==================== block 1
**Block 1: signal wires on met2**

Bar = 50 um.
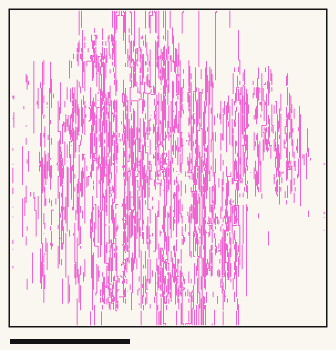
**Block 1: floorplan with the power grid**

Bar = 50 um. Pins as bars on the die edge.
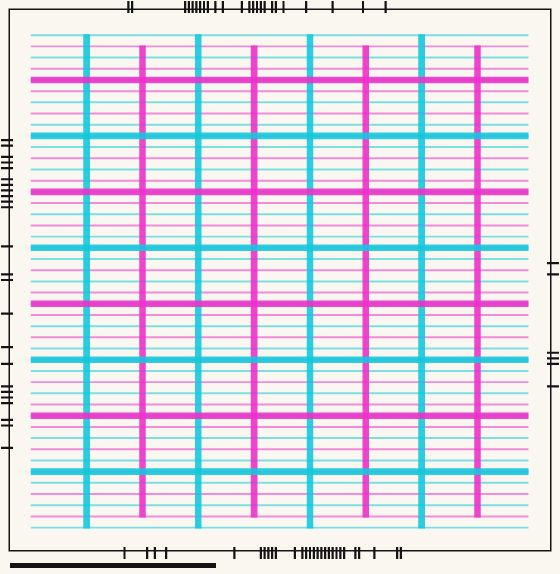
File: src/rtl/code_prog_pkg.sv
// Shared types and constants for the combination programmer:
// FSM state encoding, seven-segment patterns and slot helpers.
package code_prog_pkg;

  typedef enum logic [2:0] {
    ST_IDLE    = 3'd0,
    ST_NEW     = 3'd1,
    ST_CONFIRM = 3'd2,
    ST_DONE    = 3'd3,
    ST_ERROR   = 3'd4
  } prog_state_t;

  localparam logic [23:0] CODE_DEFAULT = 24'h281996;

  localparam logic [6:0] SEG_BLANK = 7'h7F;
  localparam logic [6:0] SEG_DASH  = 7'h3F;
  localparam logic [6:0] SEG_ZERO  = 7'h40;

  // Active-low glyphs for 0..F, segment g at bit 6; entry 0 is the lowest slice.
  localparam logic [15:0][6:0] SEG_HEX_TABLE = {
    7'h0E, 7'h06, 7'h21, 7'h46, 7'h03, 7'h08, 7'h10, 7'h00,
    7'h78, 7'h02, 7'h12, 7'h19, 7'h30, 7'h24, 7'h79, 7'h40
  };

  // Slot 0 is the leftmost pair of the 24-bit combination.
  function automatic logic [7:0] slotGet(input logic [23:0] code, input logic [1:0] k);
    case (k)
      2'd0:    return code[23:16];
      2'd1:    return code[15:8];
      default: return code[7:0];
    endcase
  endfunction

  function automatic logic [23:0] slotPut(input logic [23:0] code, input logic [1:0] k,
                                          input logic [7:0] pair);
    logic [23:0] result;
    result = code;
    case (k)
      2'd0:    result[23:16] = pair;
      2'd1:    result[15:8]  = pair;
      default: result[7:0]   = pair;
    endcase
    return result;
  endfunction

endpackage

File: src/rtl/seg7_hex.sv
// Hex digit to active-low seven-segment decoder.
module seg7_hex
  import code_prog_pkg::*;
(
  input  logic [3:0] i_digit,
  output logic [6:0] o_seg
);

  assign o_seg = SEG_HEX_TABLE[i_digit];

endmodule

File: src/rtl/code_programmer.sv
// Lock combination programmer: the user enters three BCD pairs, confirms
// them, and the new combination is committed only when both entries agree.
module code_programmer
  import code_prog_pkg::*;
#(
  parameter logic [23:0] DEFAULT_CODE = CODE_DEFAULT,
  parameter int          HOLD_CYCLES  = 50_000_000
) (
  input  logic        clock,
  input  logic        reset,
  input  logic [3:0]  A,
  input  logic [3:0]  B,
  input  logic        enter,
  input  logic        prog_start,
  input  logic        abort,
  output logic [23:0] code_out,
  output logic        code_valid,
  output logic        busy,
  output logic        err_digit,
  output logic [6:0]  H1,
  output logic [6:0]  H2,
  output logic [6:0]  H3,
  output logic [6:0]  H4,
  output logic [6:0]  H5,
  output logic [6:0]  H6
);

  localparam int CNT_W = (HOLD_CYCLES > 1) ? $clog2(HOLD_CYCLES) : 1;
  localparam logic [CNT_W-1:0] HOLD_LAST = CNT_W'(HOLD_CYCLES - 1);

  prog_state_t      r_state, w_stateNext;
  logic [1:0]       r_k, w_kNext;
  logic [23:0]      r_newCode, w_newCodeNext;
  logic [23:0]      r_confCode, w_confCodeNext;
  logic             r_mismatch, w_mismatchNext;
  logic [CNT_W-1:0] r_holdCnt, w_holdCntNext;
  logic [23:0]      r_codeOut, w_codeOutNext;
  logic             r_codeValid, w_codeValidNext;
  logic             r_errDigit, w_errDigitNext;
  logic             r_enterPrev, r_progPrev;

  logic             w_enterEdge, w_progEdge, w_pairOk, w_mismatchNow;
  logic [7:0]       w_pair;
  logic [23:0]      w_dispCode;
  logic [6:0]       w_seg1, w_seg2, w_seg3, w_seg4, w_seg5, w_seg6;

  assign w_enterEdge   = enter & ~r_enterPrev;
  assign w_progEdge    = prog_start & ~r_progPrev;
  assign w_pair        = {A, B};
  assign w_pairOk      = (A <= 4'd9) && (B <= 4'd9);
  assign w_mismatchNow = r_mismatch | (w_pair != slotGet(r_newCode, r_k));

  assign code_out   = r_codeOut;
  assign code_valid = r_codeValid;
  assign err_digit  = r_errDigit;
  assign busy       = (r_state != ST_IDLE);

  // State register plus all datapath registers and the button edge history.
  always_ff @(posedge clock or posedge reset) begin
    if (reset) begin
      r_state     <= ST_IDLE;
      r_k         <= 2'd0;
      r_newCode   <= 24'd0;
      r_confCode  <= 24'd0;
      r_mismatch  <= 1'b0;
      r_holdCnt   <= '0;
      r_codeOut   <= DEFAULT_CODE;
      r_codeValid <= 1'b0;
      r_errDigit  <= 1'b0;
      r_enterPrev <= 1'b0;
      r_progPrev  <= 1'b0;
    end else begin
      r_state     <= w_stateNext;
      r_k         <= w_kNext;
      r_newCode   <= w_newCodeNext;
      r_confCode  <= w_confCodeNext;
      r_mismatch  <= w_mismatchNext;
      r_holdCnt   <= w_holdCntNext;
      r_codeOut   <= w_codeOutNext;
      r_codeValid <= w_codeValidNext;
      r_errDigit  <= w_errDigitNext;
      r_enterPrev <= enter;
      r_progPrev  <= prog_start;
    end
  end

  // Next-state logic; abort beats everything, non-BCD pairs only raise err_digit.
  always_comb begin
    w_stateNext     = r_state;
    w_kNext         = r_k;
    w_newCodeNext   = r_newCode;
    w_confCodeNext  = r_confCode;
    w_mismatchNext  = r_mismatch;
    w_holdCntNext   = r_holdCnt;
    w_codeOutNext   = r_codeOut;
    w_codeValidNext = 1'b0;
    w_errDigitNext  = 1'b0;
    if (abort && (r_state != ST_IDLE)) begin
      w_stateNext   = ST_IDLE;
      w_kNext       = 2'd0;
      w_holdCntNext = '0;
    end else begin
      case (r_state)
        ST_IDLE: begin
          if (w_progEdge) begin
            w_stateNext    = ST_NEW;
            w_kNext        = 2'd0;
            w_newCodeNext  = 24'd0;
            w_confCodeNext = 24'd0;
            w_mismatchNext = 1'b0;
          end
        end
        ST_NEW: begin
          if (w_enterEdge) begin
            if (!w_pairOk) begin
              w_errDigitNext = 1'b1;
            end else begin
              w_newCodeNext = slotPut(r_newCode, r_k, w_pair);
              if (r_k == 2'd2) begin
                w_stateNext    = ST_CONFIRM;
                w_kNext        = 2'd0;
                w_confCodeNext = 24'd0;
              end else begin
                w_kNext = r_k + 2'd1;
              end
            end
          end
        end
        ST_CONFIRM: begin
          if (w_enterEdge) begin
            if (!w_pairOk) begin
              w_errDigitNext = 1'b1;
            end else begin
              w_confCodeNext = slotPut(r_confCode, r_k, w_pair);
              w_mismatchNext = w_mismatchNow;
              if (r_k == 2'd2) begin
                w_kNext       = 2'd0;
                w_holdCntNext = '0;
                if (w_mismatchNow) begin
                  w_stateNext = ST_ERROR;
                end else begin
                  w_stateNext     = ST_DONE;
                  w_codeOutNext   = r_newCode;
                  w_codeValidNext = 1'b1;
                end
              end else begin
                w_kNext = r_k + 2'd1;
              end
            end
          end
        end
        ST_DONE, ST_ERROR: begin
          if (r_holdCnt == HOLD_LAST) begin
            w_stateNext   = ST_IDLE;
            w_holdCntNext = '0;
          end else begin
            w_holdCntNext = r_holdCnt + 1'b1;
          end
        end
        default: begin
          w_stateNext = ST_IDLE;
          w_kNext     = 2'd0;
        end
      endcase
    end
  end

  assign w_dispCode = (r_state == ST_CONFIRM) ? r_confCode : r_newCode;

  seg7_hex u_seg6 (.i_digit(w_dispCode[23:20]), .o_seg(w_seg6));
  seg7_hex u_seg5 (.i_digit(w_dispCode[19:16]), .o_seg(w_seg5));
  seg7_hex u_seg4 (.i_digit(w_dispCode[15:12]), .o_seg(w_seg4));
  seg7_hex u_seg3 (.i_digit(w_dispCode[11:8]),  .o_seg(w_seg3));
  seg7_hex u_seg2 (.i_digit((r_state == ST_IDLE) ? A : w_dispCode[7:4]), .o_seg(w_seg2));
  seg7_hex u_seg1 (.i_digit((r_state == ST_IDLE) ? B : w_dispCode[3:0]), .o_seg(w_seg1));

  // Display muxing: live switches in IDLE, entered slots while programming, status glyphs on hold.
  always_comb begin
    H6 = SEG_BLANK;
    H5 = SEG_BLANK;
    H4 = SEG_BLANK;
    H3 = SEG_BLANK;
    H2 = SEG_BLANK;
    H1 = SEG_BLANK;
    case (r_state)
      ST_IDLE: begin
        H2 = w_seg2;
        H1 = w_seg1;
      end
      ST_NEW, ST_CONFIRM: begin
        if (r_k > 2'd0) begin
          H6 = w_seg6;
          H5 = w_seg5;
        end
        if (r_k > 2'd1) begin
          H4 = w_seg4;
          H3 = w_seg3;
        end
      end
      ST_DONE: begin
        H6 = SEG_ZERO;
        H5 = SEG_ZERO;
        H4 = SEG_ZERO;
        H3 = SEG_ZERO;
        H2 = SEG_ZERO;
        H1 = SEG_ZERO;
      end
      ST_ERROR: begin
        H6 = SEG_DASH;
        H5 = SEG_DASH;
        H4 = SEG_DASH;
        H3 = SEG_DASH;
        H2 = SEG_DASH;
        H1 = SEG_DASH;
      end
      default: begin
        H1 = SEG_BLANK;
      end
    endcase
  end

endmodule

File: config.mk
export PLATFORM = sky130hd
export DESIGN_NAME = code_programmer
export DESIGN_NICKNAME = d
export VERILOG_FILES = /design/src/rtl/code_prog_pkg.sv /design/src/rtl/seg7_hex.sv /design/src/rtl/code_programmer.sv
export SDC_FILE = /design/constraint.sdc
export NUM_CORES = 1
export LEC_CHECK = 0
export ABC_CLOCK_PERIOD_IN_PS = 4100
export CAP_MARGIN = 20
export CORE_MARGIN = 5
export CORE_UTILIZATION = 50
export CTS_BUF_LIST = sky130_fd_sc_hd__clkbuf_8
export DETAILED_ROUTE_END_ITERATION = 8
export PLACE_DENSITY = 0.77
export SETUP_SLACK_MARGIN = 0.4
export SLEW_MARGIN = 10
export SYNTH_ARGS = -nofsm -noshare
export SYNTH_HDL_FRONTEND = slang
export SYNTH_SLANG_ARGS = --single-unit
File: constraint.sdc
create_clock -name clock -period 4.1 [get_ports clock]
set_clock_uncertainty 0.05 [all_clocks]
set_input_delay 0.82 -clock clock [delete_from_list [all_inputs] [get_ports clock]]
set_output_delay 0.82 -clock clock [all_outputs]
set_load 0.01 [all_outputs]
==> impl_metrics.py <==
# Physical implementation metrics
metrics = {
    "clock_tree": {
        "cts_hold_buf": 0,
        "root_buffer": "clkbuf_8",
        "cts_resized": 40,
        "clk_pin_slew_ps": 110,
        "clock-sinks": 107,
    },
    "setup_path": {
        "max_stage_delay_ps": 510,
        "r2r_end": "r_holdCnt[22]",
        "reg2reg_depth": 7,
        "crit_end": "H2[6]",
        "cp.required_ps": 3230,
        "crit_path_start": "A[0]",
    },
    "timing": {
        "tns_ps": 0,
        "tightest_slew_ps": 770,
    },
    "run_status": {
        "status": "finished clean",
    },
    "floorplanning": {
        "fp_util": 0.508,
    },
    "synth": {
        "yosys_area_um2": 7350,
        "aoi_share": 0.140,
        "ff_type": "dfrtp_1",
        "edf_count": 0,
    },
    "drt": {
        "top_layer": "met4",
        "dr_wl_met3_mm": 1.00,
    },
    "pwr": {
        "powerClk_uw": 739,
        "total_power_mw": 5.84,
        "swShare": 0.459,
        "p_leak_nw": 4.05,
    },
    "place": {
        "gp_congestion": 0.909,
    },
    "final_layout": {
        "layout_top_cell": "dfrtp_1",
    },
}
About 'signal wires on met2' of block 1:
wire length on this layer	9520 um
longest straight run	64.6 um

About 'floorplan with the power grid' of block 1:
color	net
magenta	VDD
cyan	VSS
rows	44
met4 straps	8

==> cell type report <==
cell class / instances / area [um^2]
Clock inverter: 7 / 110
Inverter: 29 / 111
Multi-Input combinational cell: 592 / 4470
Clock buffer: 9 / 124
Fill cell: 1198 / 5530
Sequential cell: 107 / 2690
Tap cell: 184 / 230
Timing Repair Buffer: 132 / 1210
==> cell families after synthesis <==
kind of cell | Yosys count
flops | 107
buf+inv | 72
compound gates | 156
xor+xnor | 29
fa+ha+maj | 39
mux | 124
simple gates | 244
==> metrics by stage <==
step	hold WS [ps]	area (um^2)	std cells	setup WS [ps]	utilization
floorplan	414	7350	771	428	-
global placement	437	8470	1027	155	0.585
detailed placement	442	8470	1027	119	0.585
CTS	469	8790	1049	205	0.607
global route	491	8950	1060	153	0.618
finish	471	8950	1060	298	0.618
==> flip-flops by register name, summed over array words and instances (netlist names), 2 cells and up <==
register,cells
r_confCode,23
r_newCode,24
r_state,3
code_out,24
r_k,2
r_holdCnt,26
==> worst register-to-register path: stages, from the launching register on <==
cell,delay [ps]
dfrtp_1,370
buf_4,320
and3b_1,450
o21bai_1,260
a31o_2,330
and2_1,430
or3_1,450
nand2_1,70

==================== block 2
**Block 2: signal wires on met2**

Bar = 20 um.
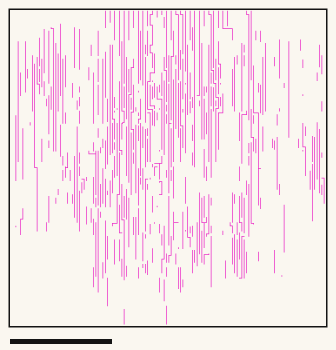
--- config.mk ---
export PLATFORM = sky130hd
export DESIGN_NAME = phy_tx_lane_sched
export DESIGN_NICKNAME = d
export VERILOG_FILES = /design/src/rtl/phy_tx_lane_sched.sv
export SDC_FILE = /design/constraint.sdc
export NUM_CORES = 1
export LEC_CHECK = 0
export CAP_MARGIN = 20
export CORE_UTILIZATION = 47
export CTS_BUF_LIST = sky130_fd_sc_hd__clkbuf_8
export DETAILED_ROUTE_END_ITERATION = 10
export PLACE_DENSITY = 0.88
export RECOVER_POWER = 25
export SLEW_MARGIN = 20
export SYNTH_ARGS = -nofsm -noshare
export SYNTH_HDL_FRONTEND = slang
export SYNTH_SLANG_ARGS = --single-unit
--- constraint.sdc ---
create_clock -name clk4f -period 2.6 [get_ports clk4f]
set_input_delay 0.52 -clock clk4f [delete_from_list [all_inputs] [get_ports clk4f]]
set_output_delay 0.52 -clock clk4f [all_outputs]
set_load 0.05 [all_outputs]
--- src/rtl/phy_tx_lane_sched.sv ---
// Transmit lane scheduler: brings the link up with a COM burst, inserts a periodic COM,
// and round-robins four lanes onto one symbol slot. Optional stats: PHY_TX_SCHED_STATS_EN.
module phy_tx_lane_sched #(
  parameter logic [7:0] COM_SYM    = 8'hBC,
  parameter logic [7:0] IDLE_SYM   = 8'h7C,
  parameter int         COM_PERIOD = 16,
  parameter int         INIT_COM   = 4
) (
  input  logic       clk4f,
  input  logic       reset,
  input  logic       active,
  input  logic [3:0] req,
  input  logic [7:0] data0,
  input  logic [7:0] data1,
  input  logic [7:0] data2,
  input  logic [7:0] data3,
  output logic [3:0] grant,
  output logic [7:0] out_data,
  output logic       out_valid,
  output logic       out_k,
  output logic [1:0] state
`ifdef PHY_TX_SCHED_STATS_EN
  ,
  output logic [15:0] idle_cnt
`endif
);

  localparam int CW = (COM_PERIOD > 1) ? $clog2(COM_PERIOD) : 1;

  typedef enum logic [1:0] {
    ST_WAIT   = 2'd0,
    ST_INIT   = 2'd1,
    ST_ACTIVE = 2'd2
  } state_e;

  state_e          state_q, state_d;
  logic [7:0]      init_cnt_q, init_cnt_d;
  logic [CW-1:0]   com_cnt_q, com_cnt_d;
  logic [1:0]      ptr_q, ptr_d;
  logic [7:0]      out_data_q, out_data_d;
  logic            out_valid_q, out_valid_d;
  logic            out_k_q, out_k_d;

  logic [7:0]      lane_data [4];
  logic [1:0]      cand_idx [4];
  logic [3:0]      cand_req;
  logic [1:0]      sel;
  logic            com_slot;

  assign lane_data[0] = data0;
  assign lane_data[1] = data1;
  assign lane_data[2] = data2;
  assign lane_data[3] = data3;

  // Candidate k is the lane k positions after the round-robin pointer.
  generate
    for (genvar gi = 0; gi < 4; gi++) begin : g_cand
      assign cand_idx[gi] = ptr_q + 2'(gi);
      assign cand_req[gi] = req[cand_idx[gi]];
    end
  endgenerate

  always_comb begin
    sel = cand_idx[3];
    for (int k = 3; k >= 0; k--) begin
      if (cand_req[k]) sel = cand_idx[k];
    end
  end

  assign com_slot = (com_cnt_q == CW'(COM_PERIOD - 1));

  always_comb begin
    state_d     = state_q;
    init_cnt_d  = init_cnt_q;
    com_cnt_d   = com_cnt_q;
    ptr_d       = ptr_q;
    grant       = 4'b0000;
    out_data_d  = IDLE_SYM;
    out_valid_d = 1'b0;
    out_k_d     = 1'b1;
    if (!active) begin
      state_d = ST_WAIT;
    end else begin
      case (state_q)
        ST_WAIT: begin
          state_d    = ST_INIT;
          init_cnt_d = 8'd0;
        end
        ST_INIT: begin
          out_data_d = COM_SYM;
          init_cnt_d = init_cnt_q + 8'd1;
          if (init_cnt_q == 8'(INIT_COM - 1)) begin
            state_d   = ST_ACTIVE;
            com_cnt_d = '0;
          end
        end
        ST_ACTIVE: begin
          if (com_slot) begin
            out_data_d = COM_SYM;
            com_cnt_d  = '0;
          end else if (|req) begin
            grant[sel]  = 1'b1;
            out_data_d  = lane_data[sel];
            out_valid_d = 1'b1;
            out_k_d     = 1'b0;
            ptr_d       = sel + 2'd1;
            com_cnt_d   = com_cnt_q + CW'(1);
          end else begin
            com_cnt_d = com_cnt_q + CW'(1);
          end
        end
        default: state_d = ST_WAIT;
      endcase
    end
  end

  always_ff @(posedge clk4f or negedge reset) begin
    if (!reset) begin
      state_q     <= ST_WAIT;
      init_cnt_q  <= 8'd0;
      com_cnt_q   <= '0;
      ptr_q       <= 2'd0;
      out_data_q  <= 8'h00;
      out_valid_q <= 1'b0;
      out_k_q     <= 1'b0;
    end else begin
      state_q     <= state_d;
      init_cnt_q  <= init_cnt_d;
      com_cnt_q   <= com_cnt_d;
      ptr_q       <= ptr_d;
      out_data_q  <= out_data_d;
      out_valid_q <= out_valid_d;
      out_k_q     <= out_k_d;
    end
  end

  assign out_data  = out_data_q;
  assign out_valid = out_valid_q;
  assign out_k     = out_k_q;
  assign state     = state_q;

`ifdef PHY_TX_SCHED_STATS_EN
  logic [15:0] idle_cnt_q;
  logic        idle_emit;

  // Any IDLE leaving ACTIVE counts, including the one sent as active drops.
  assign idle_emit = (state_q == ST_ACTIVE) && (!active || (!com_slot && !(|req)));

  always_ff @(posedge clk4f or negedge reset) begin
    if (!reset) begin
      idle_cnt_q <= 16'd0;
    end else if (state_q == ST_WAIT && active) begin
      idle_cnt_q <= 16'd0;
    end else if (idle_emit && idle_cnt_q != 16'hFFFF) begin
      idle_cnt_q <= idle_cnt_q + 16'd1;
    end
  end

  assign idle_cnt = idle_cnt_q;
`endif

endmodule

==> impl_metrics.py <==
# Physical implementation metrics
metrics = {
    "run_status": {
        "status": "finished clean",
    },
    "place": {
        "portBuffers": 54,
        "dp_hpwl_mm": 3.27,
    },
    "synth": {
        "synth.top_cell.area_share": 0.387,
        "yosys.area.top_type": "dfrtp_1",
        "aoi_share": 0.172,
        "syn_nets": 224,
        "ys_sh_simple": 0.224,
    },
    "pwr": {
        "powerSeq_uw": 487,
        "swShare": 0.346,
        "ir_drop_mv": 0.331,
    },
    "final_layout": {
        "instances_no_fill": 285,
        "clock_area_frac": 0.0293,
    },
    "clock_tree": {
        "clock-sinks": 26,
        "cts_setup_buffers": 0,
        "clockBufferDepth": 2,
    },
    "run": {
        "warning_count": 32,
    },
    "setup_path": {
        "startpoint_type": "input port",
    },
    "timing": {
        "holdWs_ps": 510,
        "tightest_slew_ps": 1380,
        "rsz0062_at_grt": "false",
    },
    "drt": {
        "drt_iter0_drc": 106,
        "wl_per_cell_um": 15.4,
    },
}
## Picture notes: 'signal wires on met2' of block 2
share of all routed wire	51%
longest straight run	30.4 um
nets with wire on the layer	248
wire length on this layer	2210 um
main direction	vertical

-- per-layer routing --
metal / part of all wire / wire length, um
met5: 0 / 0
met4: 0.020 / 87
met3: 0.045 / 197
met2: 0.51 / 2210
met1: 0.43 / 1880
-- sequential cells by signal (all words and copies together) (netlist names) --
| signal | count |
|---|---|
| init_cnt_q | 8 |
| out_data | 8 |
| com_cnt_q | 4 |
| ptr_q | 2 |
| state | 2 |
| out_k | 1 |
| out_valid | 1 |
-- layout by cell type (no fill, tap or decap), types with 2 or more instances in the layout --
master,n
nor3_1,2
nand3_1,15
nor2_1,7
clkdlybuf4s50_1,45
buf_4,15
and4_2,3
and3_1,4
a31oi_1,2
and2_4,2
mux2i_1,13
nand2_1,14
dlygate4sd2_1,4
nor2b_1,2
a21oi_1,3
clkbuf_8,3
buf_12,2
inv_1,7
dfrtp_1,26
o21ai_0,13
o31ai_1,4
a211oi_1,6
and2_1,4
ha_1,10
a221oi_1,4
-- per-stage QoR --
stage | util | setup slack [ps] | setup TNS (ps)
floorplan | - | 73.3 | 0
global placement | 0.690 | -63.4 | -244
detailed placement | 0.690 | -163 | -613
CTS | 0.720 | 88.7 | 0
global route | 0.719 | 13.3 | 0
finish | 0.719 | 64.8 | 0

==================== block 3
**Block 3: routed metal, one color a layer**

Bar = 20 um. Two of the layers only.
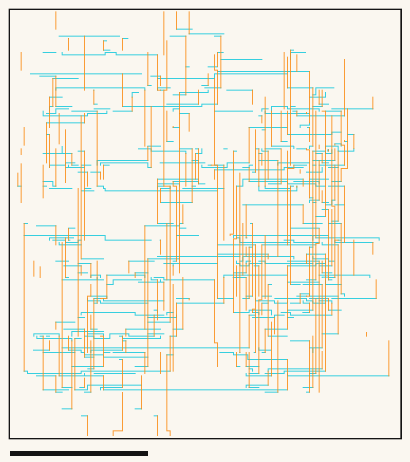
**Block 3: clock nets**

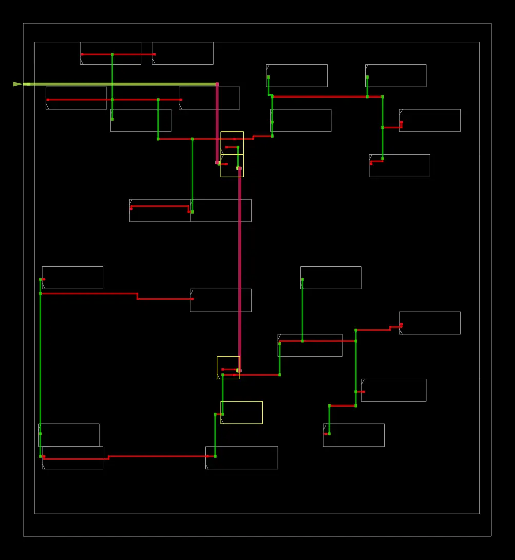
**Block 3: metal 3**

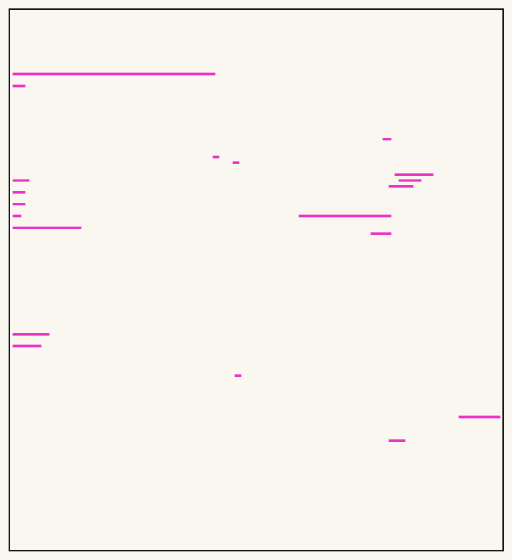
[config.mk]
export PLATFORM = sky130hd
export DESIGN_NAME = muller_c_arbiter
export DESIGN_NICKNAME = d
export VERILOG_FILES = /design/src/rtl/muller_c_pkg.sv /design/src/rtl/muller_c_sync2.sv /design/src/rtl/muller_c_arbiter.sv
export SDC_FILE = /design/constraint.sdc
export NUM_CORES = 1
export LEC_CHECK = 0
export CELL_PAD_IN_SITES_DETAIL_PLACEMENT = 0
export CELL_PAD_IN_SITES_GLOBAL_PLACEMENT = 1
export CORE_ASPECT_RATIO = 1.1
export CORE_UTILIZATION = 35
export CTS_CLUSTER_SIZE = 12
export DETAILED_ROUTE_END_ITERATION = 16
export PLACE_DENSITY_LB_ADDON = 0.1
export SETUP_SLACK_MARGIN = 0.1
export SLEW_MARGIN = 5
export SYNTH_ARGS = -nofsm -noshare
export SYNTH_HDL_FRONTEND = slang
export SYNTH_SLANG_ARGS = --single-unit
[constraint.sdc]
create_clock -name wb_clk_i -period 1.78 [get_ports wb_clk_i]
set_input_delay 0.178 -clock wb_clk_i [delete_from_list [all_inputs] [get_ports wb_clk_i]]
set_output_delay 0.178 -clock wb_clk_i [all_outputs]
set_load 0.05 [all_outputs]
[src/rtl/muller_c_pkg.sv]
// Shared types and defaults for the Muller C-element test arbiter.
package muller_c_pkg;

  typedef enum logic [2:0] {
    ST_IDLE    = 3'd0,
    ST_CLEAR   = 3'd1,
    ST_APPLY   = 3'd2,
    ST_SAMPLE  = 3'd3,
    ST_RELEASE = 3'd4,
    ST_DONE    = 3'd5
  } state_e;

  localparam int DEF_SETTLE_CYCLES  = 4;
  localparam int DEF_TIMEOUT_CYCLES = 64;

  // Round-robin pick between two requesters; on a tie the one not granted
  // last wins. Result is meaningless when req is 2'b00.
  function automatic logic rr_pick(input logic [1:0] req, input logic last);
    if (req == 2'b01) return 1'b0;
    if (req == 2'b10) return 1'b1;
    return ~last;
  endfunction

endpackage

[src/rtl/muller_c_sync2.sv]
// Two-flop synchronizer for the asynchronous C-element output.
module muller_c_sync2 (
  input  logic clk,
  input  logic rst,
  input  logic d,
  output logic q
);

  logic meta_q, meta_d;
  logic sync_q, sync_d;

  // next-value logic for the two stages
  always_comb begin
    meta_d = d;
    sync_d = meta_q;
  end

  // synchronizer flops, synchronous active-high reset
  always_ff @(posedge clk) begin
    if (rst) begin
      meta_q <= 1'b0;
      sync_q <= 1'b0;
    end else begin
      meta_q <= meta_d;
      sync_q <= sync_d;
    end
  end

  assign q = sync_q;

endmodule

[src/rtl/muller_c_arbiter.sv]
// Two-requester round-robin arbiter sharing one Muller C-element.
// Optional build macro MULLER_C_ARB_TIMEOUT_EN adds a watchdog on the
// CLEAR and RELEASE waits; without it those waits are unbounded.
//
// state   | meaning
// --------+----------------------------------------------------------
// IDLE    | C inputs 00, waiting for a request, arbitrates
// CLEAR   | C inputs 00, waiting for synchronized output to read 0
// APPLY   | latched operands on the C inputs for SETTLE_CYCLES+2 cycles
// SAMPLE  | capture synchronized output and compare against expected
// RELEASE | C inputs 00, waiting for synchronized output to read 0
// DONE    | one-cycle done pulse to the granted requester
module muller_c_arbiter
  import muller_c_pkg::*;
#(
  parameter int SETTLE_CYCLES  = DEF_SETTLE_CYCLES,
  parameter int TIMEOUT_CYCLES = DEF_TIMEOUT_CYCLES
) (
  input  logic       wb_clk_i,
  input  logic       wb_rst_i,
  input  logic [1:0] req_i,
  input  logic [1:0] a_i,
  input  logic [1:0] b_i,
  output logic [1:0] grant_o,
  output logic [1:0] done_o,
  output logic       result_o,
  output logic       mismatch_o,
  output logic       ce_a_o,
  output logic       ce_b_o,
  input  logic       ce_c_i,
  output logic       timeout_o
);

  if (SETTLE_CYCLES < 1 || SETTLE_CYCLES > 255) begin : g_settle_range
    $error("SETTLE_CYCLES must be within 1..255");
  end
  if (TIMEOUT_CYCLES < 2 || TIMEOUT_CYCLES > 65535) begin : g_timeout_range
    $error("TIMEOUT_CYCLES must be within 2..65535");
  end

  // APPLY lasts load+1 cycles because the terminal count cycle is included
  localparam logic [8:0] APPLY_LOAD = 9'(SETTLE_CYCLES + 1);

  logic c_s;

  muller_c_sync2 u_sync (
    .clk (wb_clk_i),
    .rst (wb_rst_i),
    .d   (ce_c_i),
    .q   (c_s)
  );

  state_e     state_q, state_d;
  logic [1:0] grant_q, grant_d;
  logic       last_q, last_d;
  logic       op_a_q, op_a_d;
  logic       op_b_q, op_b_d;
  logic       expected_q, expected_d;
  logic       result_q, result_d;
  logic       mismatch_q, mismatch_d;
  logic [8:0] apply_cnt_q, apply_cnt_d;
  logic       win;

`ifdef MULLER_C_ARB_TIMEOUT_EN
  localparam logic [15:0] TMO_LOAD = 16'(TIMEOUT_CYCLES - 1);
  logic [15:0] tmo_cnt_q, tmo_cnt_d;
  logic        timeout_q, timeout_d;
`endif

  // next-state, arbitration and sample logic
  always_comb begin
    state_d     = state_q;
    grant_d     = grant_q;
    last_d      = last_q;
    op_a_d      = op_a_q;
    op_b_d      = op_b_q;
    expected_d  = expected_q;
    result_d    = result_q;
    mismatch_d  = mismatch_q;
    apply_cnt_d = apply_cnt_q;
    win         = rr_pick(req_i, last_q);
`ifdef MULLER_C_ARB_TIMEOUT_EN
    tmo_cnt_d   = tmo_cnt_q;
    timeout_d   = timeout_q;
`endif
    case (state_q)
      ST_IDLE: begin
        if (|req_i) begin
          grant_d    = win ? 2'b10 : 2'b01;
          last_d     = win;
          op_a_d     = a_i[win];
          op_b_d     = b_i[win];
          // C output starts cleared, so unequal operands leave it at 0
          expected_d = a_i[win] & b_i[win];
          state_d    = ST_CLEAR;
`ifdef MULLER_C_ARB_TIMEOUT_EN
          tmo_cnt_d  = TMO_LOAD;
`endif
        end
      end
      ST_CLEAR: begin
        if (!c_s) begin
          state_d     = ST_APPLY;
          apply_cnt_d = APPLY_LOAD;
        end
`ifdef MULLER_C_ARB_TIMEOUT_EN
        else if (tmo_cnt_q == 16'd0) begin
          timeout_d  = 1'b1;
          mismatch_d = 1'b1;
          state_d    = ST_DONE;
        end else begin
          tmo_cnt_d = tmo_cnt_q - 16'd1;
        end
`endif
      end
      ST_APPLY: begin
        if (apply_cnt_q == 9'd0) state_d = ST_SAMPLE;
        else                     apply_cnt_d = apply_cnt_q - 9'd1;
      end
      ST_SAMPLE: begin
        result_d   = c_s;
        mismatch_d = c_s != expected_q;
        state_d    = ST_RELEASE;
`ifdef MULLER_C_ARB_TIMEOUT_EN
        tmo_cnt_d  = TMO_LOAD;
`endif
      end
      ST_RELEASE: begin
        if (!c_s) state_d = ST_DONE;
`ifdef MULLER_C_ARB_TIMEOUT_EN
        else if (tmo_cnt_q == 16'd0) begin
          timeout_d  = 1'b1;
          mismatch_d = 1'b1;
          state_d    = ST_DONE;
        end else begin
          tmo_cnt_d = tmo_cnt_q - 16'd1;
        end
`endif
      end
      ST_DONE: begin
        grant_d = 2'b00;
        state_d = ST_IDLE;
      end
      default: begin
        grant_d = 2'b00;
        state_d = ST_IDLE;
      end
    endcase
  end

  // state and datapath registers; reset leaves requester 1 as last granted
  always_ff @(posedge wb_clk_i) begin
    if (wb_rst_i) begin
      state_q     <= ST_IDLE;
      grant_q     <= 2'b00;
      last_q      <= 1'b1;
      op_a_q      <= 1'b0;
      op_b_q      <= 1'b0;
      expected_q  <= 1'b0;
      result_q    <= 1'b0;
      mismatch_q  <= 1'b0;
      apply_cnt_q <= 9'd0;
    end else begin
      state_q     <= state_d;
      grant_q     <= grant_d;
      last_q      <= last_d;
      op_a_q      <= op_a_d;
      op_b_q      <= op_b_d;
      expected_q  <= expected_d;
      result_q    <= result_d;
      mismatch_q  <= mismatch_d;
      apply_cnt_q <= apply_cnt_d;
    end
  end

`ifdef MULLER_C_ARB_TIMEOUT_EN
  // watchdog counter and sticky timeout flag
  always_ff @(posedge wb_clk_i) begin
    if (wb_rst_i) begin
      tmo_cnt_q <= 16'd0;
      timeout_q <= 1'b0;
    end else begin
      tmo_cnt_q <= tmo_cnt_d;
      timeout_q <= timeout_d;
    end
  end
  assign timeout_o = timeout_q;
`else
  assign timeout_o = 1'b0;
`endif

  assign grant_o    = grant_q;
  assign done_o     = (state_q == ST_DONE) ? grant_q : 2'b00;
  assign result_o   = result_q;
  assign mismatch_o = mismatch_q;
  assign ce_a_o     = (state_q == ST_APPLY) & op_a_q;
  assign ce_b_o     = (state_q == ST_APPLY) & op_b_q;

endmodule

==> impl_metrics.py <==
# Physical implementation metrics
metrics = {
    "global_route": {
        "grt.busiest_layer": "met2",
    },
    "synth": {
        "yosys_area_um2": 1150,
        "yosys_warnings": 0,
        "syn_avg_cell_area_um2": 8.65,
        "ys.flops": 22,
    },
    "setup_path": {
        "critPathMaxFanout": 2,
        "end_kind": "flip-flop",
        "cpMaxStageDelayCell": "or4b_4",
    },
    "final_layout": {
        "instances_no_fill": 202,
    },
    "place": {
        "gp_congestion": 0.770,
        "placed_cell_area_um2": 1500,
        "portBuffers": 16,
    },
    "timing": {
        "tns_ps": 0,
        "hold_viol_final": 0,
        "slew_violations": 0,
    },
    "hold_path": {
        "hp-class": "input port to flip-flop",
    },
    "pwr": {
        "power-top-group": "combinational logic",
        "swShare": 0.345,
        "p_leak_nw": 0.654,
        "internal_power_mw": 1.02,
    },
    "clock_tree": {
        "cts_tree": "built",
    },
    "drt": {
        "drt_iter0_drc": 26,
    },
    "run_status": {
        "status": "finished clean",
    },
}
About 'routed metal, one color a layer' of block 3:
color	layer	wire length
cyan	M1	1210 um
orange	M2	1380 um

About 'clock nets' of block 3:
Worst Skew: 10.9 ps
clk sink count: 22
number of clock buffers in the layout: 4
clock latency (worst-skew pair): 320 ps
number of sequential cells: 22

About 'metal 3' of block 3:
wire length on this layer	72.1 um
main direction	horizontal

[registers in the layout (all words and copies together) (netlist names)]
signal,cells
result_o,1
grant_o,2
op_a_q,1
mismatch_o,1
u_sync.q,1
u_sync.meta_q,1
apply_cnt_q,9
last_q,1
op_b_q,1
state_q,3
expected_q,1
[layout make-up]
| cell class | instances | share of cell area |
|---|---|---|
| inverter | 8 | 0.0187 |
| multi-input combinational | 96 | 0.424 |
| sequential | 22 | 0.278 |
| tap | 34 | 0.0265 |
| clock buffer | 4 | 0.0226 |
| timing repair buffer | 38 | 0.230 |
[synthesized netlist by cell type, drive strengths merged, types with 3 or more instances]
library cell,count
a211oi,3
o21ai,5
clkbuf,4
a21oi,10
nor4b,3
nor2,16
buf,3
nor3b,3
nor2b,3
dfxtp,22
nand2,4
and3,3
inv,8
nor3,9
mux2i,3
[cell families (layout without fill, tap and decap cells)]
group	Yosys count	after routing	synth area share
AND-OR/OR-AND	33	33	0.201
XOR/XNOR	1	1	0.00762
adder cells (fa/ha/maj)	2	2	0.0196
buffers and inverters	15	50	0.0544
flip-flops	22	22	0.383
multiplexers	3	3	0.0261
other	1	1	0.00326
AND/OR/NAND/NOR	56	56	0.305

==================== block 4
**Block 4: floorplan with the power grid**

Bar = 20 um. Pins as bars on the die edge.
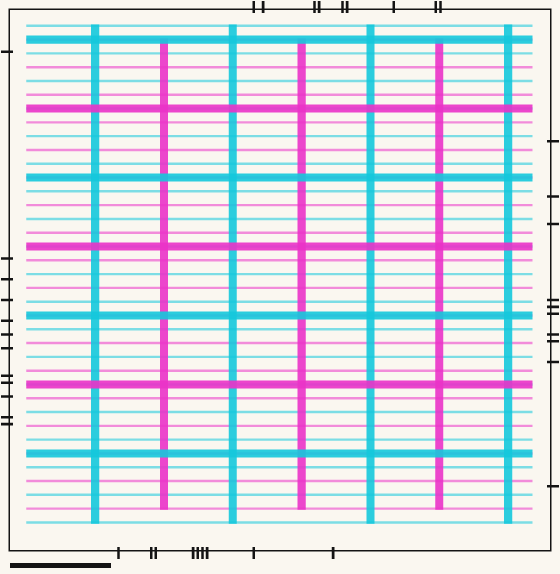
===== config.mk =====
export PLATFORM = sky130hd
export DESIGN_NAME = usb_encoder_flat
export DESIGN_NICKNAME = d
export VERILOG_FILES = /design/src/rtl/usb_encoder_if.sv /design/src/rtl/usb_encoder.sv /design/src/flat_wrapper.sv
export SDC_FILE = /design/constraint.sdc
export NUM_CORES = 1
export LEC_CHECK = 0
export ABC_AREA = 1
export ABC_CLOCK_PERIOD_IN_PS = 3570
export CELL_PAD_IN_SITES_DETAIL_PLACEMENT = 1
export CELL_PAD_IN_SITES_GLOBAL_PLACEMENT = 1
export CORE_MARGIN = 3
export CORE_UTILIZATION = 35
export CTS_CLUSTER_SIZE = 12
export DETAILED_ROUTE_END_ITERATION = 10
export PLACE_DENSITY_LB_ADDON = 0.1
export SYNTH_ARGS = -nofsm -noshare
export SYNTH_HDL_FRONTEND = slang
export SYNTH_SLANG_ARGS = --single-unit

===== constraint.sdc =====
create_clock -name clk -period 3.57 [get_ports clk]
set_input_delay 0.5355 -clock clk [delete_from_list [all_inputs] [get_ports clk]]
set_output_delay 0.5355 -clock clk [all_outputs]
set_load 0.03 [all_outputs]

===== src/rtl/usb_encoder_if.sv =====
// usb_encoder port bundle: packet request,
// payload byte stream and encoded output stream.
interface usb_encoder_if;
  logic       start;
  logic [7:0] pkt_type;
  logic [7:0] len;
  logic [7:0] d;
  logic       d_rdy;
  logic       d_ack;
  logic [7:0] q;
  logic       q_rdy;
  logic       q_accepted;
  logic       busy;

  modport master (
    output start, pkt_type, len,
    output d, d_rdy, q_accepted,
    input  d_ack, q, q_rdy, busy
  );

  modport slave (
    input  start, pkt_type, len,
    input  d, d_rdy, q_accepted,
    output d_ack, q, q_rdy, busy
  );
endinterface


===== src/rtl/usb_encoder.sv =====
// Host-bound framer: SYNC TYPE LEN payload CSUM,
// byte-stuffed so SYNC never appears after the first byte.
module usb_encoder #(
  parameter logic [7:0] SYNC    = 8'hA5,
  parameter logic [7:0] ESC     = 8'h5A,
  parameter logic [7:0] ESC_XOR = 8'h20
) (
  input  logic         clk,
  input  logic         n_rst,
  usb_encoder_if.slave bus
);

  typedef enum logic [2:0] {
    S_IDLE, S_SYNC, S_TYPE, S_LEN,
    S_DATA, S_CSUM, S_END
  } state_t;

  state_t     state, state_n;
  logic [7:0] typ_r, typ_n;
  logic [7:0] len_r, len_n;
  logic [7:0] cnt, cnt_n;
  logic [7:0] csum, csum_n;
  logic [7:0] hold, hold_n;
  logic [7:0] q_r, q_n;
  logic       q_rdy_r, q_rdy_n;
  logic       busy_r, busy_n;
  logic       esc_r, esc_n;
  logic       d_ack;
  logic       adv;
  logic       slot_free;
  logic [7:0] cur_b;

  assign slot_free = ~q_rdy_r | bus.q_accepted;

  always_comb begin
    cur_b = bus.d;
    unique case (state)
      S_TYPE:  cur_b = typ_r;
      S_LEN:   cur_b = len_r;
      S_CSUM:  cur_b = csum;
      default: cur_b = bus.d;
    endcase
  end

  always_comb begin
    state_n = state;
    typ_n   = typ_r;
    len_n   = len_r;
    cnt_n   = cnt;
    csum_n  = csum;
    hold_n  = hold;
    q_n     = q_r;
    q_rdy_n = q_rdy_r & ~slot_free;
    busy_n  = busy_r;
    esc_n   = esc_r;
    d_ack   = 1'b0;
    adv     = 1'b0;
    unique case (state)
      S_IDLE: if (bus.start) begin
        typ_n   = bus.pkt_type;
        len_n   = bus.len;
        busy_n  = 1'b1;
        state_n = S_SYNC;
      end
      S_SYNC: if (slot_free) begin
        q_n     = SYNC;
        q_rdy_n = 1'b1;
        csum_n  = 8'd0;
        state_n = S_TYPE;
      end
      S_END: if (slot_free) begin
        busy_n  = 1'b0;
        state_n = S_IDLE;
      end
      default: if (slot_free) begin
        if (esc_r) begin
          q_n     = hold;
          q_rdy_n = 1'b1;
          esc_n   = 1'b0;
          adv     = 1'b1;
        end else if (state != S_DATA
                     || bus.d_rdy) begin
          d_ack   = (state == S_DATA);
          q_rdy_n = 1'b1;
          if (state != S_CSUM)
            csum_n = csum + cur_b;
          if (state == S_LEN)
            cnt_n = len_r;
          if (state == S_DATA)
            cnt_n = cnt - 8'd1;
          // stuffed byte is parked in hold
          if (cur_b == SYNC || cur_b == ESC) begin
            q_n    = ESC;
            hold_n = cur_b ^ ESC_XOR;
            esc_n  = 1'b1;
          end else begin
            q_n = cur_b;
            adv = 1'b1;
          end
        end
      end
    endcase
    if (adv) begin
      unique case (state)
        S_TYPE:  state_n = S_LEN;
        S_LEN:   state_n = (|len_r) ? S_DATA
                                    : S_CSUM;
        S_DATA:  if (cnt_n == 8'd0)
                   state_n = S_CSUM;
        default: state_n = S_END;
      endcase
    end
  end

  always_ff @(posedge clk or negedge n_rst) begin
    if (!n_rst) begin
      state   <= S_IDLE;
      typ_r   <= 8'd0;
      len_r   <= 8'd0;
      cnt     <= 8'd0;
      csum    <= 8'd0;
      hold    <= 8'd0;
      q_r     <= 8'd0;
      q_rdy_r <= 1'b0;
      busy_r  <= 1'b0;
      esc_r   <= 1'b0;
    end else begin
      state   <= state_n;
      typ_r   <= typ_n;
      len_r   <= len_n;
      cnt     <= cnt_n;
      csum    <= csum_n;
      hold    <= hold_n;
      q_r     <= q_n;
      q_rdy_r <= q_rdy_n;
      busy_r  <= busy_n;
      esc_r   <= esc_n;
    end
  end

  assign bus.q     = q_r;
  assign bus.q_rdy = q_rdy_r;
  assign bus.busy  = busy_r;
  assign bus.d_ack = d_ack;

endmodule


===== src/flat_wrapper.sv =====
// flat-port wrapper written by rule: the top's interface ports become plain ports
module usb_encoder_flat 
#(
  parameter logic [7:0] SYNC    = 8'hA5,
  parameter logic [7:0] ESC     = 8'h5A,
  parameter logic [7:0] ESC_XOR = 8'h20
)
  (clk, n_rst, bus_start, bus_pkt_type, bus_len, bus_d, bus_d_rdy, bus_q_accepted, bus_d_ack, bus_q, bus_q_rdy, bus_busy);
  usb_encoder_if bus_i ();
  input  logic clk;
  input  logic n_rst;
  input wire logic [$bits(bus_i.start)-1:0] bus_start;
  input wire logic [$bits(bus_i.pkt_type)-1:0] bus_pkt_type;
  input wire logic [$bits(bus_i.len)-1:0] bus_len;
  input wire logic [$bits(bus_i.d)-1:0] bus_d;
  input wire logic [$bits(bus_i.d_rdy)-1:0] bus_d_rdy;
  input wire logic [$bits(bus_i.q_accepted)-1:0] bus_q_accepted;
  output wire logic [$bits(bus_i.d_ack)-1:0] bus_d_ack;
  output wire logic [$bits(bus_i.q)-1:0] bus_q;
  output wire logic [$bits(bus_i.q_rdy)-1:0] bus_q_rdy;
  output wire logic [$bits(bus_i.busy)-1:0] bus_busy;
  assign bus_i.start = bus_start;
  assign bus_i.pkt_type = bus_pkt_type;
  assign bus_i.len = bus_len;
  assign bus_i.d = bus_d;
  assign bus_i.d_rdy = bus_d_rdy;
  assign bus_i.q_accepted = bus_q_accepted;
  assign bus_d_ack = bus_i.d_ack;
  assign bus_q = bus_i.q;
  assign bus_q_rdy = bus_i.q_rdy;
  assign bus_busy = bus_i.busy;
  usb_encoder #(.SYNC(SYNC), .ESC(ESC), .ESC_XOR(ESC_XOR)) u_core (.clk(clk), .n_rst(n_rst), .bus(bus_i));
endmodule

==> impl_metrics.py <==
# Physical implementation metrics
metrics = {
    "setup_path": {
        "max_stage_delay_ps": 660,
        "crit_end": "u_core.csum[6]",
        "cpMaxStageDelayCell": "dfrtp_1",
        "worst-r2r-setup-slack_ps": 420,
        "reg2reg_depth": 17,
        "startpoint_type": "flip-flop",
        "r2r_end": "u_core.csum[6]",
    },
    "synth": {
        "synthTopCellsByCount": "nand2_1, dfrtp_1, inv_1, nor2_1, a21oi_1",
        "yosys-top-cells-area": "dfrtp_1, nand2_1, inv_1",
        "synth.top_cell.area_share": 0.382,
        "netlist_instances": 438,
        "ys_sh_adder": 0.0340,
        "yosys_area_um2": 3530,
        "top_cell": "nand2_1",
    },
    "hold_path": {
        "hp-class": "input port to async pin",
    },
    "floorplanning": {
        "coreArea_um2": 9770,
        "fp_util": 0.361,
    },
    "pwr": {
        "powerSeq_mw": 1.15,
        "p_comb_mw": 2.75,
    },
    "clock_tree": {
        "clk_pin_slew_ps": 120,
    },
    "run": {
        "drv_cap": 0,
    },
    "timing": {
        "hold_viol_final": 0,
        "slew_headroom": 0.468,
    },
    "run_status": {
        "status": "finished clean",
    },
    "final_layout": {
        "layout-drive-gt1-share": 0.157,
        "finalInstanceArea_um2": 4130,
    },
    "global_route": {
        "grt_pass1_wl_mm": 16.6,
    },
    "drt": {
        "drc": 0,
        "avgViaCountPerCell": 4.92,
    },
}
## Picture notes: 'floorplan with the power grid' of block 4
color	net
cyan	VSS
magenta	VDD
met5 straps	7
met1 rails	37

==> per-layer routing <==
layer / global-route usage / up-vias
met5: 0 / -
met4: 0.0329 / 0
met3: 0.0243 / 6
met2: 0.312 / 44
met1: 0.251 / 1452
li1: - / 1509
==> cells in the final DEF (no fill, tap or decap), types with 2 or more instances in the layout <==
cell	netlist	layout
o21ai_1	5	5
o211ai_1	2	2
nand2_8	2	2
and2_1	2	2
o22ai_1	3	3
nand2_2	8	8
ha_1	8	8
nor2_1	38	38
nand3_4	2	2
nor2_4	4	4
a21oi_1	26	26
inv_8	1	2
nor2_2	7	7
inv_1	50	50
mux2_2	15	15
o21ai_2	5	5
inv_2	4	4
nor4_1	3	3
dfrtp_1	54	54
o21bai_1	4	4
inv_4	3	3
o21ai_0	24	24
nand2_1	104	104
o21a_1	2	2
clkdlybuf4s50_1	0	38
xor2_1	4	4
clkbuf_8	0	5
o21a_4	2	2
nand4_1	10	10
nand3_1	17	17
nand2_4	8	8
==> cell type report <==
type                       instances  area, um^2
multi-input combinational        318        1880
clock buffer                       5        68.8
sequential                        54        1350
inverter                          59         236
timing repair buffer              40         393
tap                              133         166
fill                            1213        5650
clock inverter                     3        28.8

==================== block 5
**Block 5: clock nets**

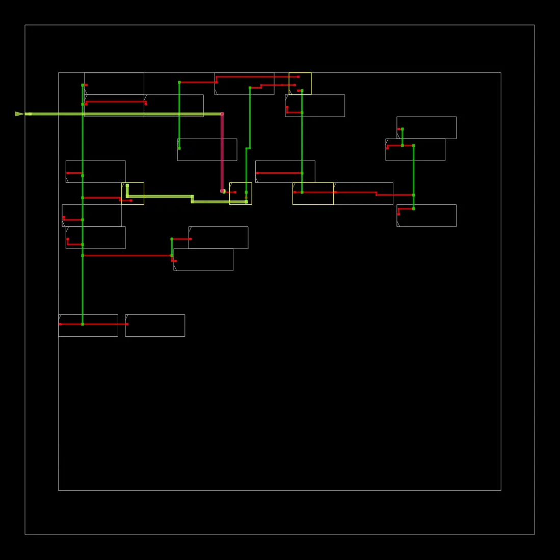
**Block 5: metal 3**

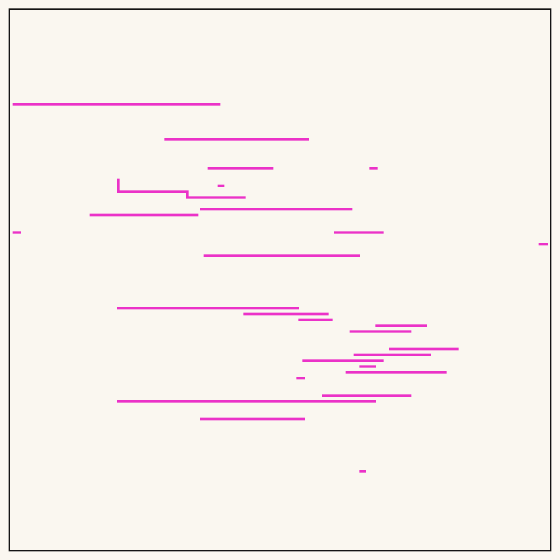
## src/rtl/rr_decoder_feeder.sv

```systemverilog
// ---------------------------------------------------------------------------
// rr_decoder_feeder
//
// Round-robin arbiter that feeds a three_to_eight one-hot decoder. Eight
// request lines are arbitrated with a rotating priority pointer. The winner
// is presented as a registered index (decoder Inp) plus an enable
// (decoder E). The grant is held until the holder signals done or a hold
// timeout expires. After each grant there is one guaranteed idle cycle, so
// the decoder output is all zeros between grants.
//
// Ports:
//   clk        single clock, all state changes on the rising edge
//   rst        synchronous active-high reset, highest priority
//   req[7:0]   request lines, bit i requests decoder output i
//   done       holder releases its grant (only looked at while a grant is held)
//   grant_idx  registered winning index -> decoder Inp
//   grant_en   registered grant valid   -> decoder E
//   timeout    one-cycle pulse when a grant is force-released by the timer
//
// Parameters:
//   HOLD_MAX   maximum grant length in cycles, 0 disables the timeout
//   CNT_W      hold counter width, HOLD_MAX must fit in CNT_W bits
// ---------------------------------------------------------------------------
module rr_decoder_feeder #(
  parameter int HOLD_MAX = 16,
  parameter int CNT_W    = 8
) (
  input  logic       clk,
  input  logic       rst,
  input  logic [7:0] req,
  input  logic       done,
  output logic [2:0] grant_idx,
  output logic       grant_en,
  output logic       timeout
);

  typedef enum logic [1:0] {
    IDLE = 2'd0,
    BUSY = 2'd1,
    GAP  = 2'd2
  } state_t;

  // The counter value seen on the last allowed hold cycle. When the timeout
  // is disabled this constant is never used.
  localparam logic [CNT_W-1:0] HOLD_LAST =
    (HOLD_MAX == 0) ? '0 : CNT_W'(HOLD_MAX - 1);
  localparam bit TIMEOUT_ON = (HOLD_MAX != 0);

  state_t           state;
  logic [2:0]       ptr;
  logic [CNT_W-1:0] cnt;

  logic [2:0]       win_idx;
  logic             win_found;
  logic             hold_expired;

  // Search ptr, ptr+1, ... wrapping mod 8; the 3-bit add wraps naturally.
  // NOTE: every always_comb output gets a default before the loop, so no
  // path leaves a value unassigned and no latch is inferred.
  always_comb begin
    win_idx   = ptr;
    win_found = 1'b0;
    for (int i = 0; i < 8; i++) begin
      if (!win_found && req[ptr + 3'(i)]) begin
        win_idx   = ptr + 3'(i);
        win_found = 1'b1;
      end
    end
  end

  assign hold_expired = TIMEOUT_ON && (cnt == HOLD_LAST);

  // NOTE: all state and outputs are updated with non-blocking assignments so
  // every register sees the pre-edge values of the others.
  always_ff @(posedge clk) begin
    if (rst) begin
      state     <= IDLE;
      ptr       <= 3'd0;
      cnt       <= '0;
      grant_idx <= 3'd0;
      grant_en  <= 1'b0;
      timeout   <= 1'b0;
    end else begin
      unique case (state)
        IDLE: begin
          timeout <= 1'b0;
          if (win_found) begin
            grant_idx <= win_idx;
            grant_en  <= 1'b1;
            cnt       <= '0;
            state     <= BUSY;
          end else begin
            // grant_idx keeps its last value while nothing is granted.
            grant_en <= 1'b0;
          end
        end

        BUSY: begin
          if (done || hold_expired) begin
            grant_en <= 1'b0;
            ptr      <= grant_idx + 3'd1;
            // done wins over a coincident timeout, so no pulse in that case.
            timeout  <= !done;
            state    <= GAP;
          end else if (cnt != '1) begin
            cnt <= cnt + 1'b1;
          end
        end

        GAP: begin
          grant_en <= 1'b0;
          timeout  <= 1'b0;
          state    <= IDLE;
        end

        default: begin
          grant_en <= 1'b0;
          timeout  <= 1'b0;
          state    <= IDLE;
        end
      endcase
    end
  end

endmodule

```

## config.mk

```make
export PLATFORM = sky130hd
export DESIGN_NAME = rr_decoder_feeder
export DESIGN_NICKNAME = d
export VERILOG_FILES = /design/src/rtl/rr_decoder_feeder.sv
export SDC_FILE = /design/constraint.sdc
export NUM_CORES = 1
export LEC_CHECK = 0
export CORE_MARGIN = 4
export CORE_UTILIZATION = 55
export CTS_CLUSTER_SIZE = 14
export DETAILED_ROUTE_END_ITERATION = 10
export HOLD_SLACK_MARGIN = 0.1
export PLACE_DENSITY = 0.84
export SKIP_LAST_GASP = 1
export SLEW_MARGIN = 20
export SYNTH_ARGS = -nofsm -noshare
export SYNTH_HDL_FRONTEND = slang
export SYNTH_SLANG_ARGS = --single-unit
```

## constraint.sdc

```tcl
create_clock -name clk -period 5 [get_ports clk]
set_input_delay 1.25 -clock clk [delete_from_list [all_inputs] [get_ports clk]]
set_output_delay 1.25 -clock clk [all_outputs]
set_load 0.05 [all_outputs]
```

==> impl_metrics.py <==
# Physical implementation metrics
metrics = {
    "run_status": {
        "status": "finished clean",
    },
    "timing": {
        "rsz0062_at_grt": "false",
        "slew_violations": 0,
        "tightest_slew_ps": 674,
    },
    "drt": {
        "top_layer": "met4",
        "wl_per_cell_um": 17.8,
        "drt-total-wl_mm": 4.03,
    },
    "hold_path": {
        "min_path_cells": 1,
        "hold_start": "grant_en",
    },
    "setup_path": {
        "cp.required_ps": 5190,
        "cpMaxStageDelayCell": "ha_1",
        "cp_common_cell": "nor2_1",
    },
    "synth": {
        "yosys_cells": 182,
    },
    "pwr": {
        "internal_power_uw": 286,
    },
    "clock_tree": {
        "clk_latency_ps": 290,
        "cts_hold_buf": 0,
        "numCtsBuffers": 3,
    },
    "final_layout": {
        "layout-drive-gt1-share": 0.144,
    },
}
## Picture notes: 'clock nets' of block 5
Clock group: 89.5 uW
Worst Skew: 2.57 ps
number of sequential cells: 18

## Picture notes: 'metal 3' of block 5
wire length on this layer	259 um
nets with wire on the layer	22
share of all routed wire	6.4%

## cell type report
cell class / count / area (um^2)
multi-input combinational: 147 / 1230
fill: 216 / 963
sequential: 18 / 360
timing repair buffer: 16 / 158
tap: 31 / 38.8
inverter: 10 / 37.5
clock buffer: 4 / 36.3
## path summary, 6_finish.rpt
| check | end | slack, ps |
|---|---|---|
| max | cnt[2] | 740 |
| min reg2reg | grant_en | 490 |
| min | grant_en | 490 |
| max reg2reg | cnt[2] | 740 |
## cells in the final DEF (no fill, tap or decap), types with 2 or more instances in the layout
| cell type | instances |
|---|---|
| a211oi_1 | 6 |
| a21oi_1 | 8 |
| clkbuf_4 | 3 |
| clkdlybuf4s50_1 | 15 |
| dfxtp_1 | 18 |
| ha_1 | 4 |
| inv_1 | 9 |
| mux2_2 | 4 |
| mux2i_1 | 9 |
| mux4_2 | 14 |
| nand2_1 | 11 |
| nand2b_1 | 3 |
| nand3_1 | 10 |
| nand4_1 | 3 |
| nor2_1 | 22 |
| nor2b_1 | 2 |
| nor3_1 | 5 |
| o21a_1 | 2 |
| o21ai_0 | 4 |
| o221ai_1 | 2 |
| o32ai_1 | 2 |
| or4_1 | 2 |
| xnor2_1 | 9 |
| xor2_1 | 2 |

==================== block 6
**Block 6: floorplan with the power grid**

Bar = 50 um. Pins as bars on the die edge.
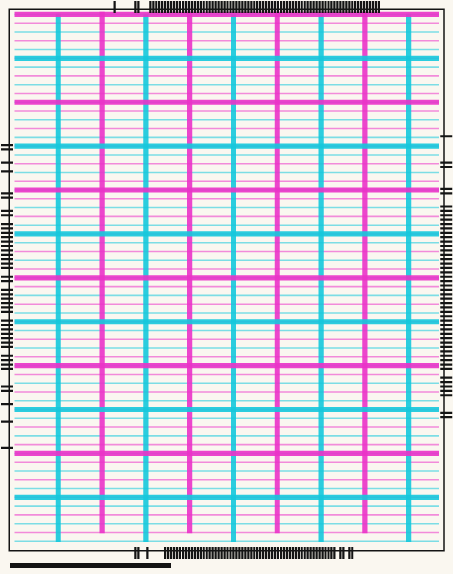
**Block 6: clock nets**

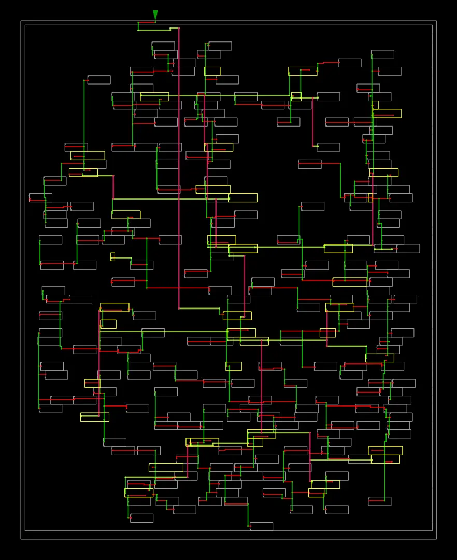
**Block 6: routed metal, one color a layer**

Bar = 50 um. Two of the layers only.
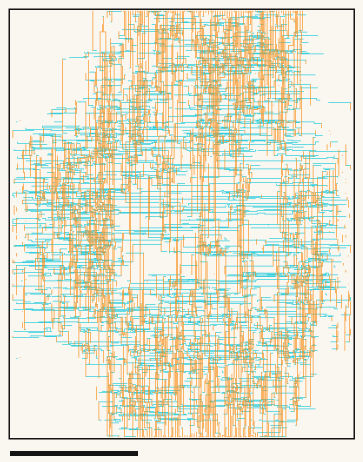
### src/rtl/lsu_bus_if_pkg.sv
// Shared constants, state type and helpers for the load/store bus initiator.
// Optional feature macro: LSU_MISALIGNED_SPLIT_EN (widens the lane datapath to two words).
package lsu_bus_if_pkg;

   localparam int XLEN = 32;
   localparam logic [XLEN-1:0] ZEROWORD = '0;

   localparam logic [1:0] LSU_SIZE_B = 2'b00;
   localparam logic [1:0] LSU_SIZE_H = 2'b01;
   localparam logic [1:0] LSU_SIZE_W = 2'b10;

   localparam logic [XLEN-1:0] LSU_IDLE_ADDR = 32'hFFFF_FFFC;

`ifdef LSU_MISALIGNED_SPLIT_EN
   localparam int LANES = 8;
   typedef enum logic [2:0] {IDLE, ACCESS, WAIT, ACCESS1, WAIT1} lsu_state_e;
`else
   localparam int LANES = 4;
   typedef enum logic [1:0] {IDLE, ACCESS, WAIT} lsu_state_e;
`endif
   localparam int DW = LANES * 8;

   // Byte-lane mask of an access at offset 0; size 11 behaves as a word.
   function automatic logic [3:0] sizeMask(input logic [1:0] size);
      case (size)
         LSU_SIZE_B: sizeMask = 4'b0001;
         LSU_SIZE_H: sizeMask = 4'b0011;
         default:    sizeMask = 4'b1111;
      endcase
   endfunction

endpackage

### src/rtl/lsu_align.sv
// Combinational lane logic: write mask/data placement, load shift/extension and odd-access detect.
// With LSU_MISALIGNED_SPLIT_EN, odd_o flags a word-crossing access; otherwise it flags misalignment.
module lsu_align
   import lsu_bus_if_pkg::*;
(
   input  logic [1:0]       off_i,
   input  logic [1:0]       size_i,
   input  logic             unsigned_i,
   input  logic [XLEN-1:0]  st_data_i,
   input  logic [DW-1:0]    ld_data_i,
   output logic             odd_o,
   output logic [LANES-1:0] mask_o,
   output logic [DW-1:0]    st_data_o,
   output logic [XLEN-1:0]  ld_data_o
);

   logic [XLEN-1:0] ldShift;
`ifdef LSU_MISALIGNED_SPLIT_EN
   logic [2:0]      nBytes;
   logic [XLEN-1:0] stSized;
`endif

   always_comb begin
      mask_o = LANES'(sizeMask(size_i)) << off_i;
`ifdef LSU_MISALIGNED_SPLIT_EN
      nBytes  = 3'd4;
      stSized = st_data_i;
      case (size_i)
         LSU_SIZE_B: begin nBytes = 3'd1; stSized = {24'b0, st_data_i[7:0]};  end
         LSU_SIZE_H: begin nBytes = 3'd2; stSized = {16'b0, st_data_i[15:0]}; end
         default: ;
      endcase
      odd_o     = ({1'b0, off_i} + nBytes) > 3'd4;
      st_data_o = DW'(stSized) << {off_i, 3'b000};
`else
      // Replicated data lets both lane-positioned and LSB-positioned responders work.
      case (size_i)
         LSU_SIZE_B: begin odd_o = 1'b0;             st_data_o = {4{st_data_i[7:0]}};  end
         LSU_SIZE_H: begin odd_o = off_i[0];         st_data_o = {2{st_data_i[15:0]}}; end
         default:    begin odd_o = (off_i != 2'b00); st_data_o = st_data_i;            end
      endcase
`endif
      ldShift = XLEN'(ld_data_i >> {off_i, 3'b000});
      case (size_i)
         LSU_SIZE_B: ld_data_o = unsigned_i ? {24'b0, ldShift[7:0]}  : {{24{ldShift[7]}}, ldShift[7:0]};
         LSU_SIZE_H: ld_data_o = unsigned_i ? {16'b0, ldShift[15:0]} : {{16{ldShift[15]}}, ldShift[15:0]};
         default:    ld_data_o = ldShift;
      endcase
   end

endmodule

### src/rtl/lsu_bus_if.sv
// Load/store initiator: one request at a time, registered bus strobes, one-cycle response pulse.
// Optional feature macro: LSU_MISALIGNED_SPLIT_EN (split word-crossing accesses instead of erroring).
module lsu_bus_if
   import lsu_bus_if_pkg::*;
#(
   parameter logic [XLEN-1:0] IDLE_ADDR = LSU_IDLE_ADDR
) (
   input  logic            clk,
   input  logic            rst_n,
   input  logic            req_valid,
   output logic            req_ready,
   input  logic            req_we,
   input  logic [XLEN-1:0] req_addr,
   input  logic [1:0]      req_size,
   input  logic            req_unsigned,
   input  logic [XLEN-1:0] req_wdata,
   output logic            rsp_valid,
   output logic [XLEN-1:0] rsp_rdata,
   output logic            rsp_err,
   output logic [XLEN-1:0] raddr,
   output logic            re,
   input  logic [XLEN-1:0] rdata,
   output logic [XLEN-1:0] waddr,
   output logic [3:0]      byte_we,
   output logic [XLEN-1:0] wdata
);

   lsu_state_e state_q, state_d;

   logic            reqWe_q, reqUns_q;
   logic [XLEN-1:0] reqAddr_q, reqData_q;
   logic [1:0]      reqSize_q;

   logic            re_q, re_d, rspValid_q, rspValid_d, rspErr_q, rspErr_d;
   logic [XLEN-1:0] raddr_q, raddr_d, waddr_q, waddr_d, wdata_q, wdata_d;
   logic [XLEN-1:0] rspRdata_q, rspRdata_d;
   logic [3:0]      bwe_q, bwe_d;

   logic             accept, odd, errReq;
   logic [XLEN-1:0]  curAddr, curData, baseAddr, ldResult;
   logic [1:0]       curSize;
   logic [LANES-1:0] mask;
   logic [DW-1:0]    stLanes, ldLanes;

   assign req_ready = (state_q == IDLE);
   assign accept    = req_valid & req_ready;

   // The aligner sees the incoming request while idle and the held request afterwards.
   assign curAddr  = req_ready ? req_addr  : reqAddr_q;
   assign curSize  = req_ready ? req_size  : reqSize_q;
   assign curData  = req_ready ? req_wdata : reqData_q;
   assign baseAddr = {curAddr[XLEN-1:2], 2'b00};

`ifdef LSU_MISALIGNED_SPLIT_EN
   logic [XLEN-1:0] rdata0_q;
   logic [XLEN-1:0] nextAddr;
   assign nextAddr = baseAddr + 32'd4;
   assign errReq   = 1'b0;
   assign ldLanes  = (state_q == WAIT1) ? {rdata, rdata0_q} : {ZEROWORD, rdata};

   always_ff @(posedge clk) begin
      if (!rst_n)
         rdata0_q <= ZEROWORD;
      else if (state_q == WAIT)
         rdata0_q <= rdata;
   end
`else
   assign errReq  = odd;
   assign ldLanes = rdata;
`endif

   lsu_align u_align (
      .off_i      (curAddr[1:0]),
      .size_i     (curSize),
      .unsigned_i (reqUns_q),
      .st_data_i  (curData),
      .ld_data_i  (ldLanes),
      .odd_o      (odd),
      .mask_o     (mask),
      .st_data_o  (stLanes),
      .ld_data_o  (ldResult)
   );

   always_ff @(posedge clk) begin
      if (!rst_n) begin
         reqWe_q   <= 1'b0;
         reqUns_q  <= 1'b0;
         reqAddr_q <= ZEROWORD;
         reqData_q <= ZEROWORD;
         reqSize_q <= LSU_SIZE_B;
      end else if (accept) begin
         reqWe_q   <= req_we;
         reqUns_q  <= req_unsigned;
         reqAddr_q <= req_addr;
         reqData_q <= req_wdata;
         reqSize_q <= req_size;
      end
   end

   // Reset abandons any in-flight access, so no response pulse can follow it.
   always_ff @(posedge clk) begin
      if (!rst_n) begin
         state_q    <= IDLE;
         re_q       <= 1'b0;
         raddr_q    <= ZEROWORD;
         waddr_q    <= IDLE_ADDR;
         bwe_q      <= 4'b0000;
         wdata_q    <= ZEROWORD;
         rspValid_q <= 1'b0;
         rspErr_q   <= 1'b0;
         rspRdata_q <= ZEROWORD;
      end else begin
         state_q    <= state_d;
         re_q       <= re_d;
         raddr_q    <= raddr_d;
         waddr_q    <= waddr_d;
         bwe_q      <= bwe_d;
         wdata_q    <= wdata_d;
         rspValid_q <= rspValid_d;
         rspErr_q   <= rspErr_d;
         rspRdata_q <= rspRdata_d;
      end
   end

   // Bus strobes are computed one state early so they are registered into the ACCESS cycle.
   always_comb begin
      state_d    = state_q;
      re_d       = 1'b0;
      raddr_d    = raddr_q;
      waddr_d    = IDLE_ADDR;
      bwe_d      = 4'b0000;
      wdata_d    = wdata_q;
      rspValid_d = 1'b0;
      rspErr_d   = 1'b0;
      rspRdata_d = rspRdata_q;
      case (state_q)
         IDLE: begin
            if (accept) begin
               if (errReq) begin
                  rspValid_d = 1'b1;
                  rspErr_d   = 1'b1;
                  rspRdata_d = ZEROWORD;
               end else begin
                  state_d = ACCESS;
                  if (req_we) begin
                     waddr_d = baseAddr;
                     bwe_d   = mask[3:0];
                     wdata_d = stLanes[31:0];
                  end else begin
                     re_d    = 1'b1;
                     raddr_d = baseAddr;
                  end
               end
            end
         end
         ACCESS: begin
            if (reqWe_q) begin
`ifdef LSU_MISALIGNED_SPLIT_EN
               if (odd) begin
                  state_d = ACCESS1;
                  waddr_d = nextAddr;
                  bwe_d   = mask[7:4];
                  wdata_d = stLanes[63:32];
               end else
`endif
               begin
                  state_d    = IDLE;
                  rspValid_d = 1'b1;
                  rspRdata_d = ZEROWORD;
               end
            end else begin
               state_d = WAIT;
            end
         end
         WAIT: begin
`ifdef LSU_MISALIGNED_SPLIT_EN
            if (odd) begin
               state_d = ACCESS1;
               re_d    = 1'b1;
               raddr_d = nextAddr;
            end else
`endif
            begin
               state_d    = IDLE;
               rspValid_d = 1'b1;
               rspRdata_d = ldResult;
            end
         end
`ifdef LSU_MISALIGNED_SPLIT_EN
         ACCESS1: begin
            if (reqWe_q) begin
               state_d    = IDLE;
               rspValid_d = 1'b1;
               rspRdata_d = ZEROWORD;
            end else begin
               state_d = WAIT1;
            end
         end
         WAIT1: begin
            state_d    = IDLE;
            rspValid_d = 1'b1;
            rspRdata_d = ldResult;
         end
`endif
         default: state_d = IDLE;
      endcase
   end

   assign re        = re_q;
   assign raddr     = raddr_q;
   assign waddr     = waddr_q;
   assign byte_we   = bwe_q;
   assign wdata     = wdata_q;
   assign rsp_valid = rspValid_q;
   assign rsp_err   = rspErr_q;
   assign rsp_rdata = rspRdata_q;

endmodule
### config.mk
export PLATFORM = sky130hd
export DESIGN_NAME = lsu_bus_if
export DESIGN_NICKNAME = d
export VERILOG_FILES = /design/src/rtl/lsu_bus_if_pkg.sv /design/src/rtl/lsu_align.sv /design/src/rtl/lsu_bus_if.sv
export SDC_FILE = /design/constraint.sdc
export NUM_CORES = 1
export LEC_CHECK = 0
export ABC_AREA = 0
export CAP_MARGIN = 20
export CORE_ASPECT_RATIO = 1.25
export CORE_UTILIZATION = 40
export CTS_CLUSTER_DIAMETER = 200
export DETAILED_ROUTE_END_ITERATION = 10
export GPL_TIMING_DRIVEN = 0
export PLACE_DENSITY = 0.81
export SYNTH_ARGS = -nofsm -noshare
export SYNTH_HDL_FRONTEND = slang
export SYNTH_HIERARCHICAL = 1
export SYNTH_SLANG_ARGS = --single-unit
### constraint.sdc
create_clock -name clk -period 3.1 [get_ports clk]
set_input_delay 0.62 -clock clk [delete_from_list [all_inputs] [get_ports clk]]
set_output_delay 0.62 -clock clk [all_outputs]
set_load 0.02 [all_outputs]
==> impl_metrics.py <==
# Physical implementation metrics
metrics = {
    "hold_path": {
        "hold_path_end": "reqAddr_q[3]",
    },
    "global_route": {
        "grt_pass1_wl_mm": 42.2,
    },
    "drt": {
        "firstDrtPassIters": 5,
        "drt-total-wl_mm": 26.9,
        "vias": 8275,
    },
    "run_status": {
        "status": "finished clean",
    },
    "timing": {
        "fin_skew_ps": 12.4,
        "slew_headroom": 0.386,
    },
    "clock_tree": {
        "cts.htree.levels": 1,
    },
    "synth": {
        "synthTopLogicFamily": "simple AND/OR/NAND/NOR gates",
        "yosys_warnings": 6,
        "top_cell": "nand2_1",
    },
    "run": {
        "drv_cap": 0,
    },
    "floorplanning": {
        "fp_util": 0.407,
    },
    "pwr": {
        "p_comb_frac": 0.195,
    },
    "final_layout": {
        "instances_no_fill": 1650,
        "layout_top_cell": "nand2_1",
    },
    "setup_path": {
        "end_kind": "flip-flop",
    },
}
About 'floorplan with the power grid' of block 6:
color	net
magenta	VDD
cyan	VSS
met1 rails	61
rows	60
met4 straps	9
signal pins	239

About 'clock nets' of block 6:
Clock group: 2.99 mW
clk sink count: 201
clock latency (worst-skew pair): 500 ps
number of sequential cells: 201

About 'routed metal, one color a layer' of block 6:
color	layer	wire length
cyan	M1	11200 um
orange	M2	13100 um

## logic make-up (layout without fill, tap and decap cells)
logic type	Yosys count	in the layout
other	1	6
and+or+nand+nor	535	535
AOI/OAI and AO/OA	150	150
muxes	105	105
DFF	201	201
buffers and inverters	102	374
## registers in the layout, summed over array words and instances (netlist names), 2 cells and up
signal	flops
reqAddr_q	32
reqData_q	32
rsp_rdata	32
wdata	32
raddr	30
waddr	30
byte_we	4
reqSize_q	2
state_q	2
## cell type report
| type | instances | area (um^2) |
|---|---|---|
| antenna | 2 | 5.00 |
| buffer | 93 | 542 |
| clock buffer | 33 | 683 |
| clock inverter | 7 | 164 |
| fill | 1923 | 9100 |
| inverter | 4 | 15.0 |
| multi-input combinational | 794 | 4220 |
| sequential | 201 | 4020 |
| tap | 279 | 349 |
| timing repair buffer | 237 | 2360 |
## per-stage QoR
step,total power [mW],setup TNS (ps),setup slack (ps)
final,7.18,0,190
after global routing,7.48,0,1.31
after CTS,7.22,0,0.393
after detailed placement,4.22,-104470,-987
after global placement,4.20,-104070,-978
after floorplan,3.67,0,10.1

==================== block 7
**config.mk**
```make
export PLATFORM = sky130hd
export DESIGN_NAME = uart_tx_arbiter
export DESIGN_NICKNAME = d
export VERILOG_FILES = /design/src/rtl/uart_pkg.sv /design/src/rtl/rr_pick.sv /design/src/rtl/uart_tx_arbiter.sv
export SDC_FILE = /design/constraint.sdc
export NUM_CORES = 1
export LEC_CHECK = 0
export ABC_AREA = 1
export CAP_MARGIN = 20
export CORE_MARGIN = 2
export CORE_UTILIZATION = 52
export CTS_CLUSTER_DIAMETER = 80
export DETAILED_ROUTE_END_ITERATION = 8
export HOLD_SLACK_MARGIN = 0.15
export PLACE_DENSITY = 0.94
export SYNTH_ARGS = -nofsm -noshare
export SYNTH_HDL_FRONTEND = slang
export SYNTH_SLANG_ARGS = --single-unit
```
**constraint.sdc**
```tcl
create_clock -name clk -period 4.5 [get_ports clk]
set_clock_uncertainty 0.05 [all_clocks]
set_input_delay 0.9 -clock clk [delete_from_list [all_inputs] [get_ports clk]]
set_output_delay 0.9 -clock clk [all_outputs]
set_load 0.005 [all_outputs]
```
**src/rtl/uart_pkg.sv**
```systemverilog
// Shared constants and types for the UART transmit path and its source arbiter.
package uart_pkg;

    localparam int unsigned DATA_BITS_DEF = 8;

    localparam logic [1:0] PARITY_NONE = 2'd0;
    localparam logic [1:0] PARITY_EVEN = 2'd1;
    localparam logic [1:0] PARITY_ODD  = 2'd2;

    typedef enum logic {
        IDLE = 1'b0,
        LOCK = 1'b1
    } arb_state_e;

    // Counter width able to hold 0..max_val; at least one bit so a zero limit still elaborates.
    function automatic int unsigned cnt_width(input int unsigned max_val);
        return (max_val == 0) ? 1 : $clog2(max_val + 1);
    endfunction

endpackage

```
**src/rtl/rr_pick.sv**
```systemverilog
// Rotate-priority encoder: first set request at or above ptr, wrapping past N-1 to 0.
module rr_pick #(
    parameter int unsigned N = 4
) (
    input  logic [N-1:0]         req,
    input  logic [$clog2(N)-1:0] ptr,
    output logic                 any,
    output logic [$clog2(N)-1:0] idx
);

    localparam int unsigned IW = $clog2(N);
    localparam int unsigned SW = IW + 1;

    logic [SW-1:0] cand;

    // Scan offsets from farthest to nearest so the nearest hit to ptr is the one kept.
    always_comb begin
        any  = 1'b0;
        idx  = '0;
        cand = '0;
        for (int i = N - 1; i >= 0; i--) begin
            cand = {1'b0, ptr} + SW'(i);
            if (cand >= SW'(N)) begin
                cand = cand - SW'(N);
            end
            if (req[cand[IW-1:0]]) begin
                any = 1'b1;
                idx = cand[IW-1:0];
            end
        end
    end

endmodule

```
**src/rtl/uart_tx_arbiter.sv**
```systemverilog
// Shares one uart_tx between NUM_REQ byte sources with round-robin, packet-locked grants
// and a one-byte holding register so accepted bytes stream back-to-back.
module uart_tx_arbiter
    import uart_pkg::*;
#(
    parameter int unsigned NUM_REQ      = 4,
    parameter int unsigned DATA_BITS    = DATA_BITS_DEF,
    parameter int unsigned MAX_BURST    = 16,
    parameter int unsigned LOCK_TIMEOUT = 1024
) (
    input  logic                           clk,
    input  logic                           rst_n,
    input  logic [NUM_REQ-1:0]             req_valid,
    input  logic [NUM_REQ*DATA_BITS-1:0]   req_data,
    input  logic [NUM_REQ-1:0]             req_last,
    output logic [NUM_REQ-1:0]             req_ready,
    output logic                           tx_valid,
    output logic [DATA_BITS-1:0]           tx_data,
    input  logic                           tx_ready,
    output logic [$clog2(NUM_REQ)-1:0]     grant_id,
    output logic                           busy
);

    localparam int unsigned IDW = $clog2(NUM_REQ);
    localparam int unsigned BW  = cnt_width(MAX_BURST);
    localparam int unsigned BW1 = BW + 1;
    localparam int unsigned TW  = cnt_width(LOCK_TIMEOUT);

    // Elaboration-time parameter range checks.
    if (NUM_REQ < 2 || NUM_REQ > 8) begin : g_bad_num_req
        $error("uart_tx_arbiter: NUM_REQ must be 2..8");
    end
    if (MAX_BURST > 65535) begin : g_bad_max_burst
        $error("uart_tx_arbiter: MAX_BURST must be <= 65535");
    end
    if (LOCK_TIMEOUT > 65535) begin : g_bad_lock_timeout
        $error("uart_tx_arbiter: LOCK_TIMEOUT must be <= 65535");
    end

    arb_state_e           state;
    logic [IDW-1:0]       rr_ptr;
    logic [BW-1:0]        burst_cnt;
    logic [TW-1:0]        idle_cnt;

    logic                 pick_any_c;
    logic [IDW-1:0]       pick_idx_c;
    logic [DATA_BITS-1:0] sel_data_c;
    logic                 sel_valid_c;
    logic                 sel_last_c;
    logic                 ready_c;
    logic                 accept_c;
    logic                 drain_c;
    logic                 burst_hit_c;
    logic                 timeout_hit_c;
    logic                 release_c;
    logic [IDW-1:0]       next_ptr_c;

    rr_pick #(.N(NUM_REQ)) u_rr_pick (
        .req (req_valid),
        .ptr (rr_ptr),
        .any (pick_any_c),
        .idx (pick_idx_c)
    );

    // Mux the granted source's byte, valid and last flag.
    always_comb begin
        sel_data_c  = '0;
        sel_valid_c = req_valid[grant_id];
        sel_last_c  = req_last[grant_id];
        for (int i = 0; i < NUM_REQ; i++) begin
            if (grant_id == IDW'(i)) begin
                sel_data_c = req_data[i*DATA_BITS +: DATA_BITS];
            end
        end
    end

    // Handshake, release conditions and next round-robin pointer.
    always_comb begin
        ready_c       = (state == LOCK) && (!tx_valid || tx_ready);
        accept_c      = ready_c && sel_valid_c;
        drain_c       = tx_valid && tx_ready;
        burst_hit_c   = (MAX_BURST != 0) &&
                        ((BW1'(burst_cnt) + BW1'(1)) == BW1'(MAX_BURST));
        timeout_hit_c = (LOCK_TIMEOUT != 0) && !sel_valid_c &&
                        (idle_cnt == TW'(LOCK_TIMEOUT - 1));
        release_c     = (state == LOCK) &&
                        ((accept_c && (sel_last_c || burst_hit_c)) || timeout_hit_c);
        next_ptr_c    = (grant_id == IDW'(NUM_REQ - 1)) ? '0 : grant_id + IDW'(1);
    end

    // Only the grantee may see ready; it is qualified by hold-register space.
    always_comb begin
        req_ready           = '0;
        req_ready[grant_id] = ready_c;
    end

    assign busy = (state == LOCK) || tx_valid;

    // Arbitration FSM with grant, round-robin pointer and lock counters.
    always_ff @(posedge clk or negedge rst_n) begin
        if (!rst_n) begin
            state     <= IDLE;
            rr_ptr    <= '0;
            grant_id  <= '0;
            burst_cnt <= '0;
            idle_cnt  <= '0;
        end else begin
            case (state)
                IDLE: begin
                    if (pick_any_c) begin
                        state     <= LOCK;
                        grant_id  <= pick_idx_c;
                        burst_cnt <= '0;
                        idle_cnt  <= '0;
                    end
                end
                LOCK: begin
                    if (accept_c) begin
                        if (burst_cnt != '1) begin
                            burst_cnt <= burst_cnt + BW'(1);
                        end
                        idle_cnt <= '0;
                    end else if (!sel_valid_c && idle_cnt != '1) begin
                        idle_cnt <= idle_cnt + TW'(1);
                    end
                    if (release_c) begin
                        state  <= IDLE;
                        rr_ptr <= next_ptr_c;
                    end
                end
                default: state <= IDLE;
            endcase
        end
    end

    // Holding register: load wins over drain so a same-cycle swap keeps tx_valid high.
    always_ff @(posedge clk or negedge rst_n) begin
        if (!rst_n) begin
            tx_valid <= 1'b0;
            tx_data  <= '0;
        end else if (accept_c) begin
            tx_valid <= 1'b1;
            tx_data  <= sel_data_c;
        end else if (drain_c) begin
            tx_valid <= 1'b0;
        end
    end

endmodule

```
**Block 7: metal 3**

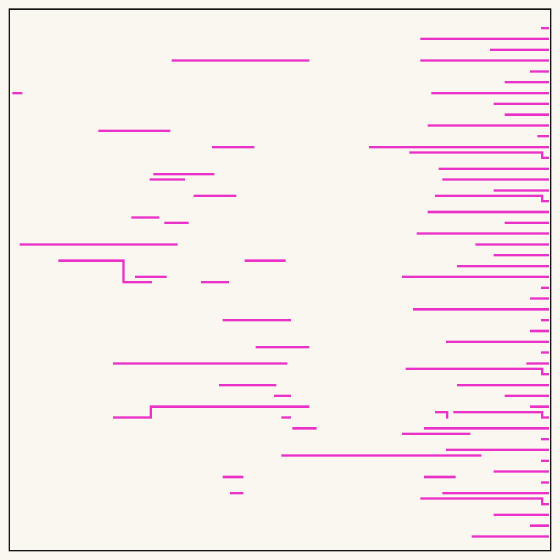
nets with wire on the layer	67
main direction	horizontal
share of all routed wire	11%
wire length on this layer	649 um

**Block 7: routed metal, one color a layer**

Bar = 20 um. Two of the layers only.
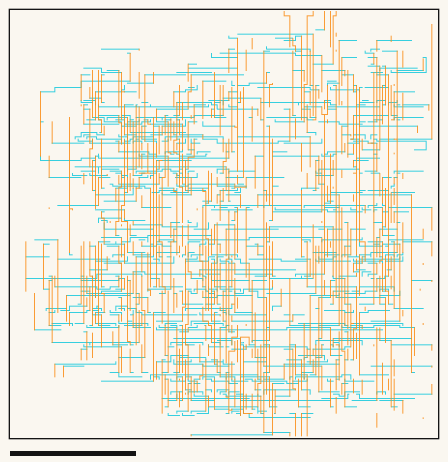
color	layer	wire length
orange	M2	2610 um
cyan	M1	2350 um

**Block 7: floorplan with the power grid**

Bar = 20 um. Pins as bars on the die edge.
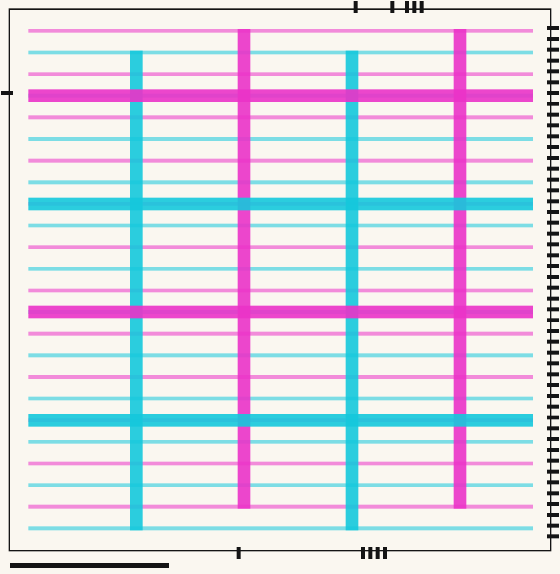
color	net
magenta	VDD
cyan	VSS
rows	23
signal pins	59

[synth_stat cells]
| library cell | n |
|---|---|
| o21bai_1 | 2 |
| o21ai_1 | 11 |
| a21oi_1 | 19 |
| xor2_1 | 2 |
| clkinv_1 | 2 |
| nand3_2 | 2 |
| clkbuf_1 | 4 |
| a2bb2oi_1 | 8 |
| or2_2 | 2 |
| o31ai_1 | 1 |
| o21ai_0 | 7 |
| nand2_1 | 114 |
| dfrtp_1 | 30 |
| nor2_2 | 2 |
| buf_4 | 1 |
| and2_1 | 1 |
| inv_2 | 7 |
| inv_1 | 19 |
| nand3_4 | 1 |
| nand4_1 | 13 |
| nand2_2 | 2 |
| ha_1 | 7 |
| buf_6 | 2 |
| buf_2 | 2 |
| nor2_1 | 17 |
| nand3_1 | 19 |
| nor3_1 | 4 |
| o211ai_1 | 8 |
[cells by family (layout without fill, tap and decap cells)]
family	Yosys count	after routing	share of synthesized area
adders and majority gates	7	7	0.0412
and+or+nand+nor	177	177	0.362
buffers and inverters	37	95	0.0754
DFF	30	30	0.354
xor gates and xnor gates	2	2	0.00825
AOI/OAI and AO/OA	56	56	0.159
==> impl_metrics.py <==
# Physical implementation metrics
metrics = {
    "run_status": {
        "status": "finished clean",
    },
    "drt": {
        "drc": 0,
    },
    "final_layout": {
        "layout_top_cell": "nand2_1",
        "seqCellArea_um2": 751,
        "nNetsFinal": 416,
        "biggestRegsByFlops": "idle_cnt: 11 flops, tx_data: 8 flops, burst_cnt: 5 flops",
        "seq_share": 0.267,
        "utilization": 0.708,
        "clock_area_frac": 0.0325,
    },
    "global_route": {
        "antenna_found_initial": 0,
        "grt_util_met1": 0.296,
        "grt_pass1_vias": 2192,
        "gr-total-overflow": 0,
    },
    "synth": {
        "netlist_instances": 309,
        "yosys_area_um2": 2120,
    },
    "floorplanning": {
        "pin_count": 59,
        "taps": 50,
    },
    "timing": {
        "setup_violations": 0,
        "period_used_share": 0.722,
        "max_freq_mhz": 308,
    },
    "pwr": {
        "powerSeq_uw": 479,
        "power-top-group": "combinational logic",
    },
    "setup_path": {
        "critical_path_arrival_ps": 2300,
        "reg2reg_depth": 9,
    },
    "clock_tree": {
        "clk_latency_ps": 290,
        "cts_tree": "built",
    },
    "hold_path": {
        "hp-class": "flip-flop to flip-flop",
    },
}

==================== block 8
**Block 8: routed metal, one color a layer**

Bar = 100 um. Two of the layers only.
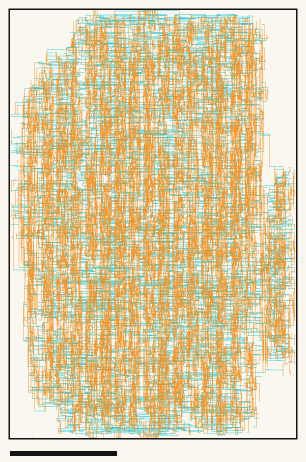
`config.mk`:
```
export PLATFORM = sky130hd
export DESIGN_NAME = idecode
export DESIGN_NICKNAME = d
export VERILOG_FILES = /design/src/rtl/idecode_pkg.sv /design/src/rtl/idecode_regfile32x32.sv /design/src/rtl/idecode.sv
export SDC_FILE = /design/constraint.sdc
export NUM_CORES = 2
export LEC_CHECK = 0
export CAP_MARGIN = 20
export CORE_ASPECT_RATIO = 1.5
export CORE_UTILIZATION = 56
export DETAILED_ROUTE_END_ITERATION = 8
export PLACE_DENSITY = 0.75
export SYNTH_ARGS = -nofsm -noshare
export SYNTH_HDL_FRONTEND = slang
export SYNTH_SLANG_ARGS = --single-unit
```
`constraint.sdc`:
```
create_clock -name clk -period 2.4 [get_ports clk]
set_input_delay 0.36 -clock clk [delete_from_list [all_inputs] [get_ports clk]]
set_output_delay 0.36 -clock clk [all_outputs]
set_load 0.03 [all_outputs]
```
`src/rtl/idecode_pkg.sv`:
```
// Shared instruction-format definitions for ifetch, idecode and execute.
// Holds opcode values, field bit positions, the bubble encoding and decode helpers.
package idecode_pkg;

    localparam logic [31:0] NOP_ENCODING = 32'h0000_0000;

    localparam int unsigned OP_MSB  = 31;
    localparam int unsigned OP_LSB  = 26;
    localparam int unsigned RD_MSB  = 25;
    localparam int unsigned RD_LSB  = 21;
    localparam int unsigned RS_MSB  = 20;
    localparam int unsigned RS_LSB  = 16;
    localparam int unsigned RT_MSB  = 15;
    localparam int unsigned RT_LSB  = 11;
    localparam int unsigned IMM_MSB = 15;
    localparam int unsigned IMM_LSB = 0;

    localparam logic [5:0] OP_NOP     = 6'h00;
    localparam logic [5:0] OP_ALU_LO  = 6'h01;
    localparam logic [5:0] OP_ALU_HI  = 6'h0F;
    localparam logic [5:0] OP_ALUI_LO = 6'h10;
    localparam logic [5:0] OP_ALUI_HI = 6'h1F;
    localparam logic [5:0] OP_LD      = 6'h20;
    localparam logic [5:0] OP_ST      = 6'h21;
    localparam logic [5:0] OP_BEQ     = 6'h30;
    localparam logic [5:0] OP_JMP     = 6'h31;

    typedef enum logic [2:0] {
        ClsNop,
        ClsAluReg,
        ClsAluImm,
        ClsLd,
        ClsSt,
        ClsBeq,
        ClsJmp,
        ClsIllegal
    } op_class_e;

    typedef struct packed {
        logic issue;
        logic uses_rs;
        logic uses_rt;
        logic reg_write;
        logic mem_read;
        logic mem_write;
        logic branch;
        logic zero_ext;
    } ctrl_t;

    function automatic op_class_e classify(input logic [5:0] op);
        if (op == OP_NOP)                            return ClsNop;
        if (op >= OP_ALU_LO && op <= OP_ALU_HI)      return ClsAluReg;
        if (op >= OP_ALUI_LO && op <= OP_ALUI_HI)    return ClsAluImm;
        if (op == OP_LD)                             return ClsLd;
        if (op == OP_ST)                             return ClsSt;
        if (op == OP_BEQ)                            return ClsBeq;
        if (op == OP_JMP)                            return ClsJmp;
        return ClsIllegal;
    endfunction

    // NOP and illegal opcodes both leave issue=0 so they go out as bubbles.
    function automatic ctrl_t decode_ctrl(input op_class_e cls);
        ctrl_t c;
        c = '0;
        unique case (cls)
            ClsAluReg: begin c.issue = 1'b1; c.uses_rs = 1'b1; c.uses_rt = 1'b1;
                             c.reg_write = 1'b1; end
            ClsAluImm: begin c.issue = 1'b1; c.uses_rs = 1'b1; c.reg_write = 1'b1; end
            ClsLd:     begin c.issue = 1'b1; c.uses_rs = 1'b1; c.mem_read = 1'b1;
                             c.reg_write = 1'b1; end
            ClsSt:     begin c.issue = 1'b1; c.uses_rs = 1'b1; c.uses_rt = 1'b1;
                             c.mem_write = 1'b1; end
            ClsBeq:    begin c.issue = 1'b1; c.uses_rs = 1'b1; c.uses_rt = 1'b1;
                             c.branch = 1'b1; end
            ClsJmp:    begin c.issue = 1'b1; c.branch = 1'b1; c.zero_ext = 1'b1; end
            ClsNop, ClsIllegal: c = '0;
            default:   c = '0;
        endcase
        return c;
    endfunction

endpackage

```
`src/rtl/idecode_regfile32x32.sv`:
```
// 32x32 register file: two combinational read ports with writeback bypass,
// one synchronous write port; r0 is hardwired to zero.
module regfile32x32 (
    input  logic        clk,
    input  logic        rst,
    input  logic        we,
    input  logic [4:0]  waddr,
    input  logic [31:0] wdata,
    input  logic [4:0]  raddr_a,
    output logic [31:0] rdata_a,
    input  logic [4:0]  raddr_b,
    output logic [31:0] rdata_b
);

    logic [31:0] mem [32];

    always_ff @(posedge clk) begin
        if (rst) begin
            for (int i = 0; i < 32; i++) begin
                mem[i] <= '0;
            end
        end else if (we && waddr != 5'd0) begin
            mem[waddr] <= wdata;
        end
    end

    always_comb begin
        rdata_a = '0;
        rdata_b = '0;
        if (raddr_a != 5'd0) begin
            rdata_a = (we && waddr == raddr_a) ? wdata : mem[raddr_a];
        end
        if (raddr_b != 5'd0) begin
            rdata_b = (we && waddr == raddr_b) ? wdata : mem[raddr_b];
        end
    end

endmodule

```
`src/rtl/idecode.sv`:
```
// Instruction decode stage: field decode, register read, load-use interlock
// and the registered bundle handed to execute.
module idecode
    import idecode_pkg::*;
#(
    parameter logic [31:0] NOP_INST = NOP_ENCODING
) (
    input  logic        clk,
    input  logic        rst,
    input  logic [31:0] inst_i,
    input  logic [15:0] inst_addr_i,
    input  logic        stall_i,
    input  logic        flush_i,
    input  logic        wb_we_i,
    input  logic [4:0]  wb_addr_i,
    input  logic [31:0] wb_data_i,
    output logic        stall_o,
    output logic        valid_o,
    output logic [5:0]  op_o,
    output logic [4:0]  rd_o,
    output logic [31:0] rs_data_o,
    output logic [31:0] rt_data_o,
    output logic [31:0] imm_o,
    output logic [15:0] pc_o,
    output logic        reg_write_o,
    output logic        mem_read_o,
    output logic        mem_write_o,
    output logic        branch_o
);

    logic [5:0]  op;
    logic [4:0]  rd;
    logic [4:0]  rs;
    logic [4:0]  rt;
    logic [15:0] imm16;
    logic [31:0] imm_ext;
    logic [31:0] rs_data;
    logic [31:0] rt_data;
    ctrl_t       ctrl;
    logic        load_use;

    assign op    = inst_i[OP_MSB:OP_LSB];
    assign rd    = inst_i[RD_MSB:RD_LSB];
    assign rs    = inst_i[RS_MSB:RS_LSB];
    assign rt    = inst_i[RT_MSB:RT_LSB];
    assign imm16 = inst_i[IMM_MSB:IMM_LSB];
    assign ctrl  = decode_ctrl(classify(op));

    assign imm_ext = ctrl.zero_ext ? {16'h0000, imm16} : {{16{imm16[15]}}, imm16};

    regfile32x32 u_regfile (
        .clk     (clk),
        .rst     (rst),
        .we      (wb_we_i),
        .waddr   (wb_addr_i),
        .wdata   (wb_data_i),
        .raddr_a (rs),
        .rdata_a (rs_data),
        .raddr_b (rt),
        .rdata_b (rt_data)
    );

    assign load_use = valid_o && mem_read_o && (rd_o != 5'd0) &&
                      ((ctrl.uses_rs && rs == rd_o) || (ctrl.uses_rt && rt == rd_o));

    assign stall_o = !rst && !flush_i && (stall_i || load_use);

    always_ff @(posedge clk) begin
        if (rst) begin
            valid_o     <= 1'b0;
            op_o        <= NOP_INST[31:26];
            rd_o        <= '0;
            rs_data_o   <= '0;
            rt_data_o   <= '0;
            imm_o       <= '0;
            pc_o        <= '0;
            reg_write_o <= 1'b0;
            mem_read_o  <= 1'b0;
            mem_write_o <= 1'b0;
            branch_o    <= 1'b0;
        end else if (flush_i || (!stall_i && (load_use || !ctrl.issue))) begin
            valid_o     <= 1'b0;
            op_o        <= NOP_INST[31:26];
            reg_write_o <= 1'b0;
            mem_read_o  <= 1'b0;
            mem_write_o <= 1'b0;
            branch_o    <= 1'b0;
        end else if (!stall_i) begin
            valid_o     <= 1'b1;
            op_o        <= op;
            rd_o        <= rd;
            rs_data_o   <= rs_data;
            rt_data_o   <= rt_data;
            imm_o       <= imm_ext;
            pc_o        <= inst_addr_i;
            reg_write_o <= ctrl.reg_write;
            mem_read_o  <= ctrl.mem_read;
            mem_write_o <= ctrl.mem_write;
            branch_o    <= ctrl.branch;
        end
    end

endmodule

```
==> impl_metrics.py <==
# Physical implementation metrics
metrics = {
    "timing": {
        "hold_viol_final": 0,
        "setup_violations": 1,
        "layout_min_cycle_time_ps": 2730,
        "slew_violations": 0,
        "post-route-worst-setup-slack_ps": -330,
    },
    "pwr": {
        "p_leak_nw": 25.4,
        "internal_power_mw": 35.8,
        "power-top-group": "registers",
        "powerDensity_nw_per_um2": 668,
    },
    "setup_path": {
        "r2r-start": "u_regfile.mem[8][4]",
        "startpoint_type": "flip-flop",
        "r2r_end": "rt_data_o[4]",
        "critPathMaxFanout": 3,
    },
    "drt": {
        "firstDrtPassIters": 8,
        "avgViaCountPerCell": 6.93,
        "ant_nets": 0,
    },
    "final_layout": {
        "largest_register": "u_regfile.mem",
        "nNetsFinal": 4546,
        "instances_no_fill": 5945,
        "biggestCellCategory": "registers",
        "signal_buffers": 770,
        "diodes": 2,
        "finalInstanceArea_um2": 71600,
    },
    "run_status": {
        "violations": "negative setup slack",
        "status": "finished, violations left",
    },
    "synth": {
        "yosys.area.top_type": "edfxtp_1",
        "yosys_warnings": 0,
        "aoi_share": 0.0464,
        "xor_share": 0.00310,
    },
    "run": {
        "drv_cap": 0,
        "warning_count": 29,
    },
    "floorplanning": {
        "fp.dieH_um": 401,
        "die_area_um2": 107000,
    },
    "clock_tree": {
        "cts_tree": "built",
        "cts_hold_buf": 0,
        "cts_setup_buffers": 4,
    },
    "place": {
        "portBuffers": 218,
    },
    "global_route": {
        "grt_max_degree": 61,
    },
}
Notes on 'routed metal, one color a layer' of block 8 above:
color	layer	wire length
cyan	M1	64.8 mm
orange	M2	93.8 mm

critical path, cell delays in order, from the launching register on:
cell,delay (ps)
dfxtp_4,370
xor2_2,150
nor3_2,240
o2111a_1,250
o2111a_1,250
nor2_2,60
nor2_4,160
buf_12,140
routing by layer:
layer  global-route usage  vias up  routed length (um)
met5                    0        -                  14
met4                0.241        2               15300
met3               0.0773      937               25100
met2                0.592     3499               93800
met1                0.469    20500               64800
li1                     -    16300                   -
layout by cell type, fill, tap and decap left out, types with 15 or more instances in the layout:
cell type / instances
clkbuf_16: 105
and2_1: 962
a211o_1: 31
buf_12: 166
or3_1: 34
mux4_2: 503
nor2b_1: 17
or2_2: 29
o21ai_0: 19
o221ai_1: 31
mux2_2: 27
clkbuf_1: 17
bufinv_16: 16
nand2b_1: 52
xnor2_1: 15
nor2_4: 31
conb_1: 32
buf_4: 388
mux2i_1: 188
dfxtp_1: 107
clkdlybuf4s50_1: 204
o22ai_1: 38
o211ai_1: 18
edfxtp_1: 1024
a32o_1: 32
a221oi_1: 34
a211oi_1: 20
clkinv_2: 21
a21oi_1: 96
nand2_1: 16
clkinv_1: 17
nand3_1: 44
nor3_1: 49
o21ai_1: 19

==================== block 9
**Block 9: clock nets**

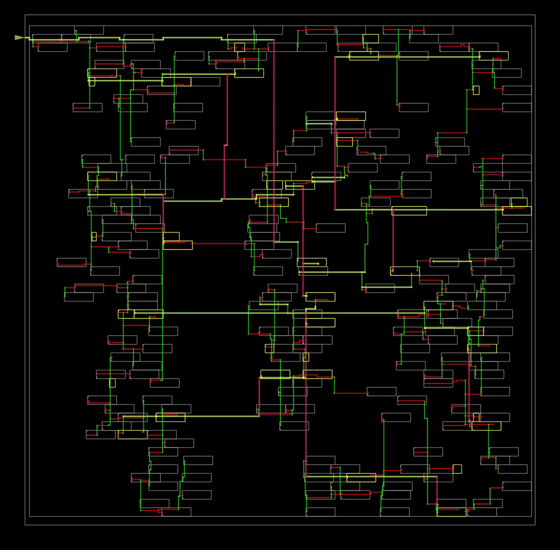
**Block 9: floorplan with the power grid**

Bar = 50 um. Pins as bars on the die edge.
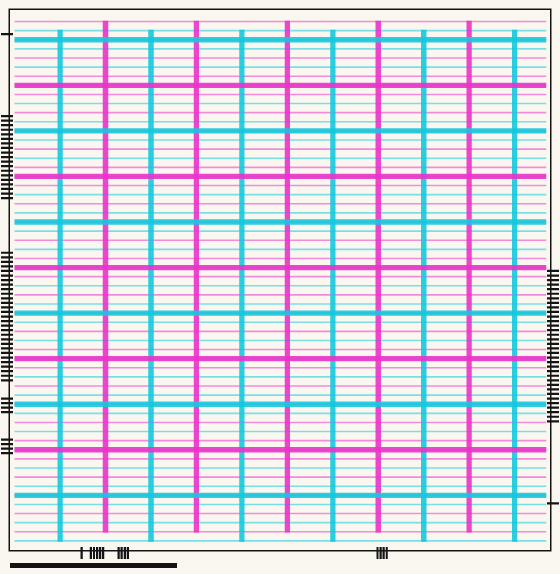
File: src/rtl/mult_sequencer.sv
// Iterative radix-2 shift-add multiplier for RV32M MUL/MULH/MULHU/MULHSU.
// Magnitudes are multiplied over XLEN steps, then a single sign-fix step applies the product sign.
module mult_sequencer #(
  parameter int XLEN = 32
) (
  input  logic            CLK,
  input  logic            nRST,
  input  logic            start,
  input  logic [XLEN-1:0] a,
  input  logic [XLEN-1:0] b,
  input  logic            signed_a,
  input  logic            signed_b,
  input  logic            half,
  input  logic            flush,
  output logic            ready,
  output logic            busy,
  output logic            done,
  output logic [XLEN-1:0] result
);

  localparam logic [1:0] IDLE = 2'd0;
  localparam logic [1:0] CALC = 2'd1;
  localparam logic [1:0] SIGN = 2'd2;
  localparam logic [1:0] DONE = 2'd3;

  localparam int CW = $clog2(XLEN) + 1;
  localparam logic [CW-1:0]     LAST_CNT = CW'(XLEN);
  localparam logic [CW-1:0]     ONE_CNT  = {{(CW-1){1'b0}}, 1'b1};
  localparam logic [XLEN-1:0]   ONE_X    = {{(XLEN-1){1'b0}}, 1'b1};
  localparam logic [2*XLEN-1:0] ONE_2X   = {{(2*XLEN-1){1'b0}}, 1'b1};

  logic [1:0]        state_q, state_d;
  logic [CW-1:0]     cnt_q, cnt_d;
  logic [2*XLEN-1:0] acc_q, acc_d;
  logic [2*XLEN-1:0] mcand_q, mcand_d;
  logic [XLEN-1:0]   mplier_q, mplier_d;
  logic              half_q, half_d;
  logic              neg_q, neg_d;
  logic [XLEN-1:0]   result_q, result_d;

  logic              accept_s;
  logic              a_neg_s, b_neg_s;
  logic [2*XLEN-1:0] fixed_acc_s;

  // Magnitude of an operand: unsigned negation wraps, so the most negative value maps to itself.
  function automatic logic [XLEN-1:0] magnitude(input logic [XLEN-1:0] v, input logic is_neg);
    return is_neg ? (~v + ONE_X) : v;
  endfunction

  assign ready    = (state_q == IDLE) || (state_q == DONE);
  assign busy     = (state_q == CALC) || (state_q == SIGN);
  assign done     = (state_q == DONE);
  assign result   = result_q;

  assign accept_s    = ready & start & ~flush;
  assign a_neg_s     = signed_a & a[XLEN-1];
  assign b_neg_s     = signed_b & b[XLEN-1];
  assign fixed_acc_s = neg_q ? (~acc_q + ONE_2X) : acc_q;

  // Next-state and datapath update.
  always_comb begin
    state_d  = state_q;
    cnt_d    = cnt_q;
    acc_d    = acc_q;
    mcand_d  = mcand_q;
    mplier_d = mplier_q;
    half_d   = half_q;
    neg_d    = neg_q;
    result_d = result_q;

    case (state_q)
      IDLE, DONE: begin
        if (accept_s) begin
          state_d  = CALC;
          cnt_d    = {CW{1'b0}};
          acc_d    = {(2*XLEN){1'b0}};
          mcand_d  = {{XLEN{1'b0}}, magnitude(a, a_neg_s)};
          mplier_d = magnitude(b, b_neg_s);
          half_d   = half;
          neg_d    = a_neg_s ^ b_neg_s;
        end else begin
          state_d = IDLE;
        end
      end
      CALC: begin
        // The step after the XLEN-th add only hands over to the sign stage.
        if (cnt_q == LAST_CNT) begin
          state_d = SIGN;
        end else begin
          acc_d    = mplier_q[0] ? (acc_q + mcand_q) : acc_q;
          mcand_d  = mcand_q << 1;
          mplier_d = mplier_q >> 1;
          cnt_d    = cnt_q + ONE_CNT;
        end
      end
      SIGN: begin
        acc_d    = fixed_acc_s;
        result_d = half_q ? fixed_acc_s[2*XLEN-1:XLEN] : fixed_acc_s[XLEN-1:0];
        state_d  = DONE;
      end
      default: begin
        state_d = IDLE;
      end
    endcase

    if (flush) begin
      state_d  = IDLE;
      cnt_d    = {CW{1'b0}};
      result_d = result_q;
    end else begin
      state_d = state_d;
    end
  end

  // State and datapath registers.
  always_ff @(posedge CLK or negedge nRST) begin
    if (!nRST) begin
      state_q  <= IDLE;
      cnt_q    <= {CW{1'b0}};
      acc_q    <= {(2*XLEN){1'b0}};
      mcand_q  <= {(2*XLEN){1'b0}};
      mplier_q <= {XLEN{1'b0}};
      half_q   <= 1'b0;
      neg_q    <= 1'b0;
      result_q <= {XLEN{1'b0}};
    end else begin
      state_q  <= state_d;
      cnt_q    <= cnt_d;
      acc_q    <= acc_d;
      mcand_q  <= mcand_d;
      mplier_q <= mplier_d;
      half_q   <= half_d;
      neg_q    <= neg_d;
      result_q <= result_d;
    end
  end

endmodule

File: config.mk
export PLATFORM = sky130hd
export DESIGN_NAME = mult_sequencer
export DESIGN_NICKNAME = d
export VERILOG_FILES = /design/src/rtl/mult_sequencer.sv
export SDC_FILE = /design/constraint.sdc
export NUM_CORES = 1
export LEC_CHECK = 0
export CAP_MARGIN = 30
export CORE_UTILIZATION = 61
export DETAILED_ROUTE_END_ITERATION = 8
export MAX_ROUTING_LAYER = met4
export PLACE_DENSITY = 0.87
export SLEW_MARGIN = 20
export SYNTH_ARGS = -nofsm -noshare
export SYNTH_HDL_FRONTEND = slang
export SYNTH_SLANG_ARGS = --single-unit
File: constraint.sdc
create_clock -name CLK -period 4.8 [get_ports CLK]
set_clock_uncertainty 0.15 [all_clocks]
set_input_delay 0.96 -clock CLK [delete_from_list [all_inputs] [get_ports CLK]]
set_output_delay 0.96 -clock CLK [all_outputs]
set_load 0.01 [all_outputs]
==> impl_metrics.py <==
# Physical implementation metrics
metrics = {
    "synth": {
        "mux_share": 0.00413,
        "syn_nets": 2145,
        "synthArstFlopShare": 1.00,
    },
    "drt": {
        "drt-met1-wl_mm": 18.9,
        "ant_nets": 0,
        "wl_met2_mm": 20.3,
        "top_layer": "met4",
        "wl_per_cell_um": 19.0,
    },
    "run_status": {
        "status": "finished clean",
    },
    "timing": {
        "setup_violations": 0,
        "rsz0062_at_grt": "false",
    },
    "floorplanning": {
        "fp.dieW_um": 161,
        "coreArea_um2": 24600,
    },
    "final_layout": {
        "syn_to_final_growth_pct": 13.2,
    },
    "global_route": {
        "track_usage": 0.353,
    },
}
About 'clock nets' of block 9:
number of CTS-inserted buffers: 24
clk sink count: 202
Clock group: 1.86 mW
number of sequential cells: 202

About 'floorplan with the power grid' of block 9:
color	net
cyan	VSS
magenta	VDD
met5 straps	11
signal pins	106
met4 straps	11
met1 rails	58

area by class of cell:
type,instances,area share
antenna,1,0.000143
tap,324,0.0232
sequential,202,0.289
timing repair buffer,126,0.0730
inverter,39,0.00836
clock inverter,9,0.00450
clock buffer,33,0.0414
multi-input combinational,1637,0.561
where the power goes:
part           leakage (nW)  switching [mW]  internal (mW)
clock                 0.398           0.753           1.10
sequential             2.67           0.803           2.33
combinational          4.38            4.64           2.55
total                  7.44            6.20           5.98
cells in the final DEF (no fill, tap or decap), types with 39 or more instances in the layout:
| cell | n |
|---|---|
| xnor2_1 | 104 |
| nand2_1 | 279 |
| o21ai_0 | 272 |
| dfrtp_1 | 202 |
| a21oi_1 | 234 |
| nor2_1 | 155 |
| xor2_1 | 66 |
| ha_1 | 70 |
| inv_1 | 39 |
| nor3_1 | 56 |
| clkdlybuf4s50_1 | 104 |
metrics by stage:
step	instance area [um^2]	total power, mW	util	hold WS (ps)	setup slack, ps
detailed placement	16600	10.1	0.677	321	769
global route	17500	13.0	0.712	358	773
floorplan	15500	7.91	-	299	1500
global placement	16600	9.86	0.677	310	870
finish	17500	12.2	0.712	314	1000
CTS	17500	12.0	0.709	335	1050

==================== block 10
$ cat src/rtl/simplerisc_pkg.sv
// Shared constants and types for the writeback stage.
package simplerisc_pkg;

  localparam int unsigned RA_REG = 15;
  localparam logic [31:0] PC_INC = 32'd4;
  localparam int unsigned REG_W  = 4;
  localparam int unsigned DATA_W = 32;

  typedef enum logic [1:0] {
    IDLE,
    ISSUE,
    WAIT
  } wb_state_t;

  typedef struct packed {
    logic              is_wb;
    logic [REG_W-1:0]  waddr;
    logic [DATA_W-1:0] wdata;
  } wb_entry_t;

  localparam int unsigned ENTRY_W = $bits(wb_entry_t);

endpackage

$ cat src/rtl/wb_fifo.sv
// In-order writeback buffer; exposes every slot so the owner can build hazard masks.
module wb_fifo #(
  parameter int unsigned DEPTH = 2,
  parameter int unsigned WIDTH = 8
) (
  input  logic                        clk,
  input  logic                        rst_n,
  input  logic                        push,
  input  logic [WIDTH-1:0]            wr_data,
  input  logic                        pop,
  output logic [WIDTH-1:0]            rd_data,
  output logic                        full,
  output logic                        empty,
  output logic [$clog2(DEPTH):0]      count,
  output logic [DEPTH-1:0][WIDTH-1:0] slots,
  output logic [DEPTH-1:0]            slot_valid
);

  localparam int unsigned PTR_W = $clog2(DEPTH);
  localparam int unsigned CNT_W = PTR_W + 1;

  logic [PTR_W-1:0]            rd_ptr;
  logic [PTR_W-1:0]            wr_ptr;
  logic [DEPTH-1:0][WIDTH-1:0] mem;
  logic [DEPTH-1:0]            vld;
  logic [CNT_W-1:0]            cnt;
  logic                        push_ok;
  logic                        pop_ok;

  assign full       = (cnt == CNT_W'(DEPTH));
  assign empty      = (cnt == '0);
  assign count      = cnt;
  assign rd_data    = mem[rd_ptr];
  assign slots      = mem;
  assign slot_valid = vld;

  // A push into a full buffer is legal only when the head leaves on the same edge.
  assign push_ok = push && (!full || pop);
  assign pop_ok  = pop && !empty;

  // Storage, pointers and occupancy; when both hit the same slot the push wins.
  always_ff @(posedge clk or negedge rst_n) begin
    if (!rst_n) begin
      rd_ptr <= '0;
      wr_ptr <= '0;
      mem    <= '0;
      vld    <= '0;
      cnt    <= '0;
    end else begin
      if (pop_ok) begin
        vld[rd_ptr] <= 1'b0;
        rd_ptr      <= rd_ptr + PTR_W'(1);
      end
      if (push_ok) begin
        mem[wr_ptr] <= wr_data;
        vld[wr_ptr] <= 1'b1;
        wr_ptr      <= wr_ptr + PTR_W'(1);
      end
      cnt <= cnt + CNT_W'(push_ok) - CNT_W'(pop_ok);
    end
  end

endmodule

$ cat src/rtl/wb_unit.sv
// Writeback stage: buffers completed instructions and retires them in order to the register file.
module wb_unit #(
  parameter int unsigned WB_DEPTH = 2,
  parameter int unsigned RA_REG   = 15
) (
  input  logic        clk,
  input  logic        rst_n,
  input  logic        in_valid,
  output logic        in_ready,
  input  logic [31:0] in_inst,
  input  logic [31:0] in_pc,
  input  logic [31:0] in_alu_result,
  input  logic [31:0] in_ld_result,
  input  logic        in_is_wb,
  input  logic        in_is_ld,
  input  logic        in_is_call,
  output logic        rf_wen,
  output logic [3:0]  rf_waddr,
  output logic [31:0] rf_wdata,
  input  logic        rf_ack,
  output logic [15:0] pending_mask,
  output logic        retired,
  output logic [15:0] retire_count
);

  import simplerisc_pkg::*;

  localparam int unsigned      CNT_W  = $clog2(WB_DEPTH) + 1;
  localparam logic [REG_W-1:0] RA_IDX = REG_W'(RA_REG);

  wb_state_t                     state;
  wb_state_t                     state_nx;
  wb_entry_t                     in_entry;
  wb_entry_t                     head;
  wb_entry_t                     slot_e;
  logic [ENTRY_W-1:0]            head_bits;
  logic [WB_DEPTH-1:0][ENTRY_W-1:0] slots;
  logic [WB_DEPTH-1:0]           slot_valid;
  logic [CNT_W-1:0]              count;
  logic                          full;
  logic                          empty;
  logic                          push;
  logic                          pop;
  logic                          unused_bits;

  assign unused_bits = ^{in_inst[31:26], in_inst[21:0], empty};

  // Build the buffered entry; a call overrides both destination and data.
  always_comb begin
    in_entry       = '0;
    in_entry.is_wb = in_is_wb;
    in_entry.waddr = in_is_call ? RA_IDX : in_inst[25:22];
    if (in_is_call)
      in_entry.wdata = in_pc + PC_INC;
    else if (in_is_ld)
      in_entry.wdata = in_ld_result;
    else
      in_entry.wdata = in_alu_result;
  end

  wb_fifo #(
    .DEPTH (WB_DEPTH),
    .WIDTH (ENTRY_W)
  ) u_fifo (
    .clk        (clk),
    .rst_n      (rst_n),
    .push       (push),
    .wr_data    (in_entry),
    .pop        (pop),
    .rd_data    (head_bits),
    .full       (full),
    .empty      (empty),
    .count      (count),
    .slots      (slots),
    .slot_valid (slot_valid)
  );

  assign head = wb_entry_t'(head_bits);

  // Retire decision kept outside the FSM process so in_ready -> push -> next-state has no loop.
  assign pop = ((state == ISSUE) && (!head.is_wb || rf_ack)) ||
               ((state == WAIT) && rf_ack);

  assign in_ready = !full || pop;
  assign push     = in_valid && in_ready;

  assign rf_wen   = ((state == ISSUE) && head.is_wb) || (state == WAIT);
  assign rf_waddr = rf_wen ? head.waddr : '0;
  assign rf_wdata = rf_wen ? head.wdata : '0;

  // FSM state register.
  always_ff @(posedge clk or negedge rst_n) begin
    if (!rst_n) state <= IDLE;
    else        state <= state_nx;
  end

  // Next-state: issue the head, park in WAIT until acked, then follow buffer occupancy.
  always_comb begin
    state_nx = state;
    unique case (state)
      IDLE:    if (push) state_nx = ISSUE;
      ISSUE:   if (head.is_wb && !rf_ack) state_nx = WAIT;
      WAIT:    state_nx = WAIT;
      default: state_nx = IDLE;
    endcase
    if (pop)
      state_nx = ((count > CNT_W'(1)) || push) ? ISSUE : IDLE;
  end

  // Destinations still owed a write by any buffered entry.
  always_comb begin
    pending_mask = '0;
    slot_e       = '0;
    for (int unsigned i = 0; i < WB_DEPTH; i++) begin
      slot_e = wb_entry_t'(slots[i]);
      if (slot_valid[i] && slot_e.is_wb)
        pending_mask[slot_e.waddr] = 1'b1;
    end
  end

  // Retire pulse and wrapping retire counter, both one cycle after the retire.
  always_ff @(posedge clk or negedge rst_n) begin
    if (!rst_n) begin
      retired      <= 1'b0;
      retire_count <= '0;
    end else begin
      retired <= pop;
      if (pop) retire_count <= retire_count + 16'd1;
    end
  end

endmodule

$ cat config.mk
export PLATFORM = sky130hd
export DESIGN_NAME = wb_unit
export DESIGN_NICKNAME = d
export VERILOG_FILES = /design/src/rtl/simplerisc_pkg.sv /design/src/rtl/wb_fifo.sv /design/src/rtl/wb_unit.sv
export SDC_FILE = /design/constraint.sdc
export NUM_CORES = 1
export LEC_CHECK = 0
export ABC_CLOCK_PERIOD_IN_PS = 5700
export CAP_MARGIN = 20
export CELL_PAD_IN_SITES_DETAIL_PLACEMENT = 0
export CELL_PAD_IN_SITES_GLOBAL_PLACEMENT = 1
export CORE_MARGIN = 5
export CORE_UTILIZATION = 39
export CTS_BUF_LIST = sky130_fd_sc_hd__clkbuf_4
export DETAILED_ROUTE_END_ITERATION = 10
export PLACE_DENSITY = 0.94
export REMOVE_ABC_BUFFERS = 1
export SLEW_MARGIN = 20
export SYNTH_ARGS = -nofsm -noshare
export SYNTH_HDL_FRONTEND = slang
export SYNTH_HIERARCHICAL = 1
export SYNTH_SLANG_ARGS = --single-unit
$ cat constraint.sdc
create_clock -name clk -period 5.7 [get_ports clk]
set_input_delay 1.14 -clock clk [delete_from_list [all_inputs] [get_ports clk]]
set_output_delay 1.14 -clock clk [all_outputs]
set_load 0.03 [all_outputs]
**Block 10: metal 3**

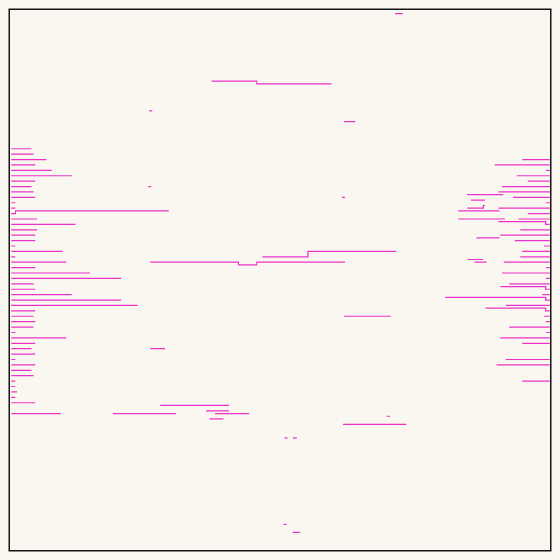
longest straight run	38.4 um
wire length on this layer	976 um
main direction	horizontal

**Block 10: floorplan with the power grid**

Bar = 50 um. Pins as bars on the die edge.
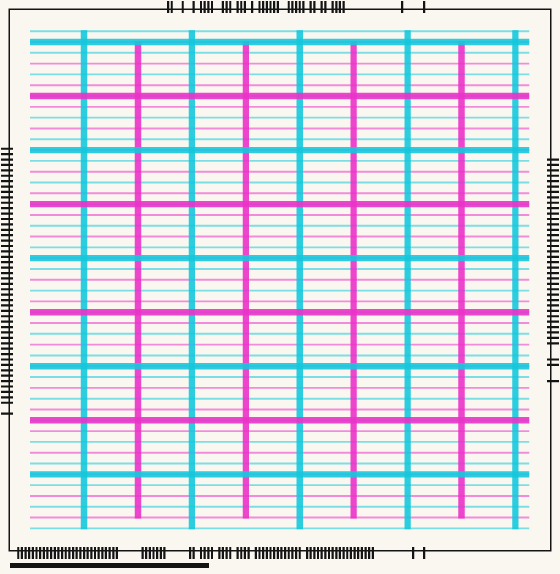
color	net
magenta	VDD
cyan	VSS
signal pins	206
met5 straps	9
met1 rails	47
met4 straps	9

==> impl_metrics.py <==
# Physical implementation metrics
metrics = {
    "final_layout": {
        "bufAreaShareNonClock": 0.221,
        "fillers": 1460,
        "utilization": 0.528,
        "flop-count": 99,
        "seqCellArea_um2": 2480,
    },
    "global_route": {
        "grt_pass1_vias": 5202,
        "antenna_found_initial": 1,
        "grtUsageMet2": 0.300,
        "track_usage": 0.176,
        "grt_pass1_wl_mm": 26.1,
    },
    "timing": {
        "holdWs_ps": 488,
        "tns_ps": 0,
        "layout_min_cycle_time_ps": 4090,
        "tightest_slew_ps": 846,
        "hold_viol_final": 0,
        "max_freq_mhz": 244,
    },
    "clock_tree": {
        "numCtsBuffers": 9,
        "cts_setup_buffers": 0,
    },
    "place": {
        "preCtsSetupSlack_ps": 1490,
        "gp_congestion": 0.791,
        "dp_hpwl_mm": 11.9,
    },
    "drt": {
        "firstDrtPassIters": 4,
        "drt_iter0_drc": 160,
        "drt-total-wl_mm": 16.2,
        "wl_met2_mm": 7.83,
        "drt-met1-wl_mm": 7.11,
        "ant_nets": 0,
        "wl_per_cell_um": 16.6,
        "vias": 5067,
        "drc": 0,
        "top_layer": "met4",
    },
    "run_status": {
        "status": "finished clean",
    },
    "synth": {
        "yosys_warnings": 6,
        "syn_avg_cell_area_um2": 10.5,
    },
    "pwr": {
        "total_power_mw": 4.09,
    },
    "floorplanning": {
        "rows": 46,
        "pin_count": 206,
        "fp.dieH_um": 136,
        "taps": 216,
    },
    "run": {
        "drv_cap": 0,
    },
}
report_power, final:
part | switching, mW | total, mW | internal (mW)
clock network | 0.252 | 0.432 | 0.181
logic | 1.22 | 2.40 | 1.18
registers | 0.223 | 1.26 | 1.03
total | 1.69 | 4.09 | 2.40
metrics by stage:
| stage | std cells | instance area (um^2) |
|---|---|---|
| 3_3_place_gp | 958 | 8100 |
| 2_1_floorplan | 559 | 6010 |
| 4_1_cts | 974 | 8270 |
| 5_1_grt | 976 | 8300 |
| 3_5_place_dp | 958 | 8100 |
| 6_report | 976 | 8300 |
final timing paths:
| path | start | endpoint | slack [ps] | cells after the start |
|---|---|---|---|---|
| worst max-delay path | u_fifo/slots[73] | rf_wdata[28] | 1610 | 5 |
| worst min-delay path | retire_count[15] | retire_count[15] | 490 | 1 |
| worst max register to register | u_fifo/slots[73] | u_fifo/slots[70] | 2340 | 8 |
| worst min register to register | retire_count[15] | retire_count[15] | 490 | 1 |
| max in group asynchronous | rst_n | u_fifo/slots[49] | 3950 | 2 |
| min in group asynchronous | rst_n | retire_count[5] | 720 | 1 |
critical path: stages (launching register included):
cell	delay, ps
dfrtp_1	460
mux2_2	330
a21oi_4	680
buf_4	330
nor2b_1	60
clkdlybuf4s50_1	620

==================== block 11
**Block 11: metal 3**

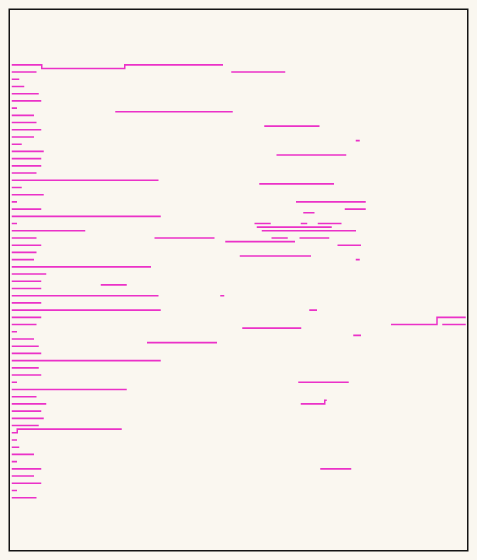
<file path="config.mk">
export PLATFORM = sky130hd
export DESIGN_NAME = iic_req_arbiter
export DESIGN_NICKNAME = d
export VERILOG_FILES = /design/src/rtl/iic_req_arbiter.sv
export SDC_FILE = /design/constraint.sdc
export NUM_CORES = 1
export LEC_CHECK = 0
export CAP_MARGIN = 10
export CORE_ASPECT_RATIO = 1.2
export CORE_MARGIN = 4
export CORE_UTILIZATION = 45
export CTS_CLUSTER_DIAMETER = 40
export DETAILED_ROUTE_END_ITERATION = 8
export MAX_ROUTING_LAYER = met4
export PLACE_DENSITY_LB_ADDON = 0.12
export SYNTH_ARGS = -nofsm -noshare
export SYNTH_HDL_FRONTEND = slang
export SYNTH_SLANG_ARGS = --single-unit
</file>
<file path="constraint.sdc">
create_clock -name clk -period 3.2 [get_ports clk]
set_input_delay 0.64 -clock clk [delete_from_list [all_inputs] [get_ports clk]]
set_output_delay 0.64 -clock clk [all_outputs]
set_load 0.01 [all_outputs]
</file>
<file path="src/rtl/iic_req_arbiter.sv">
// iic_req_arbiter: round-robin share of one iic_host between two requesters.
// Latches one transaction, strobes iic_host, waits for done edge or timeout.
//
// Ports:
//   clk, rst                 clock, synchronous active-high reset
//   reqN, rwN                request (held until doneN), 0=write 1=read
//   idN, addrN, wdataN       transaction fields from requester N
//   doneN, errN              one-cycle completion pulse, errN=1 on timeout
//   rdata                    read data, valid with doneN for reads
//   busy                     high from ISSUE through RELEASE
//   host_wr_en, host_rd_en   one-cycle strobes to iic_host
//   host_id/addr/wdata       latched fields, held until the next grant
//   host_wr_done/rd_done     iic_host completion (level or pulse)
//   host_rd_data             iic_host read data
module iic_req_arbiter #(
   parameter int               CNT_W       = 24,
   parameter logic [CNT_W-1:0] TIMEOUT_CYC = 24'd5_000_000
) (
   input  logic       clk,
   input  logic       rst,
   input  logic       req0,
   input  logic       req1,
   input  logic       rw0,
   input  logic       rw1,
   input  logic [7:0] id0,
   input  logic [7:0] id1,
   input  logic [7:0] addr0,
   input  logic [7:0] addr1,
   input  logic [7:0] wdata0,
   input  logic [7:0] wdata1,
   output logic       done0,
   output logic       done1,
   output logic       err0,
   output logic       err1,
   output logic [7:0] rdata,
   output logic       busy,
   output logic       host_wr_en,
   output logic       host_rd_en,
   output logic [7:0] host_id,
   output logic [7:0] host_addr,
   output logic [7:0] host_wdata,
   input  logic       host_wr_done,
   input  logic       host_rd_done,
   input  logic [7:0] host_rd_data
);

   typedef enum logic [1:0] {
      IDLE,
      ISSUE,
      WAIT,
      RELEASE
   } state_t;

   localparam logic [CNT_W-1:0] TO_LAST = TIMEOUT_CYC - CNT_W'(1);

   state_t           state;
   logic             gnt;
   logic             last_grant;
   logic             rw_q;
   logic [CNT_W-1:0] cnt;
   logic             wr_d;
   logic             rd_d;

   logic             wr_rise;
   logic             rd_rise;
   logic             hit;
   logic             pick1;
   logic             sel_rw;
   logic [7:0]       sel_id;
   logic [7:0]       sel_addr;
   logic [7:0]       sel_wdata;

   assign wr_rise = host_wr_done & ~wr_d;
   assign rd_rise = host_rd_done & ~rd_d;
   // only the edge matching the latched direction completes
   assign hit     = rw_q ? rd_rise : wr_rise;

   // on a tie the requester that was not served last wins
   always_comb begin
      pick1 = 1'b0;
      unique case (1'b1)
         req0 & req1:  pick1 = ~last_grant;
         req1 & ~req0: pick1 = 1'b1;
         default:      pick1 = 1'b0;
      endcase
      sel_rw    = pick1 ? rw1    : rw0;
      sel_id    = pick1 ? id1    : id0;
      sel_addr  = pick1 ? addr1  : addr0;
      sel_wdata = pick1 ? wdata1 : wdata0;
   end

   always_ff @(posedge clk) begin
      if (rst) begin
         state      <= IDLE;
         gnt        <= 1'b0;
         last_grant <= 1'b1;
         rw_q       <= 1'b0;
         cnt        <= '0;
         wr_d       <= 1'b0;
         rd_d       <= 1'b0;
         done0      <= 1'b0;
         done1      <= 1'b0;
         err0       <= 1'b0;
         err1       <= 1'b0;
         rdata      <= 8'h00;
         busy       <= 1'b0;
         host_wr_en <= 1'b0;
         host_rd_en <= 1'b0;
         host_id    <= 8'h00;
         host_addr  <= 8'h00;
         host_wdata <= 8'h00;
      end else begin
         wr_d <= host_wr_done;
         rd_d <= host_rd_done;
         unique case (state)
            IDLE: begin
               if (req0 | req1) begin
                  gnt        <= pick1;
                  last_grant <= pick1;
                  rw_q       <= sel_rw;
                  host_id    <= sel_id;
                  host_addr  <= sel_addr;
                  host_wdata <= sel_wdata;
                  host_wr_en <= ~sel_rw;
                  host_rd_en <= sel_rw;
                  busy       <= 1'b1;
                  state      <= ISSUE;
               end
            end
            ISSUE: begin
               host_wr_en <= 1'b0;
               host_rd_en <= 1'b0;
               cnt        <= '0;
               state      <= WAIT;
            end
            WAIT: begin
               if (hit) begin
                  done0 <= ~gnt;
                  done1 <= gnt;
                  err0  <= 1'b0;
                  err1  <= 1'b0;
                  if (rw_q) begin
                     rdata <= host_rd_data;
                  end
                  state <= RELEASE;
               end else if (cnt == TO_LAST) begin
                  done0 <= ~gnt;
                  done1 <= gnt;
                  err0  <= ~gnt;
                  err1  <= gnt;
                  state <= RELEASE;
               end else begin
                  cnt <= cnt + CNT_W'(1);
               end
            end
            RELEASE: begin
               done0 <= 1'b0;
               done1 <= 1'b0;
               err0  <= 1'b0;
               err1  <= 1'b0;
               busy  <= 1'b0;
               state <= IDLE;
            end
            default: state <= IDLE;
         endcase
      end
   end

endmodule

</file>
==> impl_metrics.py <==
# Physical implementation metrics
metrics = {
    "run_status": {
        "status": "finished clean",
    },
    "floorplanning": {
        "die_area_um2": 8770,
    },
    "timing": {
        "max_freq_mhz": 355,
        "fin_skew_ps": 5.62,
        "period_used_share": 0.880,
    },
    "synth": {
        "top_cell": "dfxtp_1",
        "synthArstFlopShare": 0,
        "yosys_cells": 379,
        "synth_seq_share": 0.425,
        "aoi_share": 0.237,
        "netlist_instances": 379,
        "yosys_area_um2": 3300,
        "synth.top_cell.area_share": 0.425,
        "xor_share": 0.00265,
        "syn_nets": 448,
        "ff_type": "dfxtp_1",
        "syn_avg_cell_area_um2": 8.71,
        "ys_sh_adder": 0.0190,
        "yosys-top-cells-area": "dfxtp_1, mux2i_1, a211oi_1",
        "synthTopCellsByCount": "dfxtp_1, nor2_1, nand2_1, a211oi_1, a21oi_1",
    },
    "clock_tree": {
        "clk_latency_ps": 340,
        "clockBufferDepth": 2,
    },
    "global_route": {
        "grt_pass1_vias": 3124,
    },
    "final_layout": {
        "seqCellArea_um2": 1400,
        "instances_no_fill": 565,
        "finalInstanceArea_um2": 4570,
        "nNetsFinal": 543,
        "combGateArea_um2": 1770,
    },
    "setup_path": {
        "cp.required_ps": 3440,
        "worst-r2r-setup-slack_ps": 380,
        "r2r-start": "cnt[0]",
    },
    "drt": {
        "firstDrtPassIters": 4,
    },
    "place": {
        "placed_cell_area_um2": 4400,
        "portBuffers": 102,
    },
    "pwr": {
        "powerDensity_nw_per_um2": 626,
        "ir_drop_mv": 0.404,
    },
    "hold_path": {
        "hold_path_end": "rdata[5]",
        "min_path_cells": 2,
    },
}
## Picture notes: 'metal 3' of block 11
share of all routed wire	8.1%
wire length on this layer	707 um
main direction	horizontal
nets with wire on the layer	81

[routing by layer]
metal / vias to the layer above / part of all wire / track usage / wire, um
met5: - / 0 / - / 0
met2: 116 / 0.49 / 0.349 / 4250
li1: 1597 / - / - / -
met1: 1523 / 0.41 / 0.237 / 3610
met4: 0 / 0.017 / 0.0767 / 148
met3: 14 / 0.081 / 0.0862 / 706
[critical path, cell delays in order, from the launching register on]
cell	delay, ps
dfxtp_1	410
ha_1	210
and3_1	190
nand3_1	250
o41ai_4	810
nand2b_1	450
a311oi_1	390
[final cells by class]
type / instances / share of cell area
multi-input cells: 274 / 0.388
well taps: 87 / 0.0238
flip-flops and latches: 70 / 0.307
clock inverters: 1 / 0.00110
inverters: 7 / 0.00575
repair buffers: 112 / 0.239
clock buffers: 14 / 0.0356
[report_power, final]
part	total (mW)	switching, mW	internal [mW]
clock network	0.626	0.306	0.319
logic	1.08	0.546	0.538
registers	1.15	0.105	1.04
[registers in the layout (all words and copies together) (netlist names), 2 cells and up]
name        cells
cnt            24
host_addr       8
host_id         8
host_wdata      8
rdata           8
state           2


==> screenshots <==
Signal wires on met2.
Plate I
Bar = 20 um.
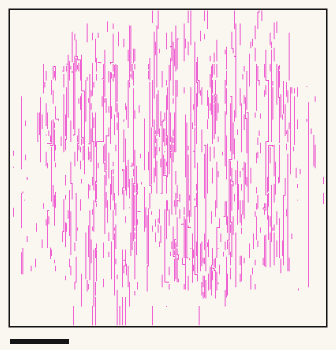
Plate II
Bar = 100 um.
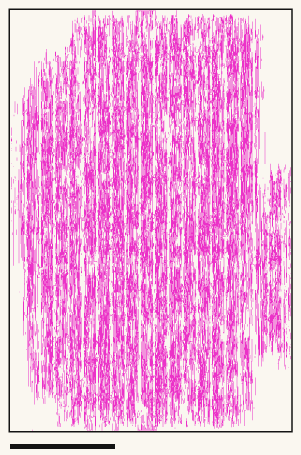
Plate III
Bar = 50 um.
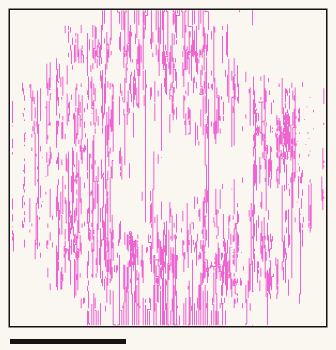
Plate IV
Bar = 20 um.
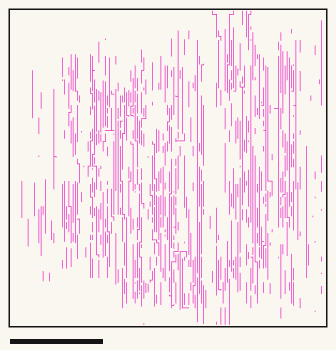
Plate V
Bar = 20 um.
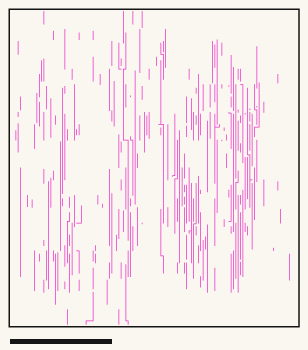
Plate VI
Bar = 20 um.
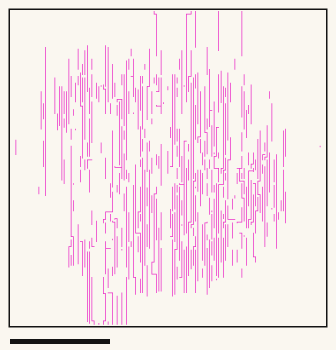
| from | picture |
|---|---|
| block 10 | Plate III |
| block 5 | Plate VI |
| block 8 | Plate II |
| block 7 | Plate IV |
| block 3 | Plate V |
| block 4 | Plate I |
- largest die: Plate II


==> gallery <==
Metal 3.
picture 1
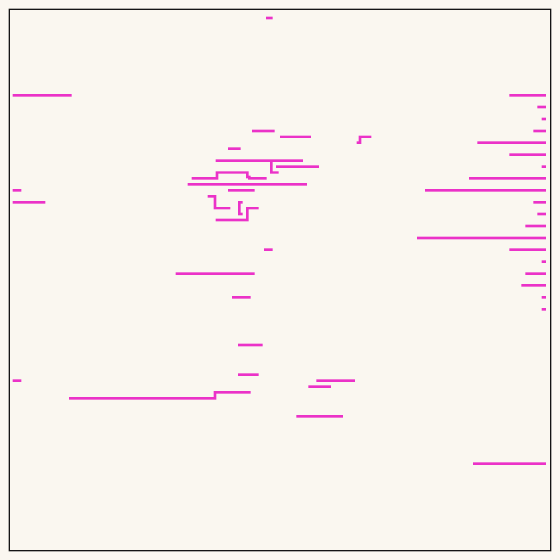
picture 2
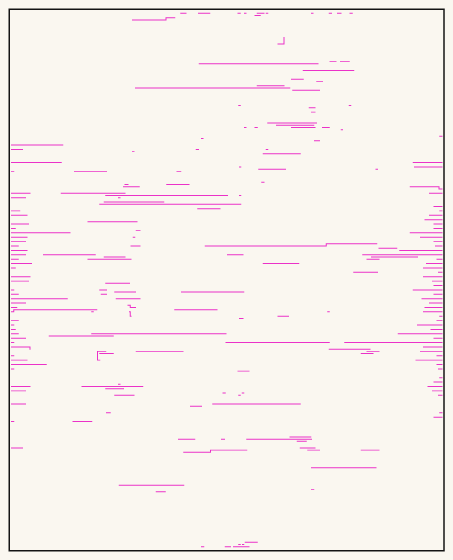
picture 3
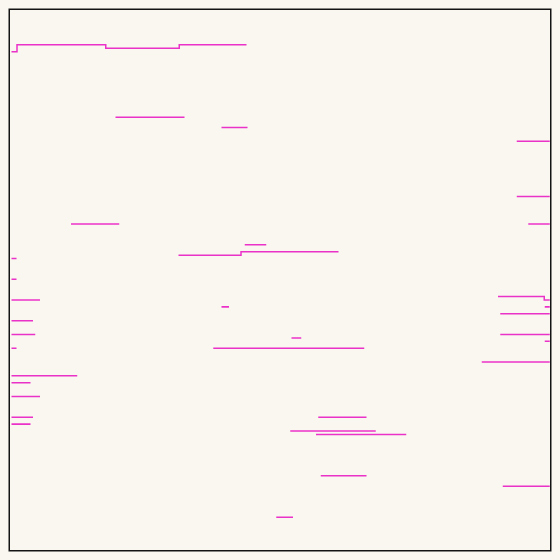
picture 4
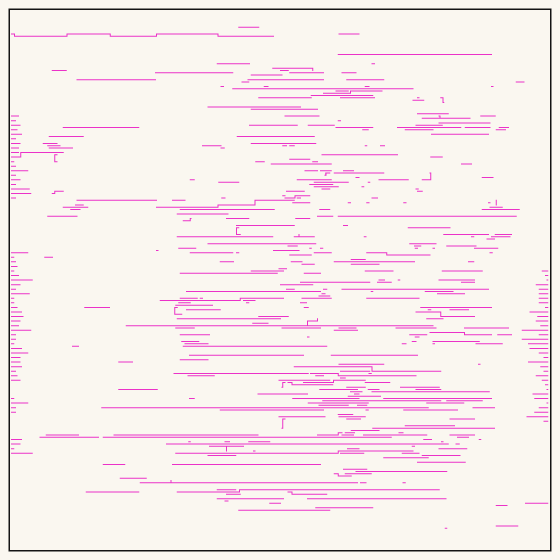
picture 5
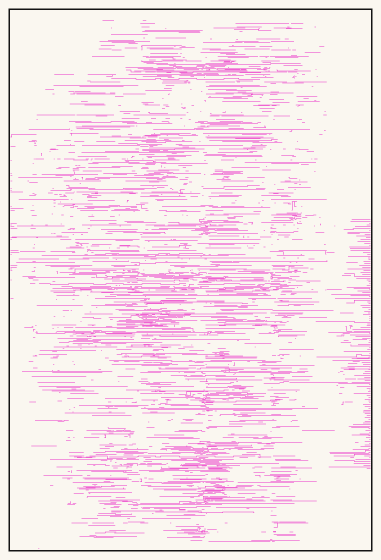
picture 6
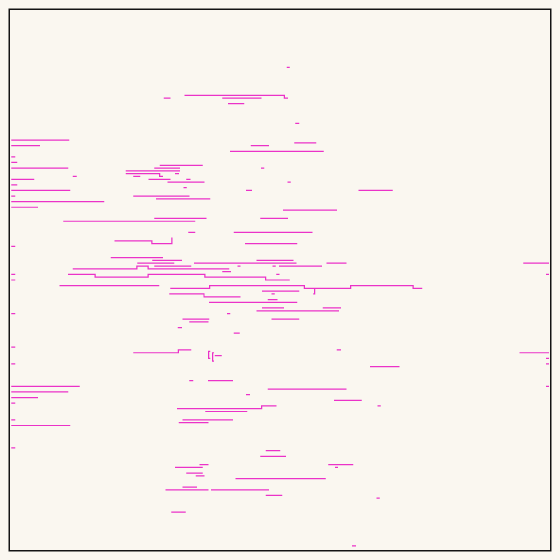
picture 5 -> block 8
picture 2 -> block 6
picture 3 -> block 4
picture 6 -> block 1
picture 4 -> block 9
picture 1 -> block 2

Key to picture 1:
nets with wire on the layer	42
main direction	horizontal
wire length on this layer	198 um
longest straight run	16.6 um

Power and IR drop assume default switching activity.
